# design 1

Fig. 1: design 1, where the registers sit
Drawn at 6 px/um. Other sequential cells in the stronger grey, the rest of the logic in the fainter grey.
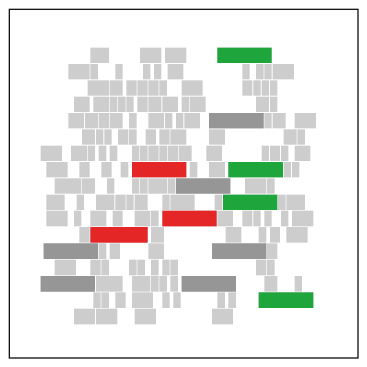

===== config.mk =====
export PLATFORM = sky130hd
export DESIGN_NAME = td4_run_ctrl
export DESIGN_NICKNAME = d
export VERILOG_FILES = /design/src/rtl/td4_ctrl_pkg.sv /design/src/rtl/td4_halt_detect.sv /design/src/rtl/td4_run_ctrl.sv
export SDC_FILE = /design/constraint.sdc
export NUM_CORES = 1
export LEC_CHECK = 0
export ABC_AREA = 1
export ABC_CLOCK_PERIOD_IN_PS = 1750
export CORE_MARGIN = 5
export CORE_UTILIZATION = 40
export CTS_BUF_LIST = sky130_fd_sc_hd__clkbuf_4
export CTS_CLUSTER_SIZE = 8
export DETAILED_ROUTE_END_ITERATION = 10
export MAX_ROUTING_LAYER = met4
export PLACE_DENSITY_LB_ADDON = 0.1
export SLEW_MARGIN = 40
export SYNTH_ARGS = -nofsm -noshare
export SYNTH_HDL_FRONTEND = slang
export SYNTH_HIERARCHICAL = 1
export SYNTH_SLANG_ARGS = --single-unit

===== constraint.sdc =====
create_clock -name clk -period 1.75 [get_ports clk]
set_input_delay 0.35 -clock clk [delete_from_list [all_inputs] [get_ports clk]]
set_output_delay 0.35 -clock clk [all_outputs]
set_load 0.01 [all_outputs]

===== src/rtl/td4_ctrl_pkg.sv =====
// Shared definitions for the TD4 run controller: state encoding, address width
// and the state-to-output decode used by the controller's output process.
package td4_ctrl_pkg;

  localparam int ADDR_W = 4;

  typedef enum logic [2:0] {
    ST_IDLE  = 3'd0,
    ST_LOAD  = 3'd1,
    ST_RUN   = 3'd2,
    ST_PAUSE = 3'd3,
    ST_STEP  = 3'd4,
    ST_HALT  = 3'd5
  } state_t;

  typedef struct packed {
    logic cpu_rst;
    logic cpu_en;
    logic load_ready;
    logic halted;
  } ctrl_out_t;

  function automatic ctrl_out_t decode_outputs(input state_t s);
    ctrl_out_t o;
    o.cpu_rst    = (s == ST_IDLE) || (s == ST_LOAD);
    o.cpu_en     = (s == ST_RUN) || (s == ST_STEP);
    o.load_ready = (s == ST_LOAD);
    o.halted     = (s == ST_HALT);
    return o;
  endfunction

endpackage


===== src/rtl/td4_halt_detect.sv =====
// Flags a jump-to-self: the CPU was enabled last cycle and its program counter
// did not move.
module td4_halt_detect
  import td4_ctrl_pkg::*;
#(
  parameter int HALT_DETECT = 1
) (
  input  logic              clk,
  input  logic              reset,
  input  logic              cpu_en,
  input  logic              cpu_rst,
  input  logic [ADDR_W-1:0] cpu_adr,
  output logic              halt
);

  logic [ADDR_W-1:0] prev_adr_reg;
  logic              prev_valid_reg;
  logic              en_prev_reg;

  always_ff @(posedge clk or posedge reset) begin
    if (reset) begin
      prev_adr_reg   <= '0;
      prev_valid_reg <= 1'b0;
      en_prev_reg    <= 1'b0;
    end else begin
      en_prev_reg <= cpu_en;
      if (cpu_en) begin
        prev_adr_reg   <= cpu_adr;
        prev_valid_reg <= 1'b1;
      end else if (cpu_rst) begin
        prev_valid_reg <= 1'b0;
      end
    end
  end

  generate
    if (HALT_DETECT != 0) begin : g_detect
      assign halt = en_prev_reg && prev_valid_reg && (cpu_adr == prev_adr_reg);
    end else begin : g_no_detect
      assign halt = 1'b0;
    end
  endgenerate

endmodule


===== src/rtl/td4_run_ctrl.sv =====
// TD4 run controller: program loading into the ROM and run/pause/step/halt
// sequencing of the CPU clock enable and reset.
module td4_run_ctrl
  import td4_ctrl_pkg::*;
#(
  parameter int HALT_DETECT = 1
) (
  input  logic              clk,
  input  logic              reset,
  input  logic              load_start,
  input  logic              load_valid,
  input  logic [7:0]        load_data,
  output logic              load_ready,
  output logic              mem_we,
  output logic [ADDR_W-1:0] mem_addr,
  output logic [7:0]        mem_wdata,
  input  logic              run_req,
  input  logic              step_req,
  input  logic              stop_req,
  input  logic [ADDR_W-1:0] cpu_adr,
  output logic              cpu_rst,
  output logic              cpu_en,
  output logic [2:0]        state,
  output logic              halted
);

  state_t            state_reg, state_next;
  logic [ADDR_W-1:0] wr_ptr_reg, wr_ptr_next;
  logic              halt;
  ctrl_out_t         outs;

  td4_halt_detect #(
    .HALT_DETECT(HALT_DETECT)
  ) u_halt_detect (
    .clk    (clk),
    .reset  (reset),
    .cpu_en (cpu_en),
    .cpu_rst(cpu_rst),
    .cpu_adr(cpu_adr),
    .halt   (halt)
  );

  always_ff @(posedge clk or posedge reset) begin
    if (reset) begin
      state_reg  <= ST_IDLE;
      wr_ptr_reg <= '0;
    end else begin
      state_reg  <= state_next;
      wr_ptr_reg <= wr_ptr_next;
    end
  end

  // Each branch tests requests in priority order, skipping ones not legal here.
  always_comb begin
    state_next  = state_reg;
    wr_ptr_next = wr_ptr_reg;
    case (state_reg)
      ST_IDLE: begin
        if (load_start) begin
          state_next  = ST_LOAD;
          wr_ptr_next = '0;
        end else if (run_req) begin
          state_next = ST_RUN;
        end else if (step_req) begin
          state_next = ST_STEP;
        end
      end
      ST_LOAD: begin
        if (stop_req) begin
          state_next  = ST_IDLE;
          wr_ptr_next = '0;
        end else if (load_valid) begin
          wr_ptr_next = wr_ptr_reg + ADDR_W'(1);
          if (wr_ptr_reg == '1) state_next = ST_IDLE;
        end
      end
      ST_RUN: begin
        if (load_start) begin
          state_next  = ST_LOAD;
          wr_ptr_next = '0;
        end else if (stop_req) begin
          state_next = ST_PAUSE;
        end else if (halt) begin
          state_next = ST_HALT;
        end
      end
      ST_PAUSE: begin
        if (load_start) begin
          state_next  = ST_LOAD;
          wr_ptr_next = '0;
        end else if (run_req) begin
          state_next = ST_RUN;
        end else if (step_req) begin
          state_next = ST_STEP;
        end
      end
      ST_STEP: begin
        state_next = halt ? ST_HALT : ST_PAUSE;
      end
      ST_HALT: begin
        if (load_start) begin
          state_next  = ST_LOAD;
          wr_ptr_next = '0;
        end else if (run_req) begin
          state_next = ST_IDLE;
        end
      end
      default: begin
        state_next  = ST_IDLE;
        wr_ptr_next = '0;
      end
    endcase
  end

  always_comb begin
    outs       = decode_outputs(state_reg);
    cpu_rst    = outs.cpu_rst;
    cpu_en     = outs.cpu_en;
    load_ready = outs.load_ready;
    halted     = outs.halted;
  end

  assign state     = state_reg;
  assign mem_we    = load_valid & load_ready;
  assign mem_wdata = load_data;
  assign mem_addr  = wr_ptr_reg;

endmodule


# design 2

<file path="src/rtl/hazard_ctrl_mc.sv">
// Pipeline hazard control for the 5-stage RV32I core: stalls, flushes, forwarding,
// multi-cycle MDU handshake, data-memory watchdog and saturating performance counters.
module hazard_ctrl_mc #(
  parameter int RA_W        = 5,
  parameter int CNT_W       = 32,
  parameter int WDOG_CYCLES = 256
) (
  input  logic             clk,
  input  logic             rst,
  input  logic [RA_W-1:0]  Rs1D,
  input  logic [RA_W-1:0]  Rs2D,
  input  logic [RA_W-1:0]  Rs1E,
  input  logic [RA_W-1:0]  Rs2E,
  input  logic [RA_W-1:0]  RdE,
  input  logic [RA_W-1:0]  RdM,
  input  logic [RA_W-1:0]  RdW,
  input  logic             RegWriteM,
  input  logic             RegWriteW,
  input  logic             ResultSrcE_b0,
  input  logic             PCSrcE,
  input  logic             dmem_req,
  input  logic             dmem_ack,
  input  logic             mdu_op_E,
  input  logic             mdu_done,
  output logic             mdu_go,
  output logic             StallF,
  output logic             StallD,
  output logic             StallE,
  output logic             StallM,
  output logic             FlushD,
  output logic             FlushE,
  output logic             FlushM,
  output logic             FlushW,
  output logic [1:0]       ForwardAE,
  output logic [1:0]       ForwardBE,
  output logic             dmem_timeout,
  output logic [CNT_W-1:0] stall_cnt,
  output logic [CNT_W-1:0] flush_cnt
);

  localparam logic [1:0] ST_RUN  = 2'd0;
  localparam logic [1:0] ST_BUSY = 2'd1;
  localparam logic [1:0] ST_DONE = 2'd2;
  localparam logic [1:0] ST_ERR  = 2'd3;

  localparam int                WAIT_W    = (WDOG_CYCLES > 1) ? $clog2(WDOG_CYCLES) : 1;
  localparam logic [WAIT_W-1:0] WAIT_LAST = WAIT_W'(WDOG_CYCLES - 1);
  localparam logic [WAIT_W-1:0] WAIT_MAX  = {WAIT_W{1'b1}};
  localparam logic              WDOG_EN   = (WDOG_CYCLES != 0);
  localparam logic [CNT_W-1:0]  CNT_MAX   = {CNT_W{1'b1}};
  localparam logic [RA_W-1:0]   REG_ZERO  = {RA_W{1'b0}};

  logic [1:0]        state_r;
  logic [1:0]        state_nxt_s;
  logic [WAIT_W-1:0] wait_cnt_r;
  logic              timeout_r;
  logic [CNT_W-1:0]  stall_cnt_r;
  logic [CNT_W-1:0]  flush_cnt_r;
  logic              mem_stall_s;
  logic              lw_stall_s;
  logic              mdu_stall_s;
  logic              wdog_hit_s;
  logic              go_s;

  function automatic logic [1:0] fwd_sel(input logic [RA_W-1:0] rs, input logic [RA_W-1:0] rd_m,
                                         input logic [RA_W-1:0] rd_w, input logic we_m,
                                         input logic we_w);
    logic [1:0] sel;
    if (we_m && (rd_m != REG_ZERO) && (rd_m == rs)) sel = 2'b10;
    else if (we_w && (rd_w != REG_ZERO) && (rd_w == rs)) sel = 2'b01;
    else sel = 2'b00;
    return sel;
  endfunction

  // The MDU stall releases in the done cycle so EX advances on the following edge.
  assign mem_stall_s = dmem_req & ~dmem_ack;
  assign lw_stall_s  = ResultSrcE_b0 & (RdE != REG_ZERO) & ((Rs1D == RdE) | (Rs2D == RdE));
  assign mdu_stall_s = ((state_r == ST_RUN) & mdu_op_E) | ((state_r == ST_BUSY) & ~mdu_done) |
                       ((state_r == ST_DONE) & mem_stall_s);
  assign wdog_hit_s  = WDOG_EN & mem_stall_s & (wait_cnt_r == WAIT_LAST) & (state_r != ST_ERR);
  assign go_s        = (state_r == ST_RUN) & mdu_op_E & ~mem_stall_s;
  assign mdu_go      = go_s & rst;
  assign ForwardAE   = fwd_sel(Rs1E, RdM, RdW, RegWriteM, RegWriteW);
  assign ForwardBE   = fwd_sel(Rs2E, RdM, RdW, RegWriteM, RegWriteW);
  assign dmem_timeout = timeout_r;
  assign stall_cnt   = stall_cnt_r;
  assign flush_cnt   = flush_cnt_r;

  // Prioritised stall/flush selection: error, memory wait, MDU, then normal hazards.
  always_comb begin
    StallF = 1'b0; StallD = 1'b0; StallE = 1'b0; StallM = 1'b0;
    FlushD = 1'b0; FlushE = 1'b0; FlushM = 1'b0; FlushW = 1'b0;
    if (state_r == ST_ERR) begin
      StallF = 1'b1; StallD = 1'b1; StallE = 1'b1; StallM = 1'b1;
    end else if (mem_stall_s) begin
      StallF = 1'b1; StallD = 1'b1; StallE = 1'b1; StallM = 1'b1;
      FlushW = 1'b1;
    end else if (mdu_stall_s) begin
      StallF = 1'b1; StallD = 1'b1; StallE = 1'b1;
      FlushM = 1'b1;
    end else begin
      StallF = lw_stall_s;
      StallD = lw_stall_s;
      FlushD = PCSrcE;
      FlushE = lw_stall_s | PCSrcE;
    end
  end

  // Controller next state; a watchdog expiry overrides any MDU transition.
  always_comb begin
    state_nxt_s = state_r;
    if (wdog_hit_s) begin
      state_nxt_s = ST_ERR;
    end else begin
      case (state_r)
        ST_RUN:  state_nxt_s = (mdu_op_E && !mem_stall_s) ? ST_BUSY : ST_RUN;
        ST_BUSY: state_nxt_s = mdu_done ? (mem_stall_s ? ST_DONE : ST_RUN) : ST_BUSY;
        ST_DONE: state_nxt_s = mem_stall_s ? ST_DONE : ST_RUN;
        ST_ERR:  state_nxt_s = ST_ERR;
        default: state_nxt_s = ST_ERR;
      endcase
    end
  end

  // State, watchdog and counter registers; everything freezes once in ERR.
  always_ff @(posedge clk or negedge rst) begin
    if (!rst) begin
      state_r     <= ST_RUN;
      wait_cnt_r  <= {WAIT_W{1'b0}};
      timeout_r   <= 1'b0;
      stall_cnt_r <= {CNT_W{1'b0}};
      flush_cnt_r <= {CNT_W{1'b0}};
    end else begin
      state_r <= state_nxt_s;
      if (state_r == ST_ERR) wait_cnt_r <= wait_cnt_r;
      else if (!mem_stall_s) wait_cnt_r <= {WAIT_W{1'b0}};
      else if (wait_cnt_r != WAIT_MAX) wait_cnt_r <= wait_cnt_r + WAIT_W'(1);
      else wait_cnt_r <= wait_cnt_r;
      if (wdog_hit_s) timeout_r <= 1'b1;
      else timeout_r <= timeout_r;
      if ((state_r != ST_ERR) && StallF && (stall_cnt_r != CNT_MAX))
        stall_cnt_r <= stall_cnt_r + CNT_W'(1);
      else stall_cnt_r <= stall_cnt_r;
      if ((state_r != ST_ERR) && FlushD && (flush_cnt_r != CNT_MAX))
        flush_cnt_r <= flush_cnt_r + CNT_W'(1);
      else flush_cnt_r <= flush_cnt_r;
    end
  end

endmodule
</file>
<file path="config.mk">
export PLATFORM = sky130hd
export DESIGN_NAME = hazard_ctrl_mc
export DESIGN_NICKNAME = d
export VERILOG_FILES = /design/src/rtl/hazard_ctrl_mc.sv
export SDC_FILE = /design/constraint.sdc
export NUM_CORES = 1
export LEC_CHECK = 0
export CORE_MARGIN = 2
export CORE_UTILIZATION = 51
export DETAILED_ROUTE_END_ITERATION = 10
export PLACE_DENSITY_LB_ADDON = 0.08
export SYNTH_ARGS = -nofsm -noshare
export SYNTH_HDL_FRONTEND = slang
export SYNTH_SLANG_ARGS = --single-unit
</file>
<file path="constraint.sdc">
create_clock -name clk -period 5.8 [get_ports clk]
set_input_delay 0.87 -clock clk [delete_from_list [all_inputs] [get_ports clk]]
set_output_delay 0.87 -clock clk [all_outputs]
set_load 0.1 [all_outputs]
</file>

## Gallery

Congestion heat map.
Plate I
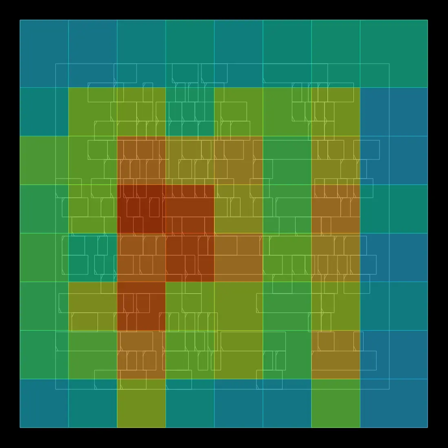
Plate II
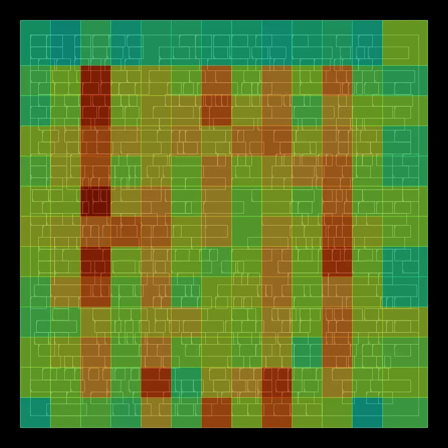
design 2 -> Plate II
design 1 -> Plate I
Of these, highest utilization: Plate II
Of these, highest track usage: Plate II

Fig. 2: design 2, close-up of the layout
Window x 34 to 59, y 34 to 59 um. Cells in grey, sequential cells in the stronger grey; small squares are vias.
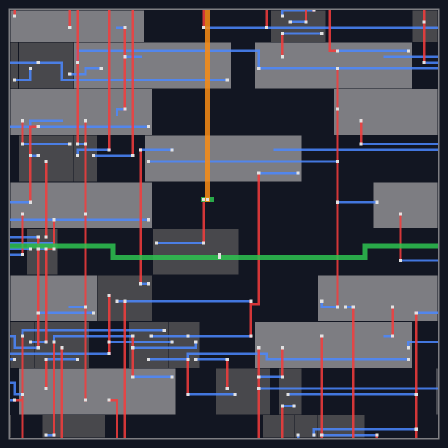
legend:
  green:
    layer: met3
  blue:
    layer: met1
  orange:
    layer: met4
  red:
    layer: met2
netlist names of flops here include: `flush_cnt` (8), `stall_cnt` (2)
sequential cells in the window: 11
cells with their middle in the window: 28
most frequent: dfrtp_1 (11), xnor2_1 (4), nand3_1 (3)

==> results.txt, design 2 <==
Implementation numbers.

- The flow ran to the end, and the final reports show no timing, DRC or antenna violations.
- The final layout contains a sequential cell count of around 75.
- The final routed DRC violation total is 0.
- The slack of the worst reg-to-reg path is between 3 and 4 ns.
- The top routing layer in use is met4.
- The total nets after synthesis is 444.
- Counting flops with a built-in enable in the synthesized netlist gives 0.
- The estimated wirelength of the detail-placed design is about 7 mm.
- Post-CTS repair changed the size of 0 cells.
- After the flow finishes, the layout carries non-filler instances totaling between 600 and 700.
- Per the cell usage report, the commonest logic cells after layout are sky130_fd_sc_hd__clkdlybuf4s50_1, sky130_fd_sc_hd__dfrtp_1, sky130_fd_sc_hd__xnor2_1.
- The netlist area before placement is slightly above 4000 sq um.
- In this run, placement finished with an instance count of between 600 and 700.
- The met3 wirelength from detailed routing is 389 um.
- The proportion of register bits with asynchronous set or reset after synthesis is 100%.
- The power of the clock network is roughly 450 uW.
- The transition time at the pin with the least slew margin is 1.00 ns.
- The number of levels the H-tree was split into is 3.
- The largest total area in the synthesized netlist belongs to sky130_fd_sc_hd__dfrtp_1.
- Synthesis inferred about 75 register bits.
- The layout overhead on the synthesized area is 37.6%.
- The total number of vias is between 3,000 and 4,000.
- The wire length on met1 is 4.12 mm.
- The final layout report lists a clock buffer count of 10.
- The detailed-route wire length per cell is about 15 um.
- Timing analysis after detailed placement gives a worst setup slack of between 1 and 1.5 ns.
- The longest individual stage delay on the worst path is about 1.2 ns.
- Along the critical path, the tally of buffer and inverter instances is 2.
- The clock drives ~75 sinks.
- The multiplexer fraction of the synthesized cell area is less than 1%.
- The length of routed met2 wiring is 4.66 mm.
- The design internal power is just over 1 mW.
==> design 2: path summary, 6_finish.rpt <==
| kind | start | cells after the start | to |
|---|---|---|---|
| hold / removal | flush_cnt[30] | 1 | flush_cnt[30] |
| max in group asynchronous | rst | 2 | flush_cnt[7] |
| setup reg to reg | stall_cnt[0] | 6 | stall_cnt[20] |
| min in group asynchronous | rst | 2 | wait_cnt_r[7] |
| hold reg to reg | flush_cnt[30] | 1 | flush_cnt[30] |
| setup / recovery | RdM[1] | 6 | ForwardBE[0] |
Fig. 3: design 1, metal 2
Drawn at 6 px/um.
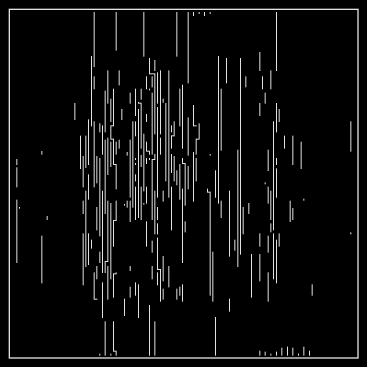
share of all routed wire: 47%
nets with wire on the layer: 150
main direction: vertical
wire length on this layer: 990 um

Fig. 4: design 1, close-up of the layout
Window x 16 to 41, y 16 to 41 um. Cells in grey, sequential cells in the stronger grey; small squares are vias.
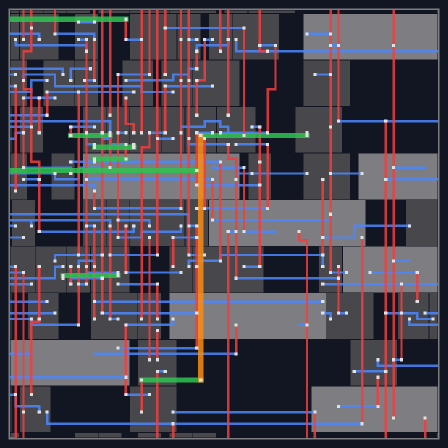
legend:
  orange:
    layer: met4
  blue:
    layer: met1
  red:
    layer: met2
  green:
    layer: met3
sequential cells in the window: 8
netlist names of flops here include: `state` (3), `u_halt_detect/prev_adr_reg` (2)
cells with their middle in the window: 54
most frequent: nand2_1 (9), dfrtp_1 (7), nor2_1 (6)

Notes on Fig. 1 above:
legend:
  red:
    name_in_the_netlist: `state`
    placed_flops: 3
  green:
    name_in_the_netlist: `u_halt_detect/prev_adr_reg`
    placed_flops: 4
not coloured: 6

==> results.txt, design 1 <==
Implementation numbers.

- The number of logged tool warnings is 26.
- The share of total power dissipated in combinational logic is a little under 60%.
- The sequential-to-total area share from yosys stat is roughly 35%.
- TritonCTS built the clock tree.
- The distinct cell type count after synthesis is 20.
- The number of maximum-capacitance violations recorded for the run is 0.
- The number of standard cells reported by yosys is ~140.
- The final antenna diode tally reported by the flow is 0.
- The run finished with clean final reports.
- Together, buffers and inverters on the worst path number 2.
- The effective utilization at floorplan is between 40% and 50%.
- Once synthesis finished, the tally of register bits stood at 13.
- The post-layout instance area is between 1000 and 1500 sq um.
- The total nets after synthesis is 156.
- The critical path data arrival time is between 1 and 1.5 ns.
- The utilization after layout is 56.9%.
- The count of sequential standard cells is 13.
- The proportion of register bits with asynchronous set or reset after synthesis is 100%.
- The count of synthesis-stage warnings from yosys is 6.
- The accumulated negative setup slack is 0 ns.
- The flow inserted 28 tap cells.
- The number of antenna-violating nets in the routed design is 0.
- Ranked by instance count, the synthesized netlist is headed by sky130_fd_sc_hd__nand2_1, sky130_fd_sc_hd__inv_1, sky130_fd_sc_hd__nand3_1.
- The instance area at placement is 1180 sq um.
-- design 1: final timing paths --
kind / from / to / depth (start not counted)
max: state[1] / load_ready / 4
min: reset / u_halt_detect/prev_adr_reg[3] / 2
max reg2reg: state[2] / mem_addr[3] / 9
max in group asynchronous: reset / state[0] / 2
min in group clk: u_halt_detect/prev_valid_reg / u_halt_detect/prev_valid_reg / 2
min reg2reg: u_halt_detect/prev_valid_reg / u_halt_detect/prev_valid_reg / 2

# design 3

Fig. 5: design 3, congestion heat map
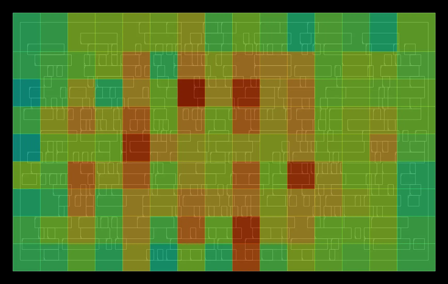

$ cat src/rtl/seg_accum_pkg.sv
// Shared FSM encoding and segment geometry for the segmented accumulator.
package seg_accum_pkg;

  typedef enum logic [1:0] {
    IDLE   = 2'd0,
    SETTLE = 2'd1,
    COMMIT = 2'd2
  } state_t;

  function automatic int seg_count(input int w, input int n);
    return w / n;
  endfunction

  function automatic bit seg_cfg_ok(input int w, input int n);
    return (n >= 1) && (w >= n) && ((w % n) == 0);
  endfunction

endpackage

$ cat src/rtl/seg_accum_ctrl_adder.sv
// seg_carry_adder: S segments of N bits, each carry-in registered from
// the segment below; carries settle one hop per clock.
module seg_carry_adder
  import seg_accum_pkg::*;
#(
  parameter int W = 16,
  parameter int N = 4
) (
  input  logic         clk,
  input  logic         rst,
  input  logic         clr_carry,
  input  logic [W-1:0] a,
  input  logic [W-1:0] b,
  output logic [W-1:0] sum,
  output logic         cout
);

  localparam int S = seg_count(W, N);

  logic [W-1:0] seg_sum;
  logic [S-1:0] seg_co;
  logic [W-1:0] sum_d, sum_q;
  logic [S-1:0] carry_d, carry_q;

  for (genvar k = 0; k < S; k++) begin : g_seg
    logic ci;
    if (k == 0) begin : g_lsb
      assign ci = 1'b0;
    end else begin : g_up
      assign ci = carry_q[k-1];
    end
    assign {seg_co[k], seg_sum[k*N +: N]} =
      {1'b0, a[k*N +: N]} + {1'b0, b[k*N +: N]} +
      {{N{1'b0}}, ci};
  end

  always_comb begin
    sum_d   = seg_sum;
    carry_d = clr_carry ? '0 : seg_co;
  end

  always_ff @(posedge clk or posedge rst) begin
    if (rst) begin
      sum_q   <= '0;
      carry_q <= '0;
    end else begin
      sum_q   <= sum_d;
      carry_q <= carry_d;
    end
  end

  // top segment's carry register doubles as the registered carry-out
  assign sum  = sum_q;
  assign cout = carry_q[S-1];

endmodule

$ cat src/rtl/seg_accum_ctrl.sv
// seg_accum_ctrl: handshake-fed accumulator around seg_carry_adder.
// Build option SEG_ACCUM_SATURATE_EN: clamp to all-ones on carry-out.
module seg_accum_ctrl
  import seg_accum_pkg::*;
#(
  parameter int W = 16,
  parameter int N = 4
) (
  input  logic         clk,
  input  logic         rst,
  input  logic         clr,
  input  logic         in_valid,
  output logic         in_ready,
  input  logic [W-1:0] in_data,
  output logic [W-1:0] acc,
  output logic         acc_valid,
  output logic         overflow,
  output logic         busy
);

  localparam int S  = seg_count(W, N);
  localparam int CW = (S > 1) ? $clog2(S) : 1;
  localparam logic [CW-1:0] LAST = CW'(S - 1);

  if (!seg_cfg_ok(W, N)) begin : g_bad_cfg
    $error("seg_accum_ctrl: W must be a positive multiple of N");
  end

  state_t         state_d, state_q;
  logic [CW-1:0]  cnt_d, cnt_q;
  logic [W-1:0]   opa_d, opa_q;
  logic [W-1:0]   acc_d, acc_q;
  logic           vld_d, vld_q;
  logic           ovf_d, ovf_q;
  logic [W-1:0]   sum;
  logic           cout;
  logic [W-1:0]   commit_val;
  logic           accept;

  assign in_ready = (state_q == IDLE) && !clr;
  assign accept   = in_valid && in_ready;

  seg_carry_adder #(.W(W), .N(N)) u_adder (
    .clk       (clk),
    .rst       (rst),
    .clr_carry (accept || clr),
    .a         (opa_q),
    .b         (acc_q),
    .sum       (sum),
    .cout      (cout)
  );

`ifdef SEG_ACCUM_SATURATE_EN
  assign commit_val = cout ? '1 : sum;
`else
  assign commit_val = sum;
`endif

  always_comb begin
    state_d = state_q;
    cnt_d   = cnt_q;
    opa_d   = opa_q;
    acc_d   = acc_q;
    ovf_d   = ovf_q;
    vld_d   = 1'b0;
    if (clr) begin
      state_d = IDLE;
      cnt_d   = '0;
      acc_d   = '0;
      ovf_d   = 1'b0;
    end else begin
      unique case (state_q)
        IDLE: begin
          if (accept) begin
            state_d = SETTLE;
            opa_d   = in_data;
            cnt_d   = '0;
          end
        end
        SETTLE: begin
          if (cnt_q == LAST) state_d = COMMIT;
          else cnt_d = cnt_q + CW'(1);
        end
        COMMIT: begin
          acc_d   = commit_val;
          ovf_d   = ovf_q | cout;
          vld_d   = 1'b1;
          state_d = IDLE;
        end
        default: state_d = IDLE;
      endcase
    end
  end

  always_ff @(posedge clk or posedge rst) begin
    if (rst) begin
      state_q <= IDLE;
      cnt_q   <= '0;
      opa_q   <= '0;
      acc_q   <= '0;
      vld_q   <= 1'b0;
      ovf_q   <= 1'b0;
    end else begin
      state_q <= state_d;
      cnt_q   <= cnt_d;
      opa_q   <= opa_d;
      acc_q   <= acc_d;
      vld_q   <= vld_d;
      ovf_q   <= ovf_d;
    end
  end

  assign acc       = acc_q;
  assign acc_valid = vld_q;
  assign overflow  = ovf_q;
  assign busy      = (state_q != IDLE);

endmodule

$ cat config.mk
export PLATFORM = sky130hd
export DESIGN_NAME = seg_accum_ctrl
export DESIGN_NICKNAME = d
export VERILOG_FILES = /design/src/rtl/seg_accum_pkg.sv /design/src/rtl/seg_accum_ctrl_adder.sv /design/src/rtl/seg_accum_ctrl.sv
export SDC_FILE = /design/constraint.sdc
export NUM_CORES = 1
export LEC_CHECK = 0
export ABC_AREA = 1
export CELL_PAD_IN_SITES_DETAIL_PLACEMENT = 1
export CELL_PAD_IN_SITES_GLOBAL_PLACEMENT = 1
export CORE_ASPECT_RATIO = 0.6
export CORE_MARGIN = 1.5
export CORE_UTILIZATION = 41
export DETAILED_ROUTE_END_ITERATION = 10
export HOLD_SLACK_MARGIN = 0.05
export PLACE_DENSITY_LB_ADDON = 0.1
export SLEW_MARGIN = 30
export SYNTH_ARGS = -nofsm -noshare
export SYNTH_HDL_FRONTEND = slang
export SYNTH_SLANG_ARGS = --single-unit
$ cat constraint.sdc
create_clock -name clk -period 2.4 [get_ports clk]
set_clock_uncertainty 0.15 [all_clocks]
set_input_delay 0.6 -clock clk [delete_from_list [all_inputs] [get_ports clk]]
set_output_delay 0.6 -clock clk [all_outputs]
set_load 0.1 [all_outputs]
# design 4

### src/rtl/sync_ptr_gray.sv
// Gray pointer synchroniser for the async FIFO destination domain.
// Ports: i_clk/i_rst (sync, active-high), i_ptr_gray in, i_lptr_bin local,
//   i_err_clr; o_ptr_sync, o_ptr_bin, o_ptr_upd, o_valid, o_level, o_err.
module sync_ptr_gray #(
  parameter int ADDRSIZE    = 4,
  parameter int SYNC_STAGES = 2
) (
  input  logic                i_clk,
  input  logic                i_rst,
  input  logic [ADDRSIZE:0]   i_ptr_gray,
  input  logic [ADDRSIZE:0]   i_lptr_bin,
  input  logic                i_err_clr,
  output logic [ADDRSIZE:0]   o_ptr_sync,
  output logic [ADDRSIZE:0]   o_ptr_bin,
  output logic                o_ptr_upd,
  output logic                o_valid,
  output logic [ADDRSIZE:0]   o_level,
  output logic                o_err
);

  localparam int W    = ADDRSIZE + 1;
  localparam int VMAX = SYNC_STAGES + 1;
  localparam int CW   = $clog2(VMAX + 1);

  if (SYNC_STAGES < 2 || SYNC_STAGES > 4) begin : g_bad_stages
    $error("sync_ptr_gray: SYNC_STAGES must be 2..4");
  end

  logic [W-1:0]  stage [SYNC_STAGES];
  logic [W-1:0]  sync_prev;
  logic [W-1:0]  bin_next;
  logic [CW-1:0] vcnt;
  logic          step_bad;

  assign o_ptr_sync = stage[SYNC_STAGES-1];

  always_comb begin
    bin_next        = '0;
    bin_next[W-1]   = o_ptr_sync[W-1];
    for (int i = W - 2; i >= 0; i--) begin
      bin_next[i] = bin_next[i+1] ^ o_ptr_sync[i];
    end
  end

  // More than one Gray bit moving between samples means a torn pointer.
  assign step_bad = $countones(o_ptr_sync ^ sync_prev) > 1;

  always_ff @(posedge i_clk) begin
    if (i_rst) begin
      for (int k = 0; k < SYNC_STAGES; k++) begin
        stage[k] <= '0;
      end
    end else begin
      stage[0] <= i_ptr_gray;
      for (int k = 1; k < SYNC_STAGES; k++) begin
        stage[k] <= stage[k-1];
      end
    end
  end

  always_ff @(posedge i_clk) begin
    if (i_rst) begin
      sync_prev <= '0;
      o_ptr_bin <= '0;
      o_ptr_upd <= 1'b0;
      o_level   <= '0;
    end else begin
      sync_prev <= o_ptr_sync;
      o_ptr_bin <= bin_next;
      o_ptr_upd <= o_valid && (bin_next != o_ptr_bin);
      o_level   <= i_lptr_bin - o_ptr_bin;
    end
  end

  // Valid follows once every pipeline stage holds post-reset data.
  always_ff @(posedge i_clk) begin
    if (i_rst) begin
      vcnt    <= '0;
      o_valid <= 1'b0;
    end else begin
      if (vcnt != CW'(VMAX)) begin
        vcnt <= vcnt + 1'b1;
      end
      o_valid <= (vcnt >= CW'(VMAX - 1));
    end
  end

  // Set wins over clear on the same edge.
  always_ff @(posedge i_clk) begin
    if (i_rst) begin
      o_err <= 1'b0;
    end else if (o_valid && step_bad) begin
      o_err <= 1'b1;
    end else if (i_err_clr) begin
      o_err <= 1'b0;
    end
  end

endmodule

### config.mk
export PLATFORM = sky130hd
export DESIGN_NAME = sync_ptr_gray
export DESIGN_NICKNAME = d
export VERILOG_FILES = /design/src/rtl/sync_ptr_gray.sv
export SDC_FILE = /design/constraint.sdc
export NUM_CORES = 1
export LEC_CHECK = 0
export ABC_CLOCK_PERIOD_IN_PS = 2300
export CAP_MARGIN = 10
export CORE_UTILIZATION = 40
export DETAILED_ROUTE_END_ITERATION = 6
export PLACE_DENSITY_LB_ADDON = 0.15
export SLEW_MARGIN = 0
export SYNTH_ARGS = -nofsm -noshare
export SYNTH_HDL_FRONTEND = slang
export SYNTH_SLANG_ARGS = --single-unit
### constraint.sdc
create_clock -name i_clk -period 2.3 [get_ports i_clk]
set_input_delay 0.46 -clock i_clk [delete_from_list [all_inputs] [get_ports i_clk]]
set_output_delay 0.46 -clock i_clk [all_outputs]
set_load 0.005 [all_outputs]
# design 5

--- config.mk ---
export PLATFORM = sky130hd
export DESIGN_NAME = twos_to_signmag_serial
export DESIGN_NICKNAME = d
export VERILOG_FILES = /design/src/rtl/twos_to_signmag_serial.sv
export SDC_FILE = /design/constraint.sdc
export NUM_CORES = 1
export LEC_CHECK = 0
export ABC_AREA = 1
export CORE_MARGIN = 4
export CORE_UTILIZATION = 42
export CTS_CLUSTER_SIZE = 10
export DETAILED_ROUTE_END_ITERATION = 10
export PLACE_DENSITY = 0.83
export SYNTH_ARGS = -nofsm -noshare
export SYNTH_HDL_FRONTEND = slang
export SYNTH_SLANG_ARGS = --single-unit
--- constraint.sdc ---
create_clock -name clk -period 1.1 [get_ports clk]
set_input_delay 0.165 -clock clk [delete_from_list [all_inputs] [get_ports clk]]
set_output_delay 0.165 -clock clk [all_outputs]
set_load 0.005 [all_outputs]
--- src/rtl/twos_to_signmag_serial.sv ---
// -----------------------------------------------------------------------------
// twos_to_signmag_serial
//   Bit-serial two's-complement to sign-magnitude decoder. A word is taken over
//   a valid/ready handshake and walked LSB-first for WIDTH cycles. Each bit is
//   either copied or inverted, depending on the sign and on whether a 1 has
//   already been seen. The finished sign and magnitude are then held on a
//   valid/ready output port.
//
// Ports
//   clk          system clock, rising edge
//   rst_n        asynchronous active-low reset
//   in_valid_i   in_data_i is valid this cycle
//   in_ready_o   block can accept a word (IDLE only)
//   in_data_i    WIDTH-bit two's-complement operand
//   out_valid_o  out_sign_o/out_mag_o hold a finished result (DONE)
//   out_ready_i  consumer accepts the result this cycle
//   out_sign_o   1 = negative
//   out_mag_o    WIDTH-bit unsigned magnitude (covers -2^(WIDTH-1))
//   busy_o       high while converting
//
// State   | Meaning
// --------+------------------------------------------------------------
// S_IDLE  | waiting for an input word, in_ready_o high
// S_CONV  | walking the latched word one bit per cycle
// S_DONE  | result presented, waiting for out_ready_i
// -----------------------------------------------------------------------------
module twos_to_signmag_serial #(
    parameter int WIDTH = 8
) (
    input  logic             clk,
    input  logic             rst_n,
    input  logic             in_valid_i,
    output logic             in_ready_o,
    input  logic [WIDTH-1:0] in_data_i,
    output logic             out_valid_o,
    input  logic             out_ready_i,
    output logic             out_sign_o,
    output logic [WIDTH-1:0] out_mag_o,
    output logic             busy_o
);

    localparam int CNT_W = (WIDTH > 2) ? $clog2(WIDTH) : 1;
    localparam logic [CNT_W-1:0] CNT_LAST = CNT_W'(WIDTH - 1);

    typedef enum logic [1:0] {
        S_IDLE = 2'd0,
        S_CONV = 2'd1,
        S_DONE = 2'd2
    } state_t;

    state_t           state_q, state_d;
    logic [WIDTH-1:0] src_q, src_d;
    logic [WIDTH-1:0] mag_q, mag_d;
    logic [CNT_W-1:0] cnt_q, cnt_d;
    logic             sign_q, sign_d;
    logic             seen_q, seen_d;
    logic             out_sign_q, out_sign_d;
    logic             bit_b;
    logic             bit_r;

    always_ff @(posedge clk or negedge rst_n) begin
        if (!rst_n) begin
            state_q    <= S_IDLE;
            src_q      <= '0;
            mag_q      <= '0;
            cnt_q      <= '0;
            sign_q     <= 1'b0;
            seen_q     <= 1'b0;
            out_sign_q <= 1'b0;
        end else begin
            state_q    <= state_d;
            src_q      <= src_d;
            mag_q      <= mag_d;
            cnt_q      <= cnt_d;
            sign_q     <= sign_d;
            seen_q     <= seen_d;
            out_sign_q <= out_sign_d;
        end
    end

    always_comb begin
        state_d    = state_q;
        src_d      = src_q;
        mag_d      = mag_q;
        cnt_d      = cnt_q;
        sign_d     = sign_q;
        seen_d     = seen_q;
        out_sign_d = out_sign_q;
        bit_b      = src_q[0];
        bit_r      = 1'b0;

        case (state_q)
            S_IDLE: begin
                if (in_valid_i) begin
                    src_d   = in_data_i;
                    sign_d  = in_data_i[WIDTH-1];
                    seen_d  = 1'b0;
                    cnt_d   = '0;
                    mag_d   = '0;
                    state_d = S_CONV;
                end
            end
            S_CONV: begin
                // Negation: bits up to and including the first 1 pass through,
                // all higher bits are inverted. Positive words pass unchanged.
                bit_r  = sign_q ? (bit_b ^ seen_q) : bit_b;
                seen_d = seen_q | bit_b;
                // Filling from the MSB side leaves result bit i at mag[i]
                // after WIDTH shifts.
                mag_d  = {bit_r, mag_q[WIDTH-1:1]};
                src_d  = src_q >> 1;
                cnt_d  = cnt_q + CNT_W'(1);
                if (cnt_q == CNT_LAST) begin
                    out_sign_d = sign_q;
                    state_d    = S_DONE;
                end
            end
            S_DONE: begin
                if (out_ready_i) begin
                    state_d = S_IDLE;
                end
            end
            default: begin
                state_d = S_IDLE;
            end
        endcase
    end

    // Handshake outputs depend on state only; no in_valid/out_ready feedthrough.
    assign in_ready_o  = (state_q == S_IDLE);
    assign busy_o      = (state_q == S_CONV);
    assign out_valid_o = (state_q == S_DONE);
    assign out_sign_o  = out_sign_q;
    assign out_mag_o   = mag_q;

endmodule

Fig. 6: design 4, metal 2
Drawn at 6 px/um.
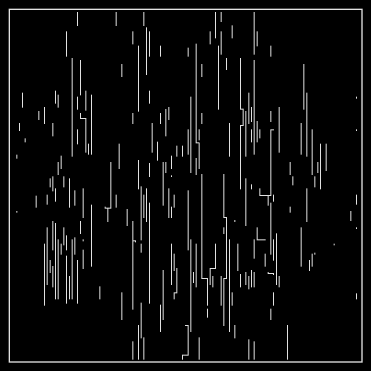
longest straight run: 17.3 um
wire length on this layer: 856 um
share of all routed wire: 45%
nets with wire on the layer: 148
main direction: vertical

Fig. 7: design 4, cells by drive strength
Drawn at 8 px/um.
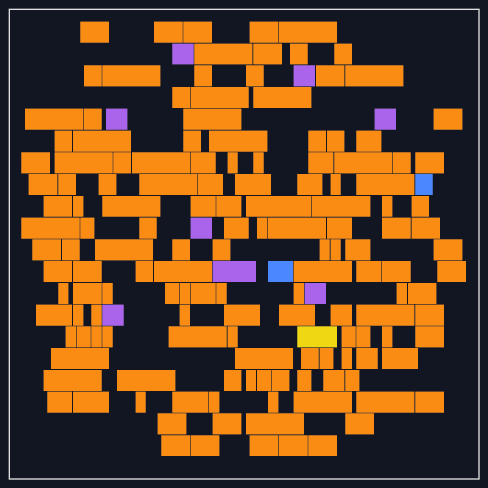
legend:
  orange:
    size: drive 1 or less
    cells: 147
    share: 93%
  blue:
    size: drive 2
    cells: 2
    share: 1.3%
  purple:
    size: drive 3 to 4
    cells: 8
    share: 5.1%
  yellow:
    size: drive 6 and up
    cells: 1
    share: 0.63%

==> results.txt, design 4 <==
Implementation numbers.

- STA lists the startpoint of the worst register-to-register path as stage[0][5].
- Counting the fill cells in the layout gives between 200 and 300.
- The via count of the first global-routing pass came to between 700 and 800.
- The number of enable flip-flop cells is 0.
- The most common cell after layout, fill and taps aside is sky130_fd_sc_hd__clkdlybuf4s50_1.
- The busiest metal layer after global routing is met2.
- Per the post-synthesis stats, the area per cell is around 10 sq um.
- The commonest cells after synthesis are sky130_fd_sc_hd__dfxtp_1, sky130_fd_sc_hd__nor2b_1, sky130_fd_sc_hd__nor2_1.
- The endpoint class of the critical path is a flip-flop.
- The wire length on met1 is a little under 900 um.
- Per the OpenROAD power report, leakage power amounts to 0.697 nW.
- The TritonCTS clock tree is built.
- The clock latency reported for the late side of the worst-skew pair is between 0.3 and 0.4 ns.
- The largest net degree at the start of global routing is 30.
- The total number of vias is 879.
- The run finished with clean final reports.
- The synthesis log from Yosys contains 0 warnings.
- For flop-to-flop paths, the worst setup slack is roughly 0.31 ns.
- The number of buffers and inverters on the critical path is 1.
- In the synthesized netlist the async set-or-reset flop fraction comes to 0%.
- The register with the most flip-flops is stage.
- The hold-fix buffer count after cts is 0.
design 4: per-stage QoR:
step	area, sq um	hold slack (ns)	util [%]	setup slack [ns]
CTS	1640	0.445	53.6	0.270
global route	1640	0.457	53.6	0.184
floorplan	1280	0.414	-	0.414
detailed placement	1580	0.428	51.8	0.129
global placement	1580	0.417	51.8	0.164
finish	1640	0.436	53.6	0.311
design 4: where the power goes:
part,switching (mW),internal (mW),leakage [nW]
logic,0.0852,0.134,0.426
registers,0.0272,0.543,0.239
clock network,0.157,0.144,0.0314
total,0.270,0.821,0.697
Fig. 8: design 3, cells by drive strength
Drawn at 6 px/um.
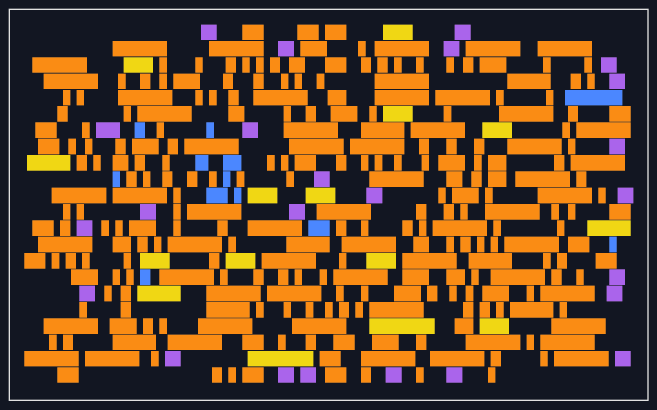
legend:
  yellow:
    size: drive 6 and up
    cells: 15
    share: 4.8%
  purple:
    size: drive 3 to 4
    cells: 24
    share: 7.6%
  blue:
    size: drive 2
    cells: 12
    share: 3.8%
  orange:
    size: drive 1 or less
    cells: 264
    share: 84%

## Picture notes: Fig. 5
final core area utilization: 54.0%
routing layer with the top usage in global route: met2
global-route met1 utilization: 26.5%

==> results.txt, design 3 <==
Implementation numbers.

- The number of cells upsized or downsized after cts is 0.
- Counting both buffers and inverters, the worst setup path holds a total of 2.
- The clock tree root buffer cell is sky130_fd_sc_hd__clkbuf_8.
- The launching element of the worst setup path is clr.
- The count of pins over their slew limit is 0.
- In the post-route analysis, the smallest setup slack over all paths is about 0.17 ns.
- Synthesis instantiated 21 different standard cells from the library.
- Yosys attributes the largest share of cell area to sky130_fd_sc_hd__dfrtp_1, sky130_fd_sc_hd__nand2_1, sky130_fd_sc_hd__ha_1, sky130_fd_sc_hd__fa_1, sky130_fd_sc_hd__inv_1.
- The synthesized design contains around 58 register bits.
- Each instance of the synthesized netlist takes up on average ~10 sq um.
- The most common cell in the synthesized netlist is sky130_fd_sc_hd__dfrtp_1.
- The power consumed by sequential cells is 1.14 mW.
- The length of routed met2 wiring is between 2 and 3 mm.
- The overall die size recorded for this design is about 6900 sq um.
- The estimated wirelength of the detail-placed design is 4.32 mm.
- The clock net in this run drives a total of ~58 sinks.
- The clock reaches the later pin of the worst-skew pair after between 0.3 and 0.4 ns.
- Detailed routing inserted a total of roughly 1,900 vias.
- The number of levels the H-tree was split into is 3.
- The run finished with clean final reports.
- In this build the clock could be raised as far as about 0.45 GHz.
- The share of the clock period used by the worst path is between 90 and 100%.
- The hold-fix buffer count after cts is 0.
- Subtracting the final worst setup slack from the clock period gives ~2.2 ns.
- The worst min-delay path startpoint is u_adder.sum[11].
- The number of standard cells reported by yosys is approximately 260.
- The detailed placer reported the number of placed instances as around 380.
- The combinational power share is 12.8%.
- At the worst endpoint, the required time is 1.65 ns.
- The via count of the first global-routing pass is around 2,100.
- Of all flip-flops after synthesis, the portion carrying an async set or reset was 100%.
- The share of total power dissipated in sequential elements is between 40% and 50%.
- The overflow left after global routing is 0.
- The largest net degree at the start of global routing is 59.
- The boundary pin count is 40.
- The internal power of the cells totals between 1.5 and 2 mW.
- The area of the synthesized netlist per yosys stat is between 2000 and 3000 sq um.
==> design 3: layout make-up <==
class	instances	area share [%]
repair buffers	44	12.5
inverters	39	4.42
multi-input cells	158	29.4
well taps	84	3.17
clock inverters	5	2.34
flip-flops and latches	58	43.9
clock buffers	11	4.27
==> design 3: cells by family (layout without fill, tap and decap cells) <==
group | after synthesis | in the layout | synth area share (%)
and+or+nand+nor | 100 | 100 | 17.0
adders and majority gates | 21 | 21 | 12.0
xor gates and xnor gates | 6 | 6 | 2.01
DFF | 58 | 58 | 55.4
AOI/OAI and AO/OA | 31 | 31 | 6.07
buffers and inverters | 45 | 99 | 7.45
Fig. 9: design 5, close-up of the layout
Window x 17 to 42, y 17 to 42 um. Cells in grey, sequential cells in the stronger grey; small squares are vias.
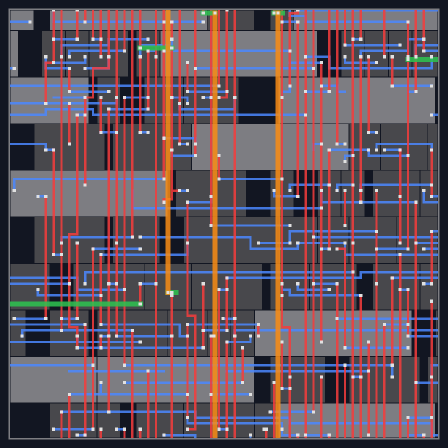
legend:
  blue:
    layer: met1
  orange:
    layer: met4
  red:
    layer: met2
  green:
    layer: met3
sequential cells in the window: 9
netlist names of flops here include: `src_q` (4), `state_q` (2)
most frequent: nand2_1 (13), dfrtp_1 (9), buf_4 (9)
cells with their middle in the window: 56

==> results.txt, design 5 <==
Implementation numbers.

- Per the synthesis report, the adder-cell share of the synthesized area is 3.52%.
- The power per cell area is between 2000 and 3000 nW/um^2.
- The multi-input combinational gate total is 97.
- For this design, the sink count on the clock tree is 24.
- Per the layout report, the design carries 195 filler cells.
- The design internal power is between 2 and 3 mW.
- The global routing report lists combined usage of all routing layers as about a fifth.
- The die width is 58.4 um.
- Setup repair after global routing could not meet its margin everywhere.
- The number of endpoints failing setup at the final stage is 27.
- The number of CTS-inserted buffers is 3.
- The count of inserted tapcells is 28.
- The worst setup margin is -0.272 ns.
- Global routing used 25.0% of the available met1 tracks.
- In this build the clock could be raised as far as roughly 0.73 GHz.
- The initial antenna violation count was 0.
- The largest net degree at the start of global routing is 25.
- After synthesis, the largest family of logic cells by area is simple AND/OR/NAND/NOR gates.
- A synthesized cell averages between 8 and 9 sq um.
- The mapped netlist covers around 1100 sq um.
- The flow reports that the clock network draws 8.8% of the design power.
- Listed in order, past its start point the critical path passes buf_6, buf_8, o21ai_4, buf_6, nand2_2, nand2_2.
- In this run the post-CTS setup repair buffer count came out at 11.
- The floorplan die height is between 50 and 60 um.
- In this run the number of H-tree levels came out at 1.
- The total nets after synthesis is 147.
- The number of ordinary and repair buffers in the finished layout is around 49.
- According to the floorplan report, the placeable core area is 2320 sq um.
- The checks that failed: negative setup slack.
- The transition time at the pin with the least slew margin is around 0.30 ns.
- The simple logic cell fraction of the synthesized area is a little under a third.
- The run finished, with violations left.
- The worst setup path is launched from a flip-flop.
design 5: metrics by stage:
| stage | power, mW | utilization [%] | TNS [ns] | instance area (sq um) | cells |
|---|---|---|---|---|---|
| 6_report | 4.31 | 69.7 | -6.07 | 1620 | 207 |
| 5_1_grt | 4.66 | 69.7 | -7.53 | 1620 | 207 |
| 4_1_cts | 3.86 | 64.7 | -3.76 | 1500 | 201 |
| 3_5_place_dp | 3.20 | 59.5 | -3.91 | 1380 | 186 |
| 3_3_place_gp | 3.08 | 59.5 | -3.16 | 1380 | 186 |
| 2_1_floorplan | 2.40 | - | 0 | 1070 | 132 |

==> gallery <==
Where the registers sit.
image #1
Drawn at 6 px/um. Other sequential cells in the stronger grey, the rest of the logic in the fainter grey.
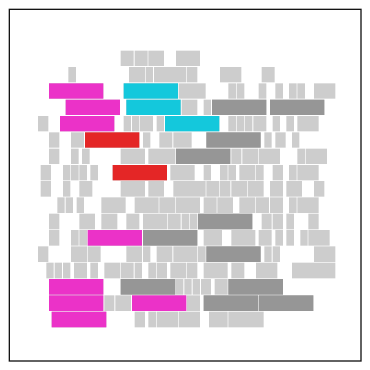
image #2
Drawn at 4 px/um. Other sequential cells in the stronger grey, the rest of the logic in the fainter grey.
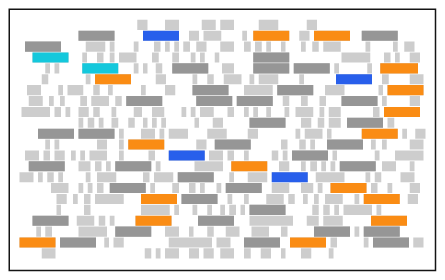
image #3
Drawn at 6 px/um. Other sequential cells in the stronger grey, the rest of the logic in the fainter grey.
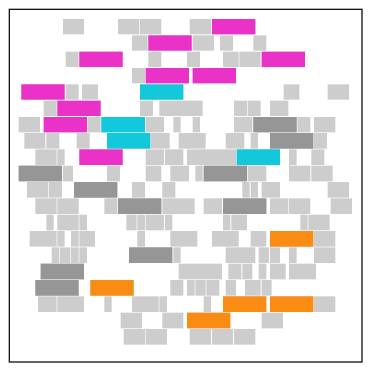
Design 3 is image #2.
Design 4 is image #3.
Design 5 is image #1.
Of these, largest die: image #2


# design 6

### config.mk
export PLATFORM = sky130hd
export DESIGN_NAME = li_expander
export DESIGN_NICKNAME = d
export VERILOG_FILES = /design/src/rtl/li_expander.sv
export SDC_FILE = /design/constraint.sdc
export NUM_CORES = 1
export LEC_CHECK = 0
export CORE_UTILIZATION = 38
export CTS_CLUSTER_SIZE = 28
export DETAILED_ROUTE_END_ITERATION = 10
export GPL_TIMING_DRIVEN = 0
export PLACE_DENSITY_LB_ADDON = 0.3
export SYNTH_ARGS = -nofsm -noshare
export SYNTH_HDL_FRONTEND = slang
export SYNTH_SLANG_ARGS = --single-unit
### constraint.sdc
create_clock -name clk -period 1.8 [get_ports clk]
set_input_delay 0.27 -clock clk [delete_from_list [all_inputs] [get_ports clk]]
set_output_delay 0.27 -clock clk [all_outputs]
set_load 0.05 [all_outputs]
### src/rtl/li_expander.sv
// rtl/li_expander.sv - sequential immediate encoder emitting MIPS load/jump sequences
//
// Purpose: turns a 32-bit constant or jump target plus destination register
// into the shortest instruction sequence (ori / addiu / lui / lui+ori / j) that
// rebuilds it, each word tagged with the extender control code it relies on.
//
// Ports:
//   clk, reset_n               clock (rising edge), async active-low reset
//   req_valid/req_ready        request handshake
//   req_kind                   0 = load constant, 1 = jump to target
//   req_rt                     destination register (load only)
//   req_value                  constant or byte jump target
//   instr_valid/instr_ready    instruction stream handshake
//   instr, instr_last          encoded word, final word of the request
//   enc_ctrl                   0 zero, 1 sign, 2 upper, 3 jump
//   err                        one-cycle pulse: request rejected
module li_expander (
  input  logic        clk,
  input  logic        reset_n,
  input  logic        req_valid,
  output logic        req_ready,
  input  logic        req_kind,
  input  logic [4:0]  req_rt,
  input  logic [31:0] req_value,
  output logic        instr_valid,
  input  logic        instr_ready,
  output logic [31:0] instr,
  output logic        instr_last,
  output logic [1:0]  enc_ctrl,
  output logic        err
);

  typedef enum logic [1:0] {
    S_IDLE  = 2'd0,
    S_EMIT1 = 2'd1,
    S_EMIT2 = 2'd2
  } state_t;

  localparam logic [5:0] OP_J     = 6'h02;
  localparam logic [5:0] OP_ADDIU = 6'h09;
  localparam logic [5:0] OP_ORI   = 6'h0D;
  localparam logic [5:0] OP_LUI   = 6'h0F;

  state_t      r_state;
  logic        r_kind;
  logic [4:0]  r_rt;
  logic [31:0] r_value;
  logic        r_err;

  logic        w_accept;
  logic        w_jump_ok;
  logic        w_req_bad;
  logic        w_out_hs;
  logic [15:0] w_lo;
  logic [15:0] w_hi;
  logic [31:0] w_word1;
  logic [31:0] w_word2;
  logic [1:0]  w_enc1;
  logic        w_two;

  assign w_accept  = req_valid && (r_state == S_IDLE);
  // The extender rebuilds a jump target as {4'h0, imm26, 2'h0}; anything it
  // cannot reproduce is rejected up front so the FSM never leaves IDLE.
  assign w_jump_ok = (req_value[31:28] == 4'h0) && (req_value[1:0] == 2'b00);
  assign w_req_bad = req_kind && !w_jump_ok;
  assign w_out_hs  = instr_valid && instr_ready;

  assign w_lo = r_value[15:0];
  assign w_hi = r_value[31:16];

  // Encoding selection from the captured request; first matching rule wins.
  always_comb begin
    w_word1 = 32'h0;
    w_enc1  = 2'd0;
    w_two   = 1'b0;
    if (r_kind) begin
      w_word1 = {OP_J, r_value[27:2]};
      w_enc1  = 2'd3;
    end else if (w_hi == 16'h0) begin
      w_word1 = {OP_ORI, 5'd0, r_rt, w_lo};
      w_enc1  = 2'd0;
    end else if (&r_value[31:15]) begin
      w_word1 = {OP_ADDIU, 5'd0, r_rt, w_lo};
      w_enc1  = 2'd1;
    end else if (w_lo == 16'h0) begin
      w_word1 = {OP_LUI, 5'd0, r_rt, w_hi};
      w_enc1  = 2'd2;
    end else begin
      w_word1 = {OP_LUI, 5'd0, r_rt, w_hi};
      w_enc1  = 2'd2;
      w_two   = 1'b1;
    end
  end

  // Second word ORs the low half into the register the lui just loaded.
  assign w_word2 = {OP_ORI, r_rt, r_rt, w_lo};

  // Outputs depend only on registered state, so there is no path from req_*
  // or instr_ready into instr*. Captured registers are frozen outside IDLE,
  // which keeps the word stable under backpressure.
  assign req_ready   = (r_state == S_IDLE);
  assign instr_valid = (r_state != S_IDLE);
  assign instr       = (r_state == S_EMIT1) ? w_word1 :
                       (r_state == S_EMIT2) ? w_word2 : 32'h0;
  assign instr_last  = ((r_state == S_EMIT1) && !w_two) || (r_state == S_EMIT2);
  assign enc_ctrl    = (r_state == S_EMIT1) ? w_enc1 : 2'd0;
  assign err         = r_err;

  always_ff @(posedge clk or negedge reset_n) begin
    if (!reset_n) begin
      r_state <= S_IDLE;
      r_kind  <= 1'b0;
      r_rt    <= 5'd0;
      r_value <= 32'h0;
      r_err   <= 1'b0;
    end else begin
      r_err <= w_accept && w_req_bad;
      case (r_state)
        S_IDLE: begin
          if (w_accept) begin
            r_kind  <= req_kind;
            r_rt    <= req_rt;
            r_value <= req_value;
            if (!w_req_bad) begin
              r_state <= S_EMIT1;
            end
          end
        end
        S_EMIT1: begin
          if (w_out_hs) begin
            r_state <= w_two ? S_EMIT2 : S_IDLE;
          end
        end
        S_EMIT2: begin
          if (w_out_hs) begin
            r_state <= S_IDLE;
          end
        end
        default: r_state <= S_IDLE;
      endcase
    end
  end

endmodule

# design 7

## src/rtl/rf_write_arbiter_pkg.sv

```systemverilog
// Shared widths and round-robin pointer encoding for the register-file write arbiter.
package rf_write_arbiter_pkg;

  localparam int unsigned ADDR_W   = 5;
  localparam int unsigned DATA_W   = 32;
  localparam int unsigned NUM_REGS = 32;

  typedef enum logic {
    PRI_A = 1'b0,
    PRI_B = 1'b1
  } rr_ptr_e;

endpackage

```

## src/rtl/rf_wr_rr_pick.sv

```systemverilog
// Combinational two-way round-robin pick; a lone requester always wins, ties follow ptr_i.
module rf_wr_rr_pick
  import rf_write_arbiter_pkg::*;
(
  input  logic    a_req_i,
  input  logic    b_req_i,
  input  logic    stall_i,
  input  rr_ptr_e ptr_i,
  output logic    a_gnt_o,
  output logic    b_gnt_o
);

  always_comb begin
    a_gnt_o = 1'b0;
    b_gnt_o = 1'b0;
    if (!stall_i) begin
      if (a_req_i && (!b_req_i || (ptr_i == PRI_A))) begin
        a_gnt_o = 1'b1;
      end else if (b_req_i) begin
        b_gnt_o = 1'b1;
      end
    end
  end

endmodule

```

## src/rtl/rf_write_arbiter.sv

```systemverilog
// Two-requester register-file write arbiter: same-cycle ack, one-cycle registered issue,
// one-hot write enable and a wrapping count of issued writes.
module rf_write_arbiter
  import rf_write_arbiter_pkg::*;
#(
  parameter int unsigned CNT_W        = 16,
  parameter bit          ZERO_PROTECT = 1'b1
) (
  input  logic                clock,
  input  logic                ctrl_reset,
  input  logic                rf_stall,
  input  logic                a_req,
  input  logic [ADDR_W-1:0]   a_addr,
  input  logic [DATA_W-1:0]   a_data,
  output logic                a_ack,
  input  logic                b_req,
  input  logic [ADDR_W-1:0]   b_addr,
  input  logic [DATA_W-1:0]   b_data,
  output logic                b_ack,
  output logic [NUM_REGS-1:0] wr_en,
  output logic [DATA_W-1:0]   wr_data,
  output logic [CNT_W-1:0]    wr_count
);

  rr_ptr_e             ptr_q, ptr_d;
  logic [NUM_REGS-1:0] wr_en_q, wr_en_d;
  logic [DATA_W-1:0]   wr_data_q, wr_data_d;
  logic [CNT_W-1:0]    cnt_q, cnt_d;
  logic                a_gnt, b_gnt;
  logic [ADDR_W-1:0]   gnt_addr;
  logic [DATA_W-1:0]   gnt_data;

  rf_wr_rr_pick u_pick (
    .a_req_i (a_req),
    .b_req_i (b_req),
    .stall_i (rf_stall),
    .ptr_i   (ptr_q),
    .a_gnt_o (a_gnt),
    .b_gnt_o (b_gnt)
  );

  // Acks are masked during reset so nothing is accepted while state is being cleared.
  assign a_ack    = a_gnt & ~ctrl_reset;
  assign b_ack    = b_gnt & ~ctrl_reset;
  assign gnt_addr = a_gnt ? a_addr : b_addr;
  assign gnt_data = a_gnt ? a_data : b_data;

  always_comb begin
    ptr_d     = ptr_q;
    wr_en_d   = '0;
    wr_data_d = wr_data_q;
    cnt_d     = cnt_q;
    if (a_ack || b_ack) begin
      ptr_d     = a_ack ? PRI_B : PRI_A;
      wr_data_d = gnt_data;
      if (!(ZERO_PROTECT && (gnt_addr == '0))) begin
        wr_en_d = {{(NUM_REGS-1){1'b0}}, 1'b1} << gnt_addr;
      end
    end
    // Count advances together with the issue so it is current in the issue cycle.
    if (wr_en_d != '0) begin
      cnt_d = cnt_q + 1'b1;
    end
  end

  always_ff @(posedge clock or posedge ctrl_reset) begin
    if (ctrl_reset) begin
      ptr_q     <= PRI_A;
      wr_en_q   <= '0;
      wr_data_q <= '0;
      cnt_q     <= '0;
    end else begin
      ptr_q     <= ptr_d;
      wr_en_q   <= wr_en_d;
      wr_data_q <= wr_data_d;
      cnt_q     <= cnt_d;
    end
  end

  assign wr_en    = wr_en_q;
  assign wr_data  = wr_data_q;
  assign wr_count = cnt_q;

endmodule

```

## config.mk

```make
export PLATFORM = sky130hd
export DESIGN_NAME = rf_write_arbiter
export DESIGN_NICKNAME = d
export VERILOG_FILES = /design/src/rtl/rf_write_arbiter_pkg.sv /design/src/rtl/rf_wr_rr_pick.sv /design/src/rtl/rf_write_arbiter.sv
export SDC_FILE = /design/constraint.sdc
export NUM_CORES = 1
export LEC_CHECK = 0
export ABC_CLOCK_PERIOD_IN_PS = 2300
export CAP_MARGIN = 20
export CORE_AREA = 4 4 102 104
export DETAILED_ROUTE_END_ITERATION = 8
export DIE_AREA = 0 0 106 108
export GPL_TIMING_DRIVEN = 0
export MAX_ROUTING_LAYER = met4
export PLACE_DENSITY = 0.83
export RECOVER_POWER = 100
export SLEW_MARGIN = 10
export SYNTH_ARGS = -nofsm -noshare
export SYNTH_HDL_FRONTEND = slang
export SYNTH_SLANG_ARGS = --single-unit
```

## constraint.sdc

```tcl
create_clock -name clock -period 2.3 [get_ports clock]
set_input_delay 0.23 -clock clock [delete_from_list [all_inputs] [get_ports clock]]
set_output_delay 0.23 -clock clock [all_outputs]
set_load 0.02 [all_outputs]
```

# design 8

--- src/rtl/toilet_dose_sequencer_pkg.sv ---
// Shared types and constants for the smart-toilet fluid sequencers.
// Phase order is kept here so a future flush/sampler sequencer walks the same list.
package toilet_ctrl_pkg;

  localparam int CNT_W    = 16;
  localparam int N_PHASES = 4;

  localparam logic [2:0] S_IDLE   = 3'd0;
  localparam logic [2:0] S_DOSE3  = 3'd1;
  localparam logic [2:0] S_DOSE2  = 3'd2;
  localparam logic [2:0] S_DOSE1  = 3'd3;
  localparam logic [2:0] S_SETTLE = 3'd4;
  localparam logic [2:0] S_DONE   = 3'd5;

  typedef enum logic [2:0] {
    ST_IDLE   = S_IDLE,
    ST_DOSE3  = S_DOSE3,
    ST_DOSE2  = S_DOSE2,
    ST_DOSE1  = S_DOSE1,
    ST_SETTLE = S_SETTLE,
    ST_DONE   = S_DONE
  } seq_state_t;

  localparam seq_state_t PHASE_ORDER [N_PHASES] = '{ST_DOSE3, ST_DOSE2, ST_DOSE1, ST_SETTLE};

  // Lowest phase index >= from whose count is nonzero; N_PHASES when none remain.
  function automatic logic [2:0] next_phase_idx(input logic [N_PHASES-1:0] nz,
                                                input logic [2:0] from);
    next_phase_idx = 3'(N_PHASES);
    for (int i = N_PHASES - 1; i >= 0; i--) begin
      if (i >= int'(from) && nz[i]) next_phase_idx = 3'(i);
    end
  endfunction

endpackage

--- src/rtl/toilet_dose_sequencer_if.sv ---
// Control/status bundle between a run requester and the dose sequencer.
interface toilet_dose_sequencer_if #(parameter int CNT_W = toilet_ctrl_pkg::CNT_W);

  logic             start;
  logic             abort;
  logic [CNT_W-1:0] dose3_cycles;
  logic [CNT_W-1:0] dose2_cycles;
  logic [CNT_W-1:0] dose1_cycles;
  logic [CNT_W-1:0] settle_cycles;
  logic             valve_soln3;
  logic             valve_soln2;
  logic             valve_soln1;
  logic             busy;
  logic             done;
  logic             aborted;

  modport master (
    output start, abort, dose3_cycles, dose2_cycles, dose1_cycles, settle_cycles,
    input  valve_soln3, valve_soln2, valve_soln1, busy, done, aborted
  );

  modport slave (
    input  start, abort, dose3_cycles, dose2_cycles, dose1_cycles, settle_cycles,
    output valve_soln3, valve_soln2, valve_soln1, busy, done, aborted
  );

endinterface

--- src/rtl/toilet_dose_sequencer_phase_timer.sv ---
// Loadable down-counter; holds at zero and flags it so the FSM can advance.
module phase_timer
  import toilet_ctrl_pkg::*;
#(
  parameter int W = CNT_W
) (
  input  logic         clk,
  input  logic         rst_n,
  input  logic         load,
  input  logic [W-1:0] load_val,
  output logic         cnt_zero
);

  logic [W-1:0] cnt_q;

  always_ff @(posedge clk) begin
    if (!rst_n) begin
      cnt_q <= '0;
    end else if (load) begin
      cnt_q <= load_val;
    end else if (cnt_q != '0) begin
      cnt_q <= cnt_q - W'(1);
    end
  end

  assign cnt_zero = (cnt_q == '0);

endmodule

--- src/rtl/toilet_dose_sequencer.sv ---
// Timed inlet-valve sequencer: soln3, soln2, soln1 doses, then settle, then done.
//   state  | meaning
//   IDLE   | waiting for start; counts not yet captured
//   DOSE3  | soln3 valve open
//   DOSE2  | soln2 valve open
//   DOSE1  | soln1 valve open
//   SETTLE | all valves shut, waiting for the network to settle
//   DONE   | one-cycle completion marker
module toilet_dose_sequencer
  import toilet_ctrl_pkg::*;
(
  input logic                   clk,
  input logic                   rst_n,
  toilet_dose_sequencer_if.slave bus
);

  seq_state_t          state_q, state_d;
  logic [CNT_W-1:0]    shadow_q [N_PHASES];
  logic [CNT_W-1:0]    req_cnt  [N_PHASES];
  logic [CNT_W-1:0]    src_cnt  [N_PHASES];
  logic [N_PHASES-1:0] nz;
  logic [2:0]          search_from;
  logic [2:0]          nxt_idx;
  logic                accept, advance, timer_load, cnt_zero, aborted_q;
  logic [CNT_W-1:0]    load_val;

  assign accept = (state_q == ST_IDLE) && bus.start && !bus.abort;

  // On the start cycle the shadows are not loaded yet, so phase selection uses the live inputs.
  always_comb begin
    req_cnt[0] = bus.dose3_cycles;
    req_cnt[1] = bus.dose2_cycles;
    req_cnt[2] = bus.dose1_cycles;
    req_cnt[3] = bus.settle_cycles;
    for (int i = 0; i < N_PHASES; i++) begin
      src_cnt[i] = (state_q == ST_IDLE) ? req_cnt[i] : shadow_q[i];
      nz[i]      = (src_cnt[i] != '0);
    end
  end

  always_comb begin
    case (state_q)
      ST_DOSE3:  search_from = 3'd1;
      ST_DOSE2:  search_from = 3'd2;
      ST_DOSE1:  search_from = 3'd3;
      ST_SETTLE: search_from = 3'd4;
      default:   search_from = 3'd0;
    endcase
  end

  assign nxt_idx = next_phase_idx(nz, search_from);

  always_comb begin
    state_d    = state_q;
    advance    = 1'b0;
    timer_load = 1'b0;
    load_val   = '0;
    case (state_q)
      ST_IDLE:  advance = accept;
      ST_DOSE3, ST_DOSE2, ST_DOSE1, ST_SETTLE: begin
        if (bus.abort)     state_d = ST_IDLE;
        else if (cnt_zero) advance = 1'b1;
      end
      default:  state_d = ST_IDLE;
    endcase
    if (advance) begin
      if (nxt_idx == 3'(N_PHASES)) begin
        state_d = ST_DONE;
      end else begin
        state_d    = PHASE_ORDER[nxt_idx[1:0]];
        timer_load = 1'b1;
        load_val   = src_cnt[nxt_idx[1:0]] - CNT_W'(1);
      end
    end
  end

  always_ff @(posedge clk) begin
    if (!rst_n) begin
      state_q   <= ST_IDLE;
      aborted_q <= 1'b0;
      for (int i = 0; i < N_PHASES; i++) shadow_q[i] <= '0;
    end else begin
      state_q   <= state_d;
      aborted_q <= (state_q != ST_IDLE) && bus.abort;
      if (accept) begin
        for (int i = 0; i < N_PHASES; i++) shadow_q[i] <= req_cnt[i];
      end
    end
  end

  phase_timer #(.W(CNT_W)) u_timer (
    .clk      (clk),
    .rst_n    (rst_n),
    .load     (timer_load),
    .load_val (load_val),
    .cnt_zero (cnt_zero)
  );

  assign bus.valve_soln3 = (state_q == ST_DOSE3);
  assign bus.valve_soln2 = (state_q == ST_DOSE2);
  assign bus.valve_soln1 = (state_q == ST_DOSE1);
  assign bus.busy        = (state_q != ST_IDLE);
  assign bus.done        = (state_q == ST_DONE);
  assign bus.aborted     = aborted_q;

endmodule

--- src/flat_wrapper.sv ---
// flat-port wrapper written by rule: the top's interface ports become plain ports
module toilet_dose_sequencer_flat import toilet_ctrl_pkg::*;
  (clk, rst_n, bus_start, bus_abort, bus_dose3_cycles, bus_dose2_cycles, bus_dose1_cycles, bus_settle_cycles, bus_valve_soln3, bus_valve_soln2, bus_valve_soln1, bus_busy, bus_done, bus_aborted);
  toilet_dose_sequencer_if #(.CNT_W(CNT_W)) bus_i ();
  input logic clk;
  input logic rst_n;
  input wire logic [$bits(bus_i.start)-1:0] bus_start;
  input wire logic [$bits(bus_i.abort)-1:0] bus_abort;
  input wire logic [$bits(bus_i.dose3_cycles)-1:0] bus_dose3_cycles;
  input wire logic [$bits(bus_i.dose2_cycles)-1:0] bus_dose2_cycles;
  input wire logic [$bits(bus_i.dose1_cycles)-1:0] bus_dose1_cycles;
  input wire logic [$bits(bus_i.settle_cycles)-1:0] bus_settle_cycles;
  output wire logic [$bits(bus_i.valve_soln3)-1:0] bus_valve_soln3;
  output wire logic [$bits(bus_i.valve_soln2)-1:0] bus_valve_soln2;
  output wire logic [$bits(bus_i.valve_soln1)-1:0] bus_valve_soln1;
  output wire logic [$bits(bus_i.busy)-1:0] bus_busy;
  output wire logic [$bits(bus_i.done)-1:0] bus_done;
  output wire logic [$bits(bus_i.aborted)-1:0] bus_aborted;
  assign bus_i.start = bus_start;
  assign bus_i.abort = bus_abort;
  assign bus_i.dose3_cycles = bus_dose3_cycles;
  assign bus_i.dose2_cycles = bus_dose2_cycles;
  assign bus_i.dose1_cycles = bus_dose1_cycles;
  assign bus_i.settle_cycles = bus_settle_cycles;
  assign bus_valve_soln3 = bus_i.valve_soln3;
  assign bus_valve_soln2 = bus_i.valve_soln2;
  assign bus_valve_soln1 = bus_i.valve_soln1;
  assign bus_busy = bus_i.busy;
  assign bus_done = bus_i.done;
  assign bus_aborted = bus_i.aborted;
  toilet_dose_sequencer u_core (.clk(clk), .rst_n(rst_n), .bus(bus_i));
endmodule
--- config.mk ---
export PLATFORM = sky130hd
export DESIGN_NAME = toilet_dose_sequencer_flat
export DESIGN_NICKNAME = d
export VERILOG_FILES = /design/src/rtl/toilet_dose_sequencer_pkg.sv /design/src/rtl/toilet_dose_sequencer_if.sv /design/src/rtl/toilet_dose_sequencer_phase_timer.sv /design/src/rtl/toilet_dose_sequencer.sv /design/src/flat_wrapper.sv
export SDC_FILE = /design/constraint.sdc
export NUM_CORES = 1
export LEC_CHECK = 0
export ABC_AREA = 1
export CAP_MARGIN = 0
export CORE_ASPECT_RATIO = 1.1
export CORE_UTILIZATION = 47
export CTS_BUF_LIST = sky130_fd_sc_hd__clkbuf_8
export DETAILED_ROUTE_END_ITERATION = 10
export GPL_TIMING_DRIVEN = 0
export PLACE_DENSITY_LB_ADDON = 0.05
export SYNTH_ARGS = -nofsm -noshare
export SYNTH_HDL_FRONTEND = slang
export SYNTH_HIERARCHICAL = 1
export SYNTH_SLANG_ARGS = --single-unit
export TNS_END_PERCENT = 30
--- constraint.sdc ---
create_clock -name clk -period 5.1 [get_ports clk]
set_clock_uncertainty 0.05 [all_clocks]
set_input_delay 0.51 -clock clk [delete_from_list [all_inputs] [get_ports clk]]
set_output_delay 0.51 -clock clk [all_outputs]
set_load 0.02 [all_outputs]
Fig. 10: design 7, metal 2
Drawn at 3 px/um.
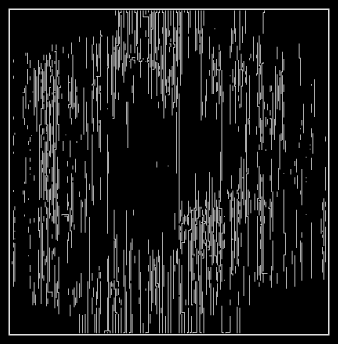
wire length on this layer: 5,280 um
longest straight run: 49.0 um
main direction: vertical

==> results.txt, design 7 <==
Implementation numbers.

- Per the CTS log, the maximum H-tree level is 3.
- Per the detail_route report, DRC violations left total 0.
- The via count of the first global-routing pass is 3,349.
- The clock net sink count is between 80 and 90.
- In this design, the stage delay of the slowest critical-path cell is roughly 0.49 ns.
- The total nets after synthesis is approximately 440.
- The net load switching power is 1.23 mW.
- Derived from the worst setup path, the maximum achievable clock frequency is 0.460 GHz.
- The post-synthesis cell count is between 300 and 400.
- The critical path endpoint has a required time of 2.07 ns.
- The layout cell share with drive strength beyond 1 is about 6.7%.
- The flow ran to the end, and the final reports show no timing, DRC or antenna violations.
- The post-placement cell count is around 660.
- Once layout is complete, the utilization of the core stands at around 57%.
- The final-layout non-clock buffer area share is 31.6%.
- Leaving out buffers and inverters, the combinational logic in the layout accounts for approximately 1300 sq um.
- The floorplan die height is between 100 and 150 um.
- The static leakage is 2.40 nW.
- The area of the synthesized netlist per yosys stat is 3450 sq um.
- The total number of vias is between 3,000 and 4,000.
- After synthesis, the netlist uses 35 different library cells.
- The number of enable flip-flop cells is 0.
- Detailed placement finished with a half-perimeter wire length of just under 8 mm.
- The endpoint class of the critical path is an output pin.
- The switching part of the total power is 33.5%.
- TritonRoute output was used to compute an average wire per cell of 15.2 um.
- The final layout report lists a clock buffer count of 9.
- The clock tree root buffer cell is sky130_fd_sc_hd__clkbuf_8.
- The overflow left after global routing is 0.
[design 7: worst paths after layout]
check,slack (ns),startpoint,cells past startpoint,endpoint
setup / recovery,0.13,a_req,8,b_ack
hold / removal,0.42,a_data[21],3,wr_data[21]
setup reg to reg,0.54,ptr_q,5,wr_en[28]
hold reg to reg,0.48,wr_count[15],1,wr_count[15]
max in group asynchronous,0.66,ctrl_reset,3,wr_count[2]
min in group asynchronous,0.45,ctrl_reset,2,wr_en[0]
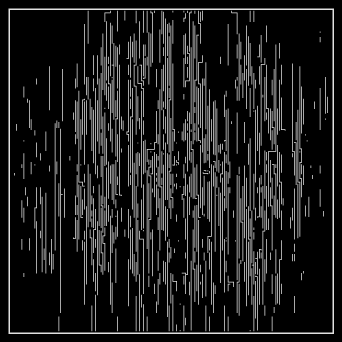
Fig. 11. Metal 2 (design 6).
Drawn at 4 px/um.
share of all routed wire: 49%
wire length on this layer: 4,300 um
longest straight run: 45.9 um
main direction: vertical
nets with wire on the layer: 343

==> results.txt, design 6 <==
Implementation numbers.

- The flow ran to the end, but the final reports show violations.
- The checks that failed: negative setup slack.
- The post-synthesis cell count is between 200 and 250.
- The clock transition time at the flip-flop clock pins of the worst setup and hold paths is approximately 0.090 ns.
- For this block, the routed nets add up to about 8.8 mm of wire.
- The clock passes through at most 2 buffers.
- STA classifies the critical path endpoint as an output pin.
- The initial antenna violation count is 0.
- The most area-hungry cell type in the Yosys netlist is sky130_fd_sc_hd__dfrtp_1.
- The number of endpoints failing setup at the final stage is around 67.
- The number of vias per cell after detailed routing is 5.91.
- The die covers between 6000 and 7000 sq um.
- The total overflow left after global routing is 0.
- Per the CTS log, the maximum H-tree level is 2.
- The critical path contains buffers and inverters numbering 3 combined.
- After filler insertion, the fill cell instance count of the layout stands at 376.
- By area, the class that comes first in the final layout consists of logic gates.
- The multi-input combinational gate total is approximately 160.
- The cell class contributing the biggest share of worst-path delay is simple AND/OR/NAND/NOR gates.
- The net count reported at finish is 374.
- For reference, compound AND-OR and OR-AND cells occupy a little under an eighth of the area reported after synthesis.
- The simple logic cell fraction of the synthesized area is approximately an eighth.
- The most common cell after layout, fill and taps aside is sky130_fd_sc_hd__clkdlybuf4s50_1.
- The worst endpoint required time is between 1.5 and 2 ns.
- The synthesis report lists the Yosys warning total as 0.
- The fraction of final cell area spent on clock buffers and inverters in this run is under 10%.
- The number of ordinary and repair buffers in the finished layout is between 100 and 150.
- Yosys instantiated no cell more often than sky130_fd_sc_hd__dfrtp_1.
- The routed layout reports a DRC error count of 0.
- In the final layout, the multi-input gates occupy ~1700 sq um.
- The non-clock inverter total of the final layout is 1.
- The layout clock buffer count is 5.
- The final timing report gives a worst setup slack of -0.667 ns.
- The count of pins over their slew limit is 0.
- The number of gates resized after CTS was 302.
- The final clock skew is ~0.015 ns.
- The netlist area before placement is 2350 sq um.
- Looking at the power breakdown, sequential logic takes between 20% and 30% of the total.
## design 6: stage by stage
step           utilization (%)  cells  instance area, sq um  hold slack [ns]
2_1_floorplan                -    215                  2620          -0.0256
3_3_place_gp              58.5    367                  3490            0.493
3_5_place_dp              58.4    367                  3480            0.453
4_1_cts                   67.3    395                  4010            0.119
5_1_grt                   73.9    408                  4400            0.178
6_report                  73.9    408                  4400           0.0931
## design 6: path summary, 6_finish.rpt
check,cells after the start,end
max,8,instr[10]
min,1,r_value[5]
max reg2reg,8,r_value[9]
min reg2reg,1,r_state[0]
max in group asynchronous,1,r_value[18]
min in group clk,1,r_state[0]
Fig. 12: design 8, close-up of the layout
Window x 44 to 69, y 50 to 75 um. Cells in grey, sequential cells in the stronger grey; small squares are vias.
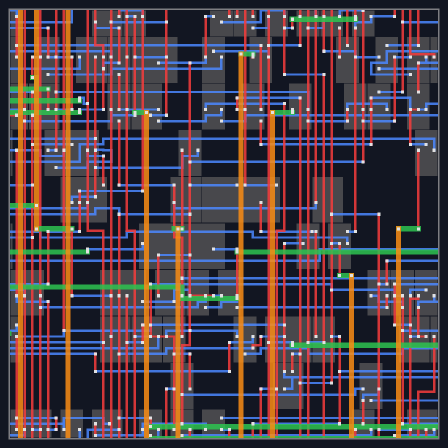
legend:
  green:
    layer: met3
  red:
    layer: met2
  blue:
    layer: met1
  orange:
    layer: met4
most frequent: nand2_1 (34), nand3_1 (11), nor2_1 (7)
sequential cells in the window: 0
cells with their middle in the window: 64

Fig. 13: design 8, cells by drive strength
Drawn at 4 px/um.
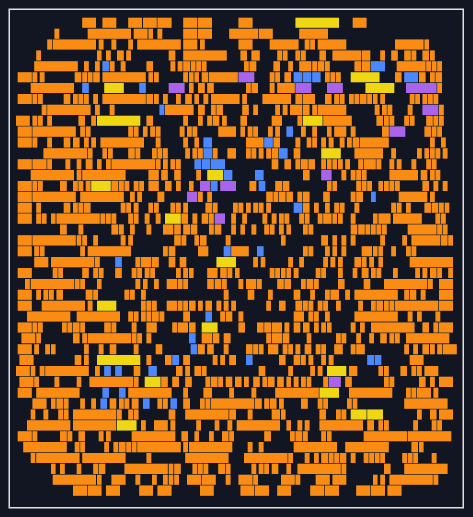
legend:
  orange:
    size: drive 1 or less
    cells: 1,014
    share: 93%
  yellow:
    size: drive 6 and up
    cells: 20
    share: 1.8%
  blue:
    size: drive 2
    cells: 41
    share: 3.8%
  purple:
    size: drive 3 to 4
    cells: 13
    share: 1.2%

==> results.txt, design 8 <==
Implementation numbers.

- The flow ran to the end, and the final reports show no timing, DRC or antenna violations.
- The final-layout non-clock buffer area share is between 10% and 20%.
- The wire length of the first global-routing pass is between 20 and 30 mm.
- In this run the count of I/O pins placed on the die edge is 74.
- The hold-fix buffer count after cts is 0.
- The final weighted congestion in routability-driven placement is ~0.98.
- The global routing report lists combined usage of all routing layers as a little over a quarter.
- The non-clock inverter total of the final layout is around 180.
- In the synthesized netlist the async set-or-reset flop fraction comes to 0%.
- The report lists the power per cell area as approximately 390 nW/um^2.
- The synthesis stat section lists a flop and latch total of roughly 84.
- The switching part of the total power is about 43%.
- The die width is 113 um.
- The detailed-route wire length per cell is ~14 um.
- The worst hold endpoint is u_core/u_timer/cnt_q[0].
- The count of pins over their slew limit is 0.
- The worst hold path was traced through 2 stages.
- The endpoint class of the critical path is a flip-flop.
- After synthesis, the design contains 999 cells according to Yosys.
- The clock tree root buffer cell is sky130_fd_sc_hd__clkbuf_8.
- The initial antenna violation count is 0.
- The top cell types in the final layout, fill and taps aside, are sky130_fd_sc_hd__nand2_1, sky130_fd_sc_hd__inv_1, sky130_fd_sc_hd__nor2_1.
design 8: worst max path at each step:
stage	from	to	slack (ns)
after detailed placement	u_core/state_q[1]	u_core/u_timer/cnt_q[13]	0.95
final	u_core/state_q[1]	u_core/u_timer/cnt_q[9]	0.95
after CTS	u_core/state_q[1]	u_core/u_timer/cnt_q[13]	0.91
after global placement	u_core/state_q[1]	u_core/u_timer/cnt_q[2]	1.01
after floorplan	u_core/state_q[1]	u_core/u_timer/cnt_q[2]	1.89
after global routing	u_core/state_q[1]	u_core/u_timer/cnt_q[9]	0.46

# design 9

Fig. 14: design 9, cells by drive strength
Drawn at 4 px/um.
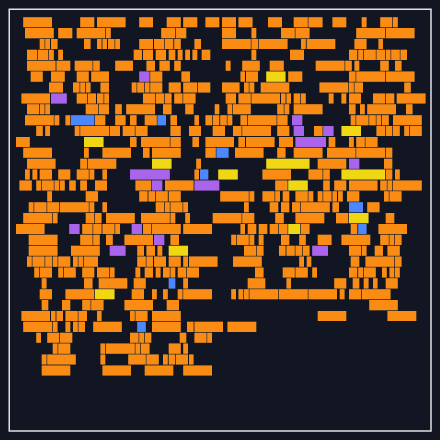

File: config.mk
export PLATFORM = sky130hd
export DESIGN_NAME = setpoint_entry
export DESIGN_NICKNAME = d
export VERILOG_FILES = /design/src/rtl/setpoint_entry.sv
export SDC_FILE = /design/constraint.sdc
export NUM_CORES = 1
export LEC_CHECK = 0
export CORE_UTILIZATION = 40
export CTS_CLUSTER_DIAMETER = 60
export DETAILED_ROUTE_END_ITERATION = 12
export GPL_ROUTABILITY_DRIVEN = 0
export PLACE_DENSITY = 0.6
export REMOVE_ABC_BUFFERS = 1
export SKIP_CTS_REPAIR_TIMING = 1
export SLEW_MARGIN = 40
export SYNTH_ARGS = -nofsm -noshare
export SYNTH_HDL_FRONTEND = slang
export SYNTH_SLANG_ARGS = --single-unit
File: constraint.sdc
create_clock -name clk -period 3.09 [get_ports clk]
set_clock_uncertainty 0.05 [all_clocks]
set_input_delay 0.309 -clock clk [delete_from_list [all_inputs] [get_ports clk]]
set_output_delay 0.309 -clock clk [all_outputs]
set_load 0.05 [all_outputs]
File: src/rtl/setpoint_entry.sv
// Front-panel setpoint editor: stages up/down edits in a shadow register with
// auto-repeat and clamping, then commits on SET or discards on inactivity.
module setpoint_entry #(
  parameter int unsigned T_MIN        = 50,
  parameter int unsigned T_MAX        = 90,
  parameter int unsigned T_DEFAULT    = 70,
  parameter int unsigned REPEAT_DELAY = 50_000_000,
  parameter int unsigned REPEAT_RATE  = 10_000_000,
  parameter int unsigned TIMEOUT      = 500_000_000
) (
  input  logic       clk,
  input  logic       reset,
  input  logic       btn_up,
  input  logic       btn_down,
  input  logic       btn_set,
  output logic [7:0] desired_temp,
  output logic       temp_set,
  output logic [7:0] edit_temp,
  output logic       editing
);

  localparam logic [7:0]  TMin      = 8'(T_MIN);
  localparam logic [7:0]  TMax      = 8'(T_MAX);
  localparam logic [7:0]  TDefault  = 8'(T_DEFAULT);
  localparam logic [31:0] DelayLast = 32'(REPEAT_DELAY - 1);
  localparam logic [31:0] RateLast  = 32'(REPEAT_RATE - 1);
  localparam logic [31:0] TmoLast   = 32'(TIMEOUT - 1);

  typedef enum logic {StIdle, StEdit} state_e;

  state_e      state_q, state_d;
  logic        up_q, down_q, set_q;
  logic        armed_q;
  logic [31:0] rpt_q, rpt_d;
  logic        rpt_phase_q, rpt_phase_d;
  logic [31:0] tmo_q, tmo_d;
  logic [7:0]  desired_q, desired_d;
  logic [7:0]  edit_q, edit_d;
  logic        temp_set_q, temp_set_d;

  // Rises are masked for one cycle after reset so a button held through
  // reset release is not mistaken for a fresh press.
  logic up_rise, down_rise, set_rise;
  logic lone_up, lone_down, lone_any, any_btn;
  logic step_rise, rpt_hit, step_req, tmo_hit, commit;
  logic [7:0] step_val;

  assign up_rise   = armed_q & btn_up & ~up_q;
  assign down_rise = armed_q & btn_down & ~down_q;
  assign set_rise  = armed_q & btn_set & ~set_q;
  assign lone_up   = btn_up & ~btn_down;
  assign lone_down = btn_down & ~btn_up;
  assign lone_any  = lone_up | lone_down;
  assign any_btn   = btn_up | btn_down | btn_set;
  assign step_rise = (lone_up & up_rise) | (lone_down & down_rise);
  assign rpt_hit   = lone_any & ~step_rise & (state_q == StEdit) &
                     (rpt_phase_q ? (rpt_q == RateLast) : (rpt_q == DelayLast));
  assign step_req  = step_rise | rpt_hit;
  assign tmo_hit   = (state_q == StEdit) & ~any_btn & (tmo_q == TmoLast);
  assign commit    = (state_q == StEdit) & set_rise;
  assign step_val  = lone_up ? ((edit_q >= TMax) ? TMax : edit_q + 8'd1)
                             : ((edit_q <= TMin) ? TMin : edit_q - 8'd1);

  // State register.
  always_ff @(posedge clk) begin
    if (reset) state_q <= StIdle;
    else       state_q <= state_d;
  end

  // Next-state logic: SET beats timeout beats stepping.
  always_comb begin
    state_d = state_q;
    unique case (state_q)
      StIdle: if (step_rise) state_d = StEdit;
      StEdit: if (commit || tmo_hit) state_d = StIdle;
      default: state_d = StIdle;
    endcase
  end

  // Datapath next values: staged/committed words, strobe and counters.
  always_comb begin
    desired_d   = desired_q;
    edit_d      = edit_q;
    temp_set_d  = 1'b0;
    rpt_d       = rpt_q + 32'd1;
    rpt_phase_d = rpt_phase_q;
    tmo_d       = tmo_q + 32'd1;

    // Repeat sequence restarts on release, on both-held, or on a new press.
    if (!lone_any || step_rise || state_q == StIdle) begin
      rpt_d       = '0;
      rpt_phase_d = 1'b0;
    end else if (rpt_hit) begin
      rpt_d       = '0;
      rpt_phase_d = 1'b1;
    end

    if (state_q == StIdle || any_btn || tmo_hit) tmo_d = '0;

    unique case (state_q)
      StIdle: edit_d = step_rise ? step_val : desired_q;
      StEdit: begin
        if (commit) begin
          desired_d  = edit_q;
          temp_set_d = 1'b1;
        end else if (tmo_hit) begin
          edit_d = desired_q;
        end else if (step_req) begin
          edit_d = step_val;
        end
      end
      default: edit_d = desired_q;
    endcase
  end

  // Datapath and edge-detect registers.
  always_ff @(posedge clk) begin
    if (reset) begin
      up_q        <= 1'b0;
      down_q      <= 1'b0;
      set_q       <= 1'b0;
      armed_q     <= 1'b0;
      rpt_q       <= '0;
      rpt_phase_q <= 1'b0;
      tmo_q       <= '0;
      desired_q   <= TDefault;
      edit_q      <= TDefault;
      temp_set_q  <= 1'b0;
    end else begin
      up_q        <= btn_up;
      down_q      <= btn_down;
      set_q       <= btn_set;
      armed_q     <= 1'b1;
      rpt_q       <= rpt_d;
      rpt_phase_q <= rpt_phase_d;
      tmo_q       <= tmo_d;
      desired_q   <= desired_d;
      edit_q      <= edit_d;
      temp_set_q  <= temp_set_d;
    end
  end

  assign desired_temp = desired_q;
  assign edit_temp    = edit_q;
  assign temp_set     = temp_set_q;
  assign editing      = (state_q == StEdit);

endmodule

# design 10

**src/rtl/vc_read_scheduler_if.sv**
```systemverilog
// Handshake bundle between the VC buffers / crossbar mux and the read scheduler.
// master: buffer/status side, slave: scheduler side.
interface vc_read_scheduler_if #(
    parameter int VC_NUM = 2,
    parameter int SEL_W  = $clog2(VC_NUM)
);
    logic [VC_NUM-1:0]      vc_empty_i;
    logic [VC_NUM-1:0][1:0] vc_flit_type_i;
    logic                   out_on_i;
    logic [VC_NUM-1:0]      vc_read_o;
    logic [SEL_W-1:0]       vc_sel_o;
    logic                   valid_o;
    logic                   locked_o;
    logic                   err_o;

    modport master (
        output vc_empty_i, vc_flit_type_i, out_on_i,
        input  vc_read_o, vc_sel_o, valid_o, locked_o, err_o
    );

    modport slave (
        input  vc_empty_i, vc_flit_type_i, out_on_i,
        output vc_read_o, vc_sel_o, valid_o, locked_o, err_o
    );
endinterface

```
**src/rtl/vc_read_scheduler.sv**
```systemverilog
// Wormhole VC read scheduler: packet-granular round-robin among VC buffers of one
// input port, holding the port for the winning VC until its TAIL flit is read.
module vc_read_scheduler #(
    parameter int VC_NUM = 2,
    parameter int SEL_W  = $clog2(VC_NUM)
) (
    input logic               clk,
    input logic               rst,
    vc_read_scheduler_if.slave bus
);

    localparam logic [1:0] FT_HEAD = 2'b00;
    localparam logic [1:0] FT_BODY = 2'b01;
    localparam logic [1:0] FT_TAIL = 2'b10;
    localparam logic [1:0] FT_HT   = 2'b11;

    typedef enum logic {IDLE = 1'b0, LOCKED = 1'b1} state_t;

    state_t           state_q, state_d;
    logic [SEL_W-1:0] rr_ptr_q, rr_ptr_d;
    logic [SEL_W-1:0] owner_q, owner_d;
    logic             err_q, err_d;

    logic [VC_NUM-1:0] eligible;
    logic [VC_NUM-1:0] bad_type;
    logic [VC_NUM-1:0] read;
    logic [SEL_W-1:0]  sel;
    logic [SEL_W-1:0]  grant;
    logic [SEL_W-1:0]  cand;
    logic              found;
    logic [1:0]        owner_type;
    logic              owner_empty;

    // Explicit wrap so non-power-of-2 VC counts stay in range.
    function automatic logic [SEL_W-1:0] wrap_inc(input logic [SEL_W-1:0] x);
        return (x == SEL_W'(VC_NUM - 1)) ? '0 : x + 1'b1;
    endfunction

    for (genvar i = 0; i < VC_NUM; i++) begin : g_vc
        assign eligible[i] = ~bus.vc_empty_i[i] &
                             ((bus.vc_flit_type_i[i] == FT_HEAD) || (bus.vc_flit_type_i[i] == FT_HT));
        assign bad_type[i] = ~bus.vc_empty_i[i] &
                             ((bus.vc_flit_type_i[i] == FT_BODY) || (bus.vc_flit_type_i[i] == FT_TAIL));
    end

    assign owner_type  = bus.vc_flit_type_i[owner_q];
    assign owner_empty = bus.vc_empty_i[owner_q];

    // First eligible VC scanning from rr_ptr with wrap.
    always_comb begin
        found = 1'b0;
        grant = rr_ptr_q;
        cand  = rr_ptr_q;
        for (int k = 0; k < VC_NUM; k++) begin
            if (!found && eligible[cand]) begin
                found = 1'b1;
                grant = cand;
            end
            cand = wrap_inc(cand);
        end
    end

    always_comb begin
        state_d  = state_q;
        rr_ptr_d = rr_ptr_q;
        owner_d  = owner_q;
        err_d    = err_q;
        read     = '0;
        sel      = rr_ptr_q;
        if (state_q == IDLE) begin
            if (|bad_type) err_d = 1'b1;
            if (found && bus.out_on_i) begin
                read[grant] = 1'b1;
                sel         = grant;
                if (bus.vc_flit_type_i[grant] == FT_HEAD) begin
                    state_d = LOCKED;
                    owner_d = grant;
                end else begin
                    rr_ptr_d = wrap_inc(grant);
                end
            end
        end else begin
            sel = owner_q;
            if (!owner_empty) begin
                if ((owner_type == FT_BODY) || (owner_type == FT_TAIL)) begin
                    if (bus.out_on_i) begin
                        read[owner_q] = 1'b1;
                        if (owner_type == FT_TAIL) begin
                            state_d  = IDLE;
                            rr_ptr_d = wrap_inc(owner_q);
                        end
                    end
                end else begin
                    // A header inside a packet: never read it, so the port stalls until reset.
                    err_d = 1'b1;
                end
            end
        end
    end

    always_ff @(posedge clk or negedge rst) begin
        if (!rst) begin
            state_q  <= IDLE;
            rr_ptr_q <= '0;
            owner_q  <= '0;
            err_q    <= 1'b0;
        end else begin
            state_q  <= state_d;
            rr_ptr_q <= rr_ptr_d;
            owner_q  <= owner_d;
            err_q    <= err_d;
        end
    end

    assign bus.vc_read_o = rst ? read : '0;
    assign bus.vc_sel_o  = rst ? sel : '0;
    assign bus.valid_o   = rst & (|read);
    assign bus.locked_o  = rst & (state_q == LOCKED);
    assign bus.err_o     = rst & err_q;

endmodule

```
**src/flat_wrapper.sv**
```systemverilog
// flat-port wrapper written by rule: the top's interface ports become plain ports
module vc_read_scheduler_flat 
#(
    parameter int VC_NUM = 2,
    parameter int SEL_W  = $clog2(VC_NUM)
)
  (clk, rst, bus_vc_empty_i, bus_vc_flit_type_i, bus_out_on_i, bus_vc_read_o, bus_vc_sel_o, bus_valid_o, bus_locked_o, bus_err_o);
  vc_read_scheduler_if #(.VC_NUM(VC_NUM), .SEL_W(SEL_W)) bus_i ();
  input logic clk;
  input logic rst;
  input wire logic [$bits(bus_i.vc_empty_i)-1:0] bus_vc_empty_i;
  input wire logic [$bits(bus_i.vc_flit_type_i)-1:0] bus_vc_flit_type_i;
  input wire logic [$bits(bus_i.out_on_i)-1:0] bus_out_on_i;
  output wire logic [$bits(bus_i.vc_read_o)-1:0] bus_vc_read_o;
  output wire logic [$bits(bus_i.vc_sel_o)-1:0] bus_vc_sel_o;
  output wire logic [$bits(bus_i.valid_o)-1:0] bus_valid_o;
  output wire logic [$bits(bus_i.locked_o)-1:0] bus_locked_o;
  output wire logic [$bits(bus_i.err_o)-1:0] bus_err_o;
  assign bus_i.vc_empty_i = bus_vc_empty_i;
  assign bus_i.vc_flit_type_i = bus_vc_flit_type_i;
  assign bus_i.out_on_i = bus_out_on_i;
  assign bus_vc_read_o = bus_i.vc_read_o;
  assign bus_vc_sel_o = bus_i.vc_sel_o;
  assign bus_valid_o = bus_i.valid_o;
  assign bus_locked_o = bus_i.locked_o;
  assign bus_err_o = bus_i.err_o;
  vc_read_scheduler #(.VC_NUM(VC_NUM), .SEL_W(SEL_W)) u_core (.clk(clk), .rst(rst), .bus(bus_i));
endmodule
```
**config.mk**
```make
export PLATFORM = sky130hd
export DESIGN_NAME = vc_read_scheduler_flat
export DESIGN_NICKNAME = d
export VERILOG_FILES = /design/src/rtl/vc_read_scheduler_if.sv /design/src/rtl/vc_read_scheduler.sv /design/src/flat_wrapper.sv
export SDC_FILE = /design/constraint.sdc
export NUM_CORES = 1
export LEC_CHECK = 0
export CAP_MARGIN = 20
export CORE_AREA = 8 8 45 47
export CTS_BUF_LIST = sky130_fd_sc_hd__clkbuf_8
export DETAILED_ROUTE_END_ITERATION = 8
export DIE_AREA = 0 0 53 55
export GPL_TIMING_DRIVEN = 0
export PLACE_DENSITY = 0.72
export SLEW_MARGIN = 40
export SYNTH_ARGS = -nofsm -noshare
export SYNTH_HDL_FRONTEND = slang
export SYNTH_SLANG_ARGS = --single-unit
```
**constraint.sdc**
```tcl
create_clock -name clk -period 2.3 [get_ports clk]
set_input_delay 0.575 -clock clk [delete_from_list [all_inputs] [get_ports clk]]
set_output_delay 0.575 -clock clk [all_outputs]
set_load 0.01 [all_outputs]
```
Fig. 15: design 10, close-up of the layout
Window x 14 to 39, y 15 to 40 um. Cells in grey, sequential cells in the stronger grey; small squares are vias.
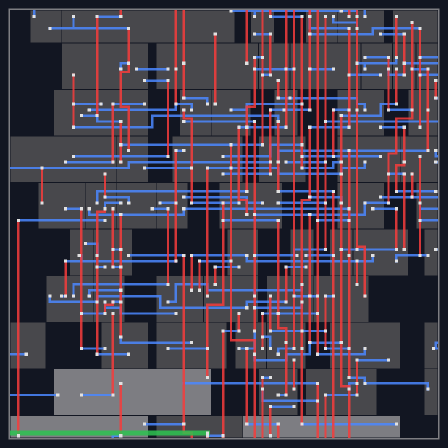
legend:
  green:
    layer: met3
  blue:
    layer: met1
  red:
    layer: met2
sequential cells in the window: 1
cells with their middle in the window: 54
netlist names of flops here include: `u_core.state_q` (1)
most frequent: a21oi_1 (5), inv_1 (4), a31oi_1 (4)

Fig. 16: design 10, local utilization
Drawn at 6 px/um. The die is cut into 11 by 11 equal tiles; black is low, pale yellow is high, 0 to 100% covered.
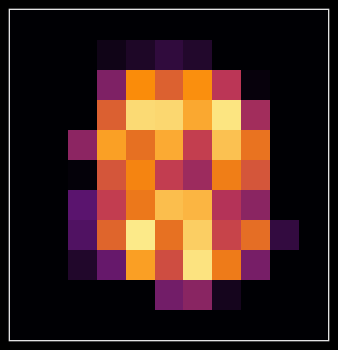
fullest tile: 96%
tiles over 75% full: 12%
densest ninth of the die: centre
nearly empty tiles: 56%
mean over tiles: 24%

==> results.txt, design 10 <==
Implementation numbers.

- Prior to clock tree synthesis, the placed netlist has a worst setup slack of -1.04 ns.
- The number of cells upsized or downsized after cts is around 46.
- The worst setup path is captured at an output pin.
- In this run the cell area measured after placement is about 650 sq um.
- The register area is just over 100 sq um.
- The via count of the first global-routing pass came to between 500 and 600.
- Headroom to the max-slew limit came out at between 60% and 70%.
- The count of pins over their slew limit is 0.
- The final weighted congestion in routability-driven placement is just over 0.8.
- The logic depth of the worst setup path including buffers is 7.
- The checks that failed: negative setup slack.
- The worst setup margin is -0.155 ns.
- The run finished, with violations left.
- Non-clock buffers make up 20.1% of the layout cell area.
- The largest share of the power goes to combinational cells.
- The hold-fix buffer count after cts is 0.
- The number of endpoints failing setup at the final stage is 3.
- The analysis attributes to cell leakage a power of 0.306 nW.
- The layout report gives the register share of total cell area as between 10 and 15%.
- The wire length on met1 is about 520 um.
- The global routing report lists met3 layer usage as ~5.6%.
- Entering global routing, the biggest net connects 11 pins.
- The multi-input combinational gate total is between 40 and 50.
- Yosys mapped the design onto 29 distinct sky130hd cell types.
- The biggest area consumer among cell classes is logic gates.
- The critical path starts at bus_vc_flit_type_i[3].
design 10: how the worst max path moves through the flow:
stage,end,slack (ns)
5_1_grt,bus_valid_o,-0.20
3_5_place_dp,bus_valid_o,-1.04
4_1_cts,bus_valid_o,-0.23
2_1_floorplan,bus_valid_o,0.02
3_3_place_gp,bus_valid_o,-1.01
6_report,bus_valid_o,-0.15
design 10: cell families after synthesis:
group	after synthesis	synth area share, %
buffers and inverters	6	6.18
adders and majority gates	2	4.90
xor gates and xnor gates	2	6.70
muxes	5	11.1
DFF	4	20.6
AOI/OAI and AO/OA	21	27.1
and+or+nand+nor	19	23.5
Fig. 17: design 9, where the registers sit
Drawn at 4 px/um. Other sequential cells in the stronger grey, the rest of the logic in the fainter grey.
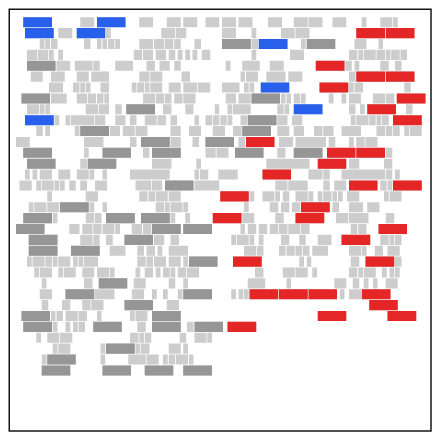
legend:
  red:
    name_in_the_netlist: `tmo_q`
    placed_flops: 32
  blue:
    name_in_the_netlist: `desired_temp`
    placed_flops: 8

Notes on Fig. 14 above:
legend:
  purple:
    size: drive 3 to 4
    cells: 15
    share: 2.9%
  yellow:
    size: drive 6 and up
    cells: 12
    share: 2.3%
  blue:
    size: drive 2
    cells: 8
    share: 1.5%
  orange:
    size: drive 1 or less
    cells: 490
    share: 93%

==> results.txt, design 9 <==
Implementation numbers.

- The number of endpoints failing setup at the final stage is 0.
- The critical path is of the reg2reg type.
- The clock latency reported for the late side of the worst-skew pair is around 0.36 ns.
- Each instance of the synthesized netlist takes up on average ~8.5 sq um.
- On the critical path, the stage with the largest delay is an instance of sky130_fd_sc_hd__or2_2.
- The run finished with clean final reports.
- Per the detailed-route log, wirelength across all metal layers totals 9.03 mm.
- The depth of the worst register-to-register path is 5.
- Per the synth stats, the proportion of register bits with asynchronous set or reset is 0%.
- The boundary pin count is 23.
- The post-placement cell count is 645.
- The adder-cell area share of the yosys netlist is under 10%.
- Of the available clock period, the critical path in the final layout requires 87.2%.
- For the worst setup path, the data required time is between 3 and 4 ns.
- After layout, the worst setup slack is between 0.3 and 0.4 ns.
- In the post-synthesis netlist, the biggest area contributors are sky130_fd_sc_hd__dfxtp_1, sky130_fd_sc_hd__nor2_1, sky130_fd_sc_hd__xor2_1, sky130_fd_sc_hd__xnor2_1, sky130_fd_sc_hd__nand2_1.
- The power report lists the clock group at between 800 and 900 uW.
- For this run, the chip area from Yosys synthesis comes to around 4200 sq um.
- For flop-to-flop paths, the worst setup slack is between 0.3 and 0.4 ns.
- The synthesized-area fraction occupied by xor and xnor cells is a little under an eighth.
- The initial antenna violation count was 0.
- The layout overhead on the synthesized area is 13.5%.
- The distinct cell type count after synthesis is 55.
- The cell class contributing the biggest share of worst-path delay is simple AND/OR/NAND/NOR gates.
- The clock power share is a little over 40%.
- The sequential-to-total area share from yosys stat is 41.0%.
- Looking at area per cell type in the netlist, the leader is sky130_fd_sc_hd__dfxtp_1.
- Entering global routing, the biggest net connects 33 pins.
- The report gives the cell count of the worst hold path as 1.
- The data arrival time reported for the critical path is 2.87 ns.
[design 9: per-layer routing]
layer,part of all wire [%],routed length [um],global-route usage [%],up-vias
li1,-,-,-,1794
met1,49,4440,23.3,1664
met2,46,4130,28.2,44
met3,3.7,330,3.62,13
met4,1.4,125,5.73,0
met5,0,0,0,-
[design 9: cell type report]
cell class	instances	area share [%]
Multi-Input combinational cell	379	49.1
Sequential cell	87	36.1
Timing Repair Buffer	30	5.81
Tap cell	136	3.53
Clock buffer	11	2.73
Clock inverter	5	1.69
Inverter	13	1.01

==> layout pictures side by side <==
Metal 2.
panel A
Drawn at 6 px/um.
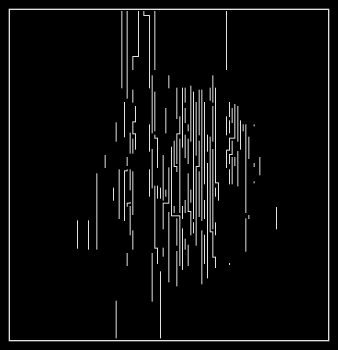
panel B
Drawn at 4 px/um.
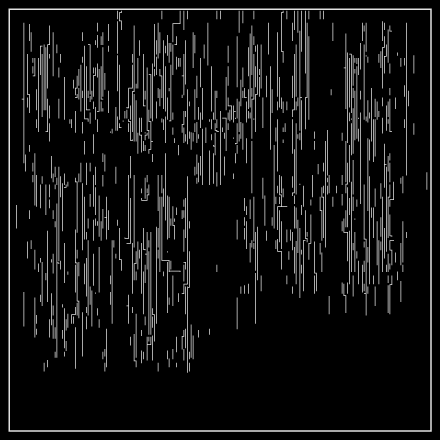
Design 9 is panel B.
Design 10 is panel A.


# design 11

Fig. 18: design 11, cells by drive strength
Drawn at 8 px/um.
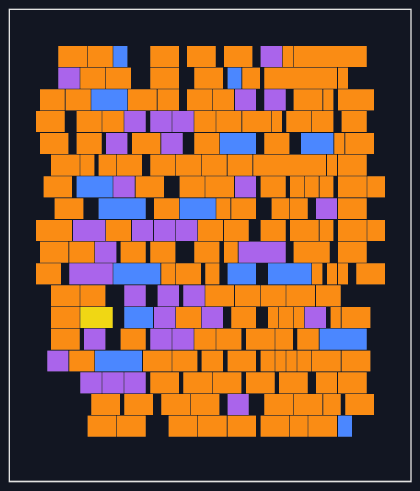

--- config.mk ---
export PLATFORM = sky130hd
export DESIGN_NAME = mips_hazard_ctrl
export DESIGN_NICKNAME = d
export VERILOG_FILES = /design/src/rtl/mips_pkg.sv /design/src/rtl/mips_md_occupancy.sv /design/src/rtl/mips_hazard_ctrl.sv
export SDC_FILE = /design/constraint.sdc
export NUM_CORES = 1
export LEC_CHECK = 0
export CORE_ASPECT_RATIO = 1.2
export CORE_MARGIN = 3
export CORE_UTILIZATION = 37
export DETAILED_ROUTE_END_ITERATION = 10
export PLACE_DENSITY = 0.86
export SKIP_LAST_GASP = 1
export SYNTH_ARGS = -nofsm -noshare
export SYNTH_HDL_FRONTEND = slang
export SYNTH_SLANG_ARGS = --single-unit
--- constraint.sdc ---
create_clock -name clk -period 2.3 [get_ports clk]
set_input_delay 0.23 -clock clk [delete_from_list [all_inputs] [get_ports clk]]
set_output_delay 0.23 -clock clk [all_outputs]
set_load 0.01 [all_outputs]
--- src/rtl/mips_pkg.sv ---
// Shared definitions for the MIPS pipeline hazard control slice.
//   FWD_RF / FWD_W / FWD_M : E-stage ALU operand forward selects
//   md_state_e             : mul/div execute occupancy states
//   REG_AW_DEFAULT         : default register address width
package mips_pkg;

  localparam int REG_AW_DEFAULT = 5;

  localparam logic [1:0] FWD_RF = 2'b00;
  localparam logic [1:0] FWD_W  = 2'b01;
  localparam logic [1:0] FWD_M  = 2'b10;

  typedef enum logic {
    MD_IDLE = 1'b0,
    MD_BUSY = 1'b1
  } md_state_e;

endpackage

--- src/rtl/mips_md_occupancy.sv ---
// Mul/div execute-stage occupancy tracker.
// A mul/div op entering E keeps E busy for MD_LAT cycles in total; a data
// memory wait freezes both the state and the latency counter.
// Ports:
//   clk        pipeline clock
//   rst        asynchronous active-low reset
//   md_start_e E holds a mul/div op
//   mem_wait   data memory is stalling the pipeline
//   md_busy    mul/div occupies E this cycle
//   state      current occupancy state
module mips_md_occupancy
  import mips_pkg::*;
#(
  parameter int MD_LAT = 4
) (
  input  logic      clk,
  input  logic      rst,
  input  logic      md_start_e,
  input  logic      mem_wait,
  output logic      md_busy,
  output md_state_e state
);

  localparam int CNT_W = (MD_LAT > 2) ? $clog2(MD_LAT) : 1;
  // The start cycle itself is the first busy cycle and the cnt==0 cycle is
  // the last, so the counter is loaded with MD_LAT-2.
  localparam logic [CNT_W-1:0] CNT_LOAD = CNT_W'(MD_LAT - 2);

  md_state_e        stateNext;
  logic [CNT_W-1:0] cnt;
  logic [CNT_W-1:0] cntNext;

  always_ff @(posedge clk or negedge rst) begin
    if (!rst) begin
      state <= MD_IDLE;
      cnt   <= '0;
    end else begin
      state <= stateNext;
      cnt   <= cntNext;
    end
  end

  always_comb begin
    stateNext = state;
    cntNext   = cnt;
    md_busy   = 1'b0;
    case (state)
      MD_IDLE: begin
        md_busy = rst & md_start_e;
        if (md_start_e && !mem_wait) begin
          stateNext = MD_BUSY;
          cntNext   = CNT_LOAD;
        end
      end
      MD_BUSY: begin
        md_busy = rst;
        if (!mem_wait) begin
          if (cnt == '0) begin
            stateNext = MD_IDLE;
          end else begin
            cntNext = cnt - 1'b1;
          end
        end
      end
      default: begin
        stateNext = MD_IDLE;
        cntNext   = '0;
      end
    endcase
  end

endmodule

--- src/rtl/mips_hazard_ctrl.sv ---
// Hazard controller for the five-stage MIPS pipeline: operand forwarding,
// load-use and branch stalls, redirect flushes, mul/div execute occupancy
// and data-memory wait freezing.
// Optional build macro: HAZARD_PERF_EN adds the 32-bit stall_cnt port that
// counts cycles in which fetch is stalled.
// Ports:
//   clk, rst                       clock, asynchronous active-low reset
//   rs_d, rt_d, use_rs_d, use_rt_d decode sources and their use flags
//   branch_d, jump_d, pcsrc_d      decode control flow
//   rs_e, rt_e, wreg_e             execute sources / destination
//   regwrite_e, memread_e, md_start_e
//   wreg_m, wreg_w, regwrite_m, memtoreg_m, regwrite_w
//   mem_req_m, mem_ready_m         data memory handshake in M
//   stall_f/d/e/m, flush_d/e/m/w   pipeline register control
//   fwd_a_d, fwd_b_d               branch compare forward from M
//   fwd_a_e, fwd_b_e               ALU operand selects (FWD_RF/FWD_W/FWD_M)
//   md_busy                        mul/div occupying E
//   stall_cnt                      stall cycle counter (HAZARD_PERF_EN only)
module mips_hazard_ctrl
  import mips_pkg::*;
#(
  parameter int REG_AW = REG_AW_DEFAULT,
  parameter int MD_LAT = 4
) (
  input  logic              clk,
  input  logic              rst,
  input  logic [REG_AW-1:0] rs_d,
  input  logic [REG_AW-1:0] rt_d,
  input  logic              use_rs_d,
  input  logic              use_rt_d,
  input  logic              branch_d,
  input  logic              jump_d,
  input  logic              pcsrc_d,
  input  logic [REG_AW-1:0] rs_e,
  input  logic [REG_AW-1:0] rt_e,
  input  logic [REG_AW-1:0] wreg_e,
  input  logic              regwrite_e,
  input  logic              memread_e,
  input  logic              md_start_e,
  input  logic [REG_AW-1:0] wreg_m,
  input  logic [REG_AW-1:0] wreg_w,
  input  logic              regwrite_m,
  input  logic              memtoreg_m,
  input  logic              regwrite_w,
  input  logic              mem_req_m,
  input  logic              mem_ready_m,
  output logic              stall_f,
  output logic              stall_d,
  output logic              stall_e,
  output logic              stall_m,
  output logic              flush_d,
  output logic              flush_e,
  output logic              flush_m,
  output logic              flush_w,
  output logic              fwd_a_d,
  output logic              fwd_b_d,
  output logic [1:0]        fwd_a_e,
  output logic [1:0]        fwd_b_e,
  output logic              md_busy
`ifdef HAZARD_PERF_EN
  ,
  output logic [31:0]       stall_cnt
`endif
);

  // Register 0 is hard-wired zero, so it never produces a hazard.
  function automatic logic regMatch(input logic [REG_AW-1:0] dst,
                                    input logic              we,
                                    input logic [REG_AW-1:0] src);
    return we && (dst != '0) && (dst == src);
  endfunction

  logic      memWait;
  logic      loadUse;
  logic      branchStall;
  logic      mdBusy;
  logic      redirectStall;
  logic [1:0] fwdAE;
  logic [1:0] fwdBE;
  md_state_e mdStateUnused;

  mips_md_occupancy #(
    .MD_LAT (MD_LAT)
  ) u_md (
    .clk        (clk),
    .rst        (rst),
    .md_start_e (md_start_e),
    .mem_wait   (memWait),
    .md_busy    (mdBusy),
    .state      (mdStateUnused)
  );

  assign memWait = mem_req_m & ~mem_ready_m;

  assign loadUse = memread_e &
                   ((use_rs_d & regMatch(wreg_e, regwrite_e, rs_d)) |
                    (use_rt_d & regMatch(wreg_e, regwrite_e, rt_d)));

  // A branch resolves in D, so it must wait for an E result or a loaded
  // value still in M; ALU results in M are forwarded instead.
  assign branchStall = branch_d &
                       (regMatch(wreg_e, regwrite_e, rs_d) |
                        regMatch(wreg_e, regwrite_e, rt_d) |
                        (memtoreg_m & (regMatch(wreg_m, regwrite_m, rs_d) |
                                       regMatch(wreg_m, regwrite_m, rt_d))));

  assign redirectStall = loadUse | branchStall;

  // M is the younger result, so it takes priority over W.
  assign fwdAE = regMatch(wreg_m, regwrite_m, rs_e) ? FWD_M :
                 regMatch(wreg_w, regwrite_w, rs_e) ? FWD_W : FWD_RF;
  assign fwdBE = regMatch(wreg_m, regwrite_m, rt_e) ? FWD_M :
                 regMatch(wreg_w, regwrite_w, rt_e) ? FWD_W : FWD_RF;

  always_comb begin
    stall_f = 1'b0;
    stall_d = 1'b0;
    stall_e = 1'b0;
    stall_m = 1'b0;
    flush_d = 1'b0;
    flush_e = 1'b0;
    flush_m = 1'b0;
    flush_w = 1'b0;
    fwd_a_d = 1'b0;
    fwd_b_d = 1'b0;
    fwd_a_e = FWD_RF;
    fwd_b_e = FWD_RF;
    md_busy = 1'b0;
    if (rst) begin
      stall_f = redirectStall | mdBusy | memWait;
      stall_d = stall_f;
      stall_e = mdBusy | memWait;
      stall_m = memWait;
      // A stalled stage is never flushed, and a memory wait suppresses
      // every flush except the bubble into W.
      flush_d = (pcsrc_d | jump_d) & ~stall_d & ~memWait;
      flush_e = redirectStall & ~stall_e & ~memWait;
      flush_m = mdBusy & ~stall_m & ~memWait;
      flush_w = memWait;
      fwd_a_d = regMatch(wreg_m, regwrite_m, rs_d);
      fwd_b_d = regMatch(wreg_m, regwrite_m, rt_d);
      fwd_a_e = fwdAE;
      fwd_b_e = fwdBE;
      md_busy = mdBusy;
    end
  end

`ifdef HAZARD_PERF_EN
  always_ff @(posedge clk or negedge rst) begin
    if (!rst) begin
      stall_cnt <= '0;
    end else if (stall_f) begin
      stall_cnt <= stall_cnt + 32'd1;
    end
  end
`endif

endmodule

# design 12

**src/rtl/alarm_ringer.sv**
```systemverilog
// Alarm responder: drives the buzzer pattern, handles snooze/dismiss and ring
// timeout, and pulls the Alarm enable low to clear and re-arm its latch.
module alarm_ringer #(
    parameter int BEEP_HALF    = 25000000,
    parameter int RING_TIMEOUT = 60,
    parameter int SNOOZE_SEC   = 300,
    parameter int MAX_SNOOZE   = 3
) (
    input  logic       clk,
    input  logic       reset,
    input  logic       alarm_in,
    input  logic       sec_tick,
    input  logic       snooze_btn,
    input  logic       dismiss_btn,
    output logic       alarm_en_out,
    output logic       buzzer,
    output logic       ringing,
    output logic       snoozing,
    output logic [3:0] snooze_count
);
    localparam logic [25:0] BEEP_LAST   = 26'(BEEP_HALF - 1);
    localparam logic [7:0]  RING_LAST   = 8'(RING_TIMEOUT - 1);
    localparam logic [9:0]  SNOOZE_LOAD = 10'(SNOOZE_SEC);
    localparam logic [3:0]  SNOOZE_MAX  = 4'(MAX_SNOOZE);

    typedef enum logic [1:0] {IDLE, RING, SNOOZE, REARM} state_t;

    state_t      state, state_nx;
    logic        prev_alarm, prev_snooze, prev_dismiss;
    logic        alarm_rise, snooze_rise, dismiss_rise;
    logic [7:0]  ring_sec, ring_sec_nx;
    logic [9:0]  snooze_tmr, snooze_tmr_nx;
    logic [25:0] beep_cnt, beep_cnt_nx;
    logic [3:0]  snooze_count_nx;
    logic        buzzer_nx;

    assign alarm_rise   = alarm_in & ~prev_alarm;
    assign snooze_rise  = snooze_btn & ~prev_snooze;
    assign dismiss_rise = dismiss_btn & ~prev_dismiss;

    assign alarm_en_out = (state != REARM);
    assign ringing      = (state == RING);
    assign snoozing     = (state == SNOOZE);

    always_ff @(posedge clk or negedge reset) begin
        if (!reset) begin
            state        <= IDLE;
            prev_alarm   <= 1'b0;
            prev_snooze  <= 1'b0;
            prev_dismiss <= 1'b0;
            ring_sec     <= '0;
            snooze_tmr   <= '0;
            beep_cnt     <= '0;
            snooze_count <= '0;
            buzzer       <= 1'b0;
        end else begin
            state        <= state_nx;
            prev_alarm   <= alarm_in;
            prev_snooze  <= snooze_btn;
            prev_dismiss <= dismiss_btn;
            ring_sec     <= ring_sec_nx;
            snooze_tmr   <= snooze_tmr_nx;
            beep_cnt     <= beep_cnt_nx;
            snooze_count <= snooze_count_nx;
            buzzer       <= buzzer_nx;
        end
    end

    always_comb begin
        state_nx        = state;
        ring_sec_nx     = ring_sec;
        snooze_tmr_nx   = snooze_tmr;
        beep_cnt_nx     = beep_cnt;
        snooze_count_nx = snooze_count;
        buzzer_nx       = 1'b0;
        case (state)
            IDLE: begin
                if (alarm_rise) begin
                    state_nx    = RING;
                    ring_sec_nx = '0;
                    beep_cnt_nx = '0;
                    buzzer_nx   = 1'b1;
                end
            end
            RING: begin
                buzzer_nx = buzzer;
                if (beep_cnt == BEEP_LAST) begin
                    beep_cnt_nx = '0;
                    buzzer_nx   = ~buzzer;
                end else begin
                    beep_cnt_nx = beep_cnt + 26'd1;
                end
                if (sec_tick)
                    ring_sec_nx = ring_sec + 8'd1;
                // Dismiss outranks timeout, which outranks snooze.
                if (dismiss_rise || (sec_tick && ring_sec == RING_LAST)) begin
                    state_nx        = REARM;
                    snooze_count_nx = '0;
                    buzzer_nx       = 1'b0;
                end else if (snooze_rise && snooze_count < SNOOZE_MAX) begin
                    state_nx        = SNOOZE;
                    snooze_count_nx = snooze_count + 4'd1;
                    snooze_tmr_nx   = SNOOZE_LOAD;
                    buzzer_nx       = 1'b0;
                end
            end
            SNOOZE: begin
                if (dismiss_rise) begin
                    state_nx        = REARM;
                    snooze_count_nx = '0;
                end else if (sec_tick) begin
                    if (snooze_tmr == 10'd1) begin
                        state_nx    = RING;
                        ring_sec_nx = '0;
                        beep_cnt_nx = '0;
                        buzzer_nx   = 1'b1;
                    end else begin
                        snooze_tmr_nx = snooze_tmr - 10'd1;
                    end
                end
            end
            REARM: begin
                // Hold enable low past a second boundary so the same match can't re-latch.
                if (sec_tick)
                    state_nx = IDLE;
            end
            default: state_nx = IDLE;
        endcase
    end
endmodule

```
**config.mk**
```make
export PLATFORM = sky130hd
export DESIGN_NAME = alarm_ringer
export DESIGN_NICKNAME = d
export VERILOG_FILES = /design/src/rtl/alarm_ringer.sv
export SDC_FILE = /design/constraint.sdc
export NUM_CORES = 1
export LEC_CHECK = 0
export CORE_ASPECT_RATIO = 1.25
export CORE_MARGIN = 10
export CORE_UTILIZATION = 55
export CTS_CLUSTER_DIAMETER = 50
export CTS_CLUSTER_SIZE = 30
export DETAILED_ROUTE_END_ITERATION = 12
export PLACE_DENSITY = 0.77
export SLEW_MARGIN = 20
export SYNTH_ARGS = -nofsm -noshare
export SYNTH_HDL_FRONTEND = slang
export SYNTH_SLANG_ARGS = --single-unit
```
**constraint.sdc**
```tcl
create_clock -name clk -period 2.23 [get_ports clk]
set_clock_uncertainty 0.15 [all_clocks]
set_input_delay 0.446 -clock clk [delete_from_list [all_inputs] [get_ports clk]]
set_output_delay 0.446 -clock clk [all_outputs]
set_load 0.05 [all_outputs]
```

==> screenshots <==
Close-up of the layout.
(a)
Window x 32 to 57, y 41 to 66 um. Cells in grey, sequential cells in the stronger grey; small squares are vias.
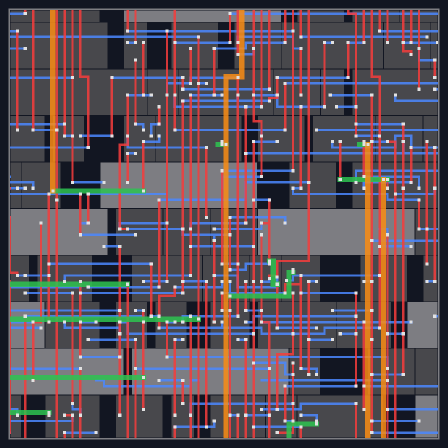
(b)
Window x 13 to 38, y 17 to 42 um. Cells in grey, sequential cells in the stronger grey; small squares are vias.
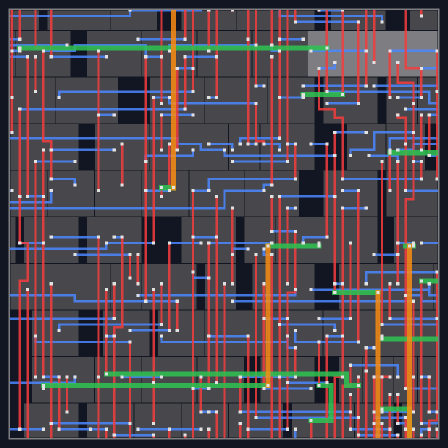
| picture | from |
|---|---|
| (a) | design 12 |
| (b) | design 11 |

Key to (b):
legend:
  red:
    layer: met2
  blue:
    layer: met1
  green:
    layer: met3
  orange:
    layer: met4
netlist names of flops here include: `u_md.state` (1)
cells with their middle in the window: 64
most frequent: xnor2_1 (13), buf_4 (11), xor2_1 (9)
sequential cells in the window: 1

Fig. 19: design 12, where the registers sit
Drawn at 3 px/um. Other sequential cells in the stronger grey, the rest of the logic in the fainter grey.
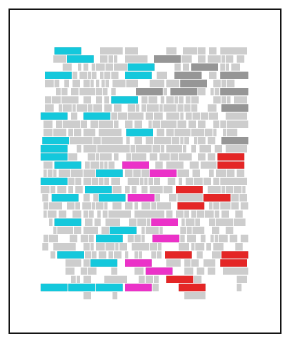
legend:
  cyan:
    name_in_the_netlist: `beep_cnt`
    placed_flops: 26
  red:
    name_in_the_netlist: `snooze_tmr`
    placed_flops: 10
  magenta:
    name_in_the_netlist: `ring_sec`
    placed_flops: 8
not coloured: 10

Fig. 20: design 12, metal 2
Drawn at 3 px/um.
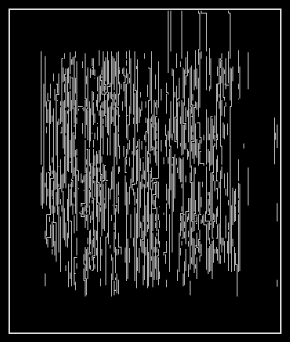
longest straight run: 49.0 um
nets with wire on the layer: 414
share of all routed wire: 55%
main direction: vertical

==> results.txt, design 12 <==
Implementation numbers.

- In the final layout, the clock buffer count is 7.
- The count of inserted tapcells is slightly above 80.
- Per STA, the worst path is made up of inv_1, buf_4, ha_2, inv_1, a21oi_2, nand2_4, buf_6, o31ai_2.
- The logic depth of the worst setup path including buffers is 8.
- The register bit count reported by yosys is between 50 and 60.
- The checks that failed: negative setup slack.
- The launching element of the worst setup path is state[1].
- Sorting the synthesized cells by how often they occur yields sky130_fd_sc_hd__dfrtp_1, sky130_fd_sc_hd__nand2_1, sky130_fd_sc_hd__o21ai_0.
- STA reports a reg2reg setup slack of -0.03 ns.
- Counting I/O delays and the setup requirement, the final critical path takes 2.26 ns.
- The worst setup margin is -0.0294 ns.
- The top routing layer in use is met4.
- Row generation in the floorplan step produced 31 rows.
- In the final design, more cell area goes to logic gates than to any other class.
- The global routing usage on met2 is between 30% and 40%.
- The number of endpoints failing setup at the final stage is 5.
- The flow ran to the end, but the final reports show violations.
- The overall power is roughly 4.9 mW.
- STA lists the endpoint of the worst register-to-register path as beep_cnt[22].
- The wire length of the first global-routing pass is 15.2 mm.
-- design 12: cells in the final DEF, fill, tap and decap left out, drive strengths merged, types with 3 or more instances in the layout --
cell / instances
buf: 91
dfrtp: 54
o21ai: 34
nand2: 33
nand3: 18
nor2: 16
inv: 15
a22o: 12
nor3: 11
a21oi: 11
ha: 11
o31ai: 11
nand4: 8
a31oi: 8
o41ai: 8
nand2b: 7
a2bb2oi: 7
clkbuf: 7
nor4: 7
and2: 6
clkdlybuf4s50: 5
a22oi: 5
a21o: 5
or2: 4
or4: 4
nor2b: 3
and3: 3
o2bb2ai: 3
nor4b: 3
or4b: 3
o22ai: 3
Fig. 21: design 11, local utilization
Drawn at 6 px/um. The die is cut into 10 by 12 equal tiles; black is low, pale yellow is high, 0 to 100% covered.
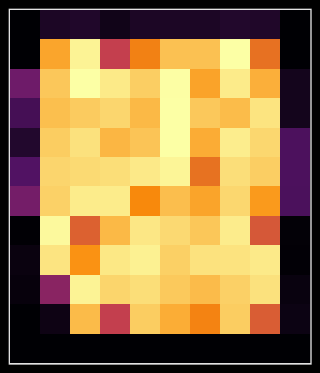
fullest tile: 100%
nearly empty tiles: 16%
tiles over 75% full: 57%
emptiest ninth of the die: south-west
mean over tiles: 59%

Notes on Fig. 18 above:
legend:
  purple:
    size: drive 3 to 4
    cells: 33
    share: 17%
  orange:
    size: drive 1 or less
    cells: 149
    share: 75%
  blue:
    size: drive 2
    cells: 15
    share: 7.6%
  yellow:
    size: drive 6 and up
    cells: 1
    share: 0.51%

==> results.txt, design 11 <==
Implementation numbers.

- The non-clock inverter total of the final layout is 4.
- The final hold violation count recorded for this run is 0.
- A synthesized cell averages around 7.9 sq um.
- Per the final report, max-transition violations number 0.
- In the final layout, non-clock buffers account for a little under half of the cell area.
- The category of the most critical setup path is in2out.
- Per the layout report, the design carries between 90 and 100 non-clock buffers.
- STA reports a reg2reg setup slack of a little over 0.9 ns.
- Setup repair after global routing could not meet its margin everywhere.
- Summing the areas of all compound-gate instances in the mapped netlist gives 14.7% of the synthesized area.
- The number of buffers and inverters on the critical path is 4.
- The proportion of register bits with asynchronous set or reset after synthesis is 100%.
- The count of sequential standard cells is 3.
- The main area contributors are sky130_fd_sc_hd__xnor2_1, sky130_fd_sc_hd__xor2_1, sky130_fd_sc_hd__dfrtp_1, sky130_fd_sc_hd__nand3_1, sky130_fd_sc_hd__or4_1.
- The logic area is 786 sq um.
- The horizontal die dimension reported for this design is ~50 um.
- The post-CTS hold buffer count recorded in the log is 0.
- Per the cell usage report, the commonest logic cell in the layout is sky130_fd_sc_hd__clkdlybuf4s50_1.
- The register area is roughly 75 sq um.
- The flow reports that the clock network draws 15.4% of the design power.
- The total number of placement rows is 18.
- The endpoint of the worst register-to-register path is u_md.cnt[0].
- Detailed placement ended at an HPWL of roughly 2.8 mm.
- The pre-CTS worst setup slack is -0.363 ns.
- Per STA, the endpoint of the critical path is stall_d.
- The cell area that synthesis handed to floorplanning was between 800 and 900 sq um.
- STA classifies the critical path endpoint as an output pin.
- The placeable core region is around 2100 sq um.
- The script logs the ratio of routed vias to standard cells as about 5.2.
- The run finished with clean final reports.
==> design 11: stage by stage <==
step	util, %	cell area [sq um]	hold WS, ns	instances
global route	83.2	1780	0.349	228
floorplan	-	861	-0.0656	109
global placement	79.4	1700	0.487	223
detailed placement	79.4	1700	0.495	223
CTS	81.2	1740	0.329	228
finish	83.2	1780	0.337	228
==> design 11: power by group through the flow <==
stage                     combinational (mW)  sequential, mW  clock (mW)
after floorplan                        0.205          0.0917           0
after detailed placement               0.403          0.0957           0
final                                  0.418          0.0951      0.0937
after global placement                 0.387          0.0938           0
after global routing                   0.456          0.0969      0.0975
after CTS                              0.405          0.0956      0.0926


==> layout pictures side by side <==
Cells by drive strength.
picture 1
Drawn at 8 px/um.
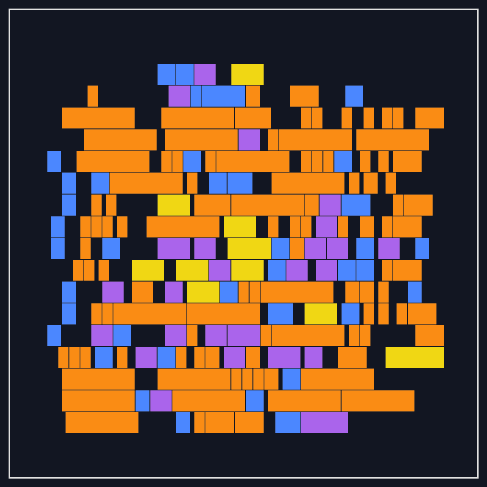
picture 2
Drawn at 4 px/um.
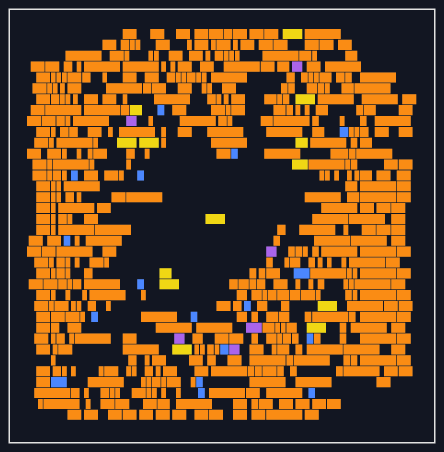
picture 3
Drawn at 8 px/um.
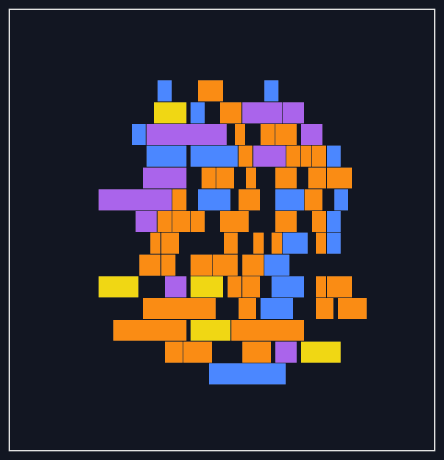
picture 4
Drawn at 8 px/um.
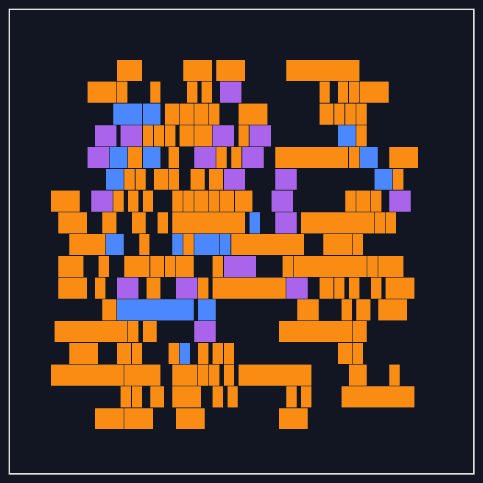
picture 5
Drawn at 6 px/um.
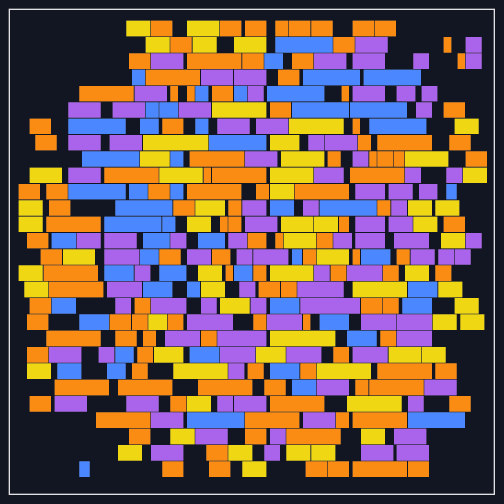
picture 6
Drawn at 4 px/um.
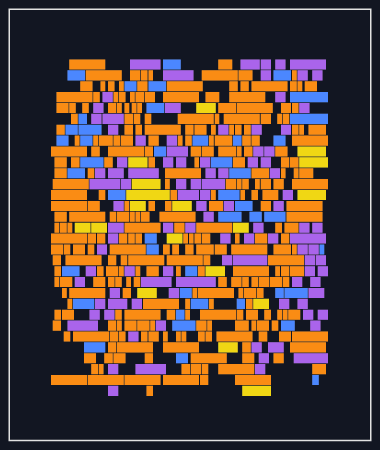
| picture | from |
|---|---|
| picture 6 | design 12 |
| picture 3 | design 10 |
| picture 5 | design 6 |
| picture 4 | design 1 |
| picture 2 | design 7 |
| picture 1 | design 5 |


## Gallery

Close-up of the layout.
shot_01.png
Window x 40 to 65, y 40 to 65 um. Cells in grey, sequential cells in the stronger grey; small squares are vias.
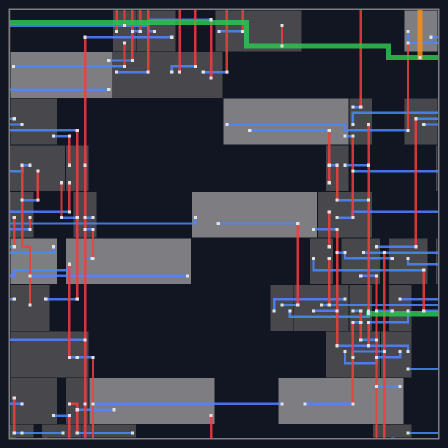
shot_02.png
Window x 17 to 42, y 17 to 42 um. Cells in grey, sequential cells in the stronger grey; small squares are vias.
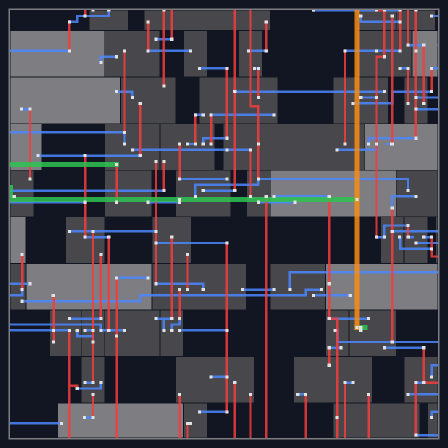
shot_03.png
Window x 41 to 66, y 20 to 45 um. Cells in grey, sequential cells in the stronger grey; small squares are vias.
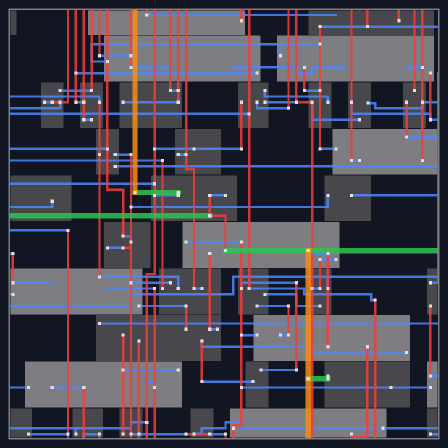
shot_04.png
Window x 28 to 53, y 28 to 53 um. Cells in grey, sequential cells in the stronger grey; small squares are vias.
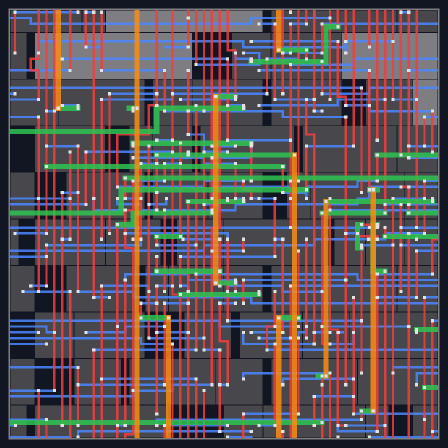
shot_02.png: design 4
shot_04.png: design 6
shot_01.png: design 9
shot_03.png: design 3

Power is estimated from default activity; no workload was simulated.
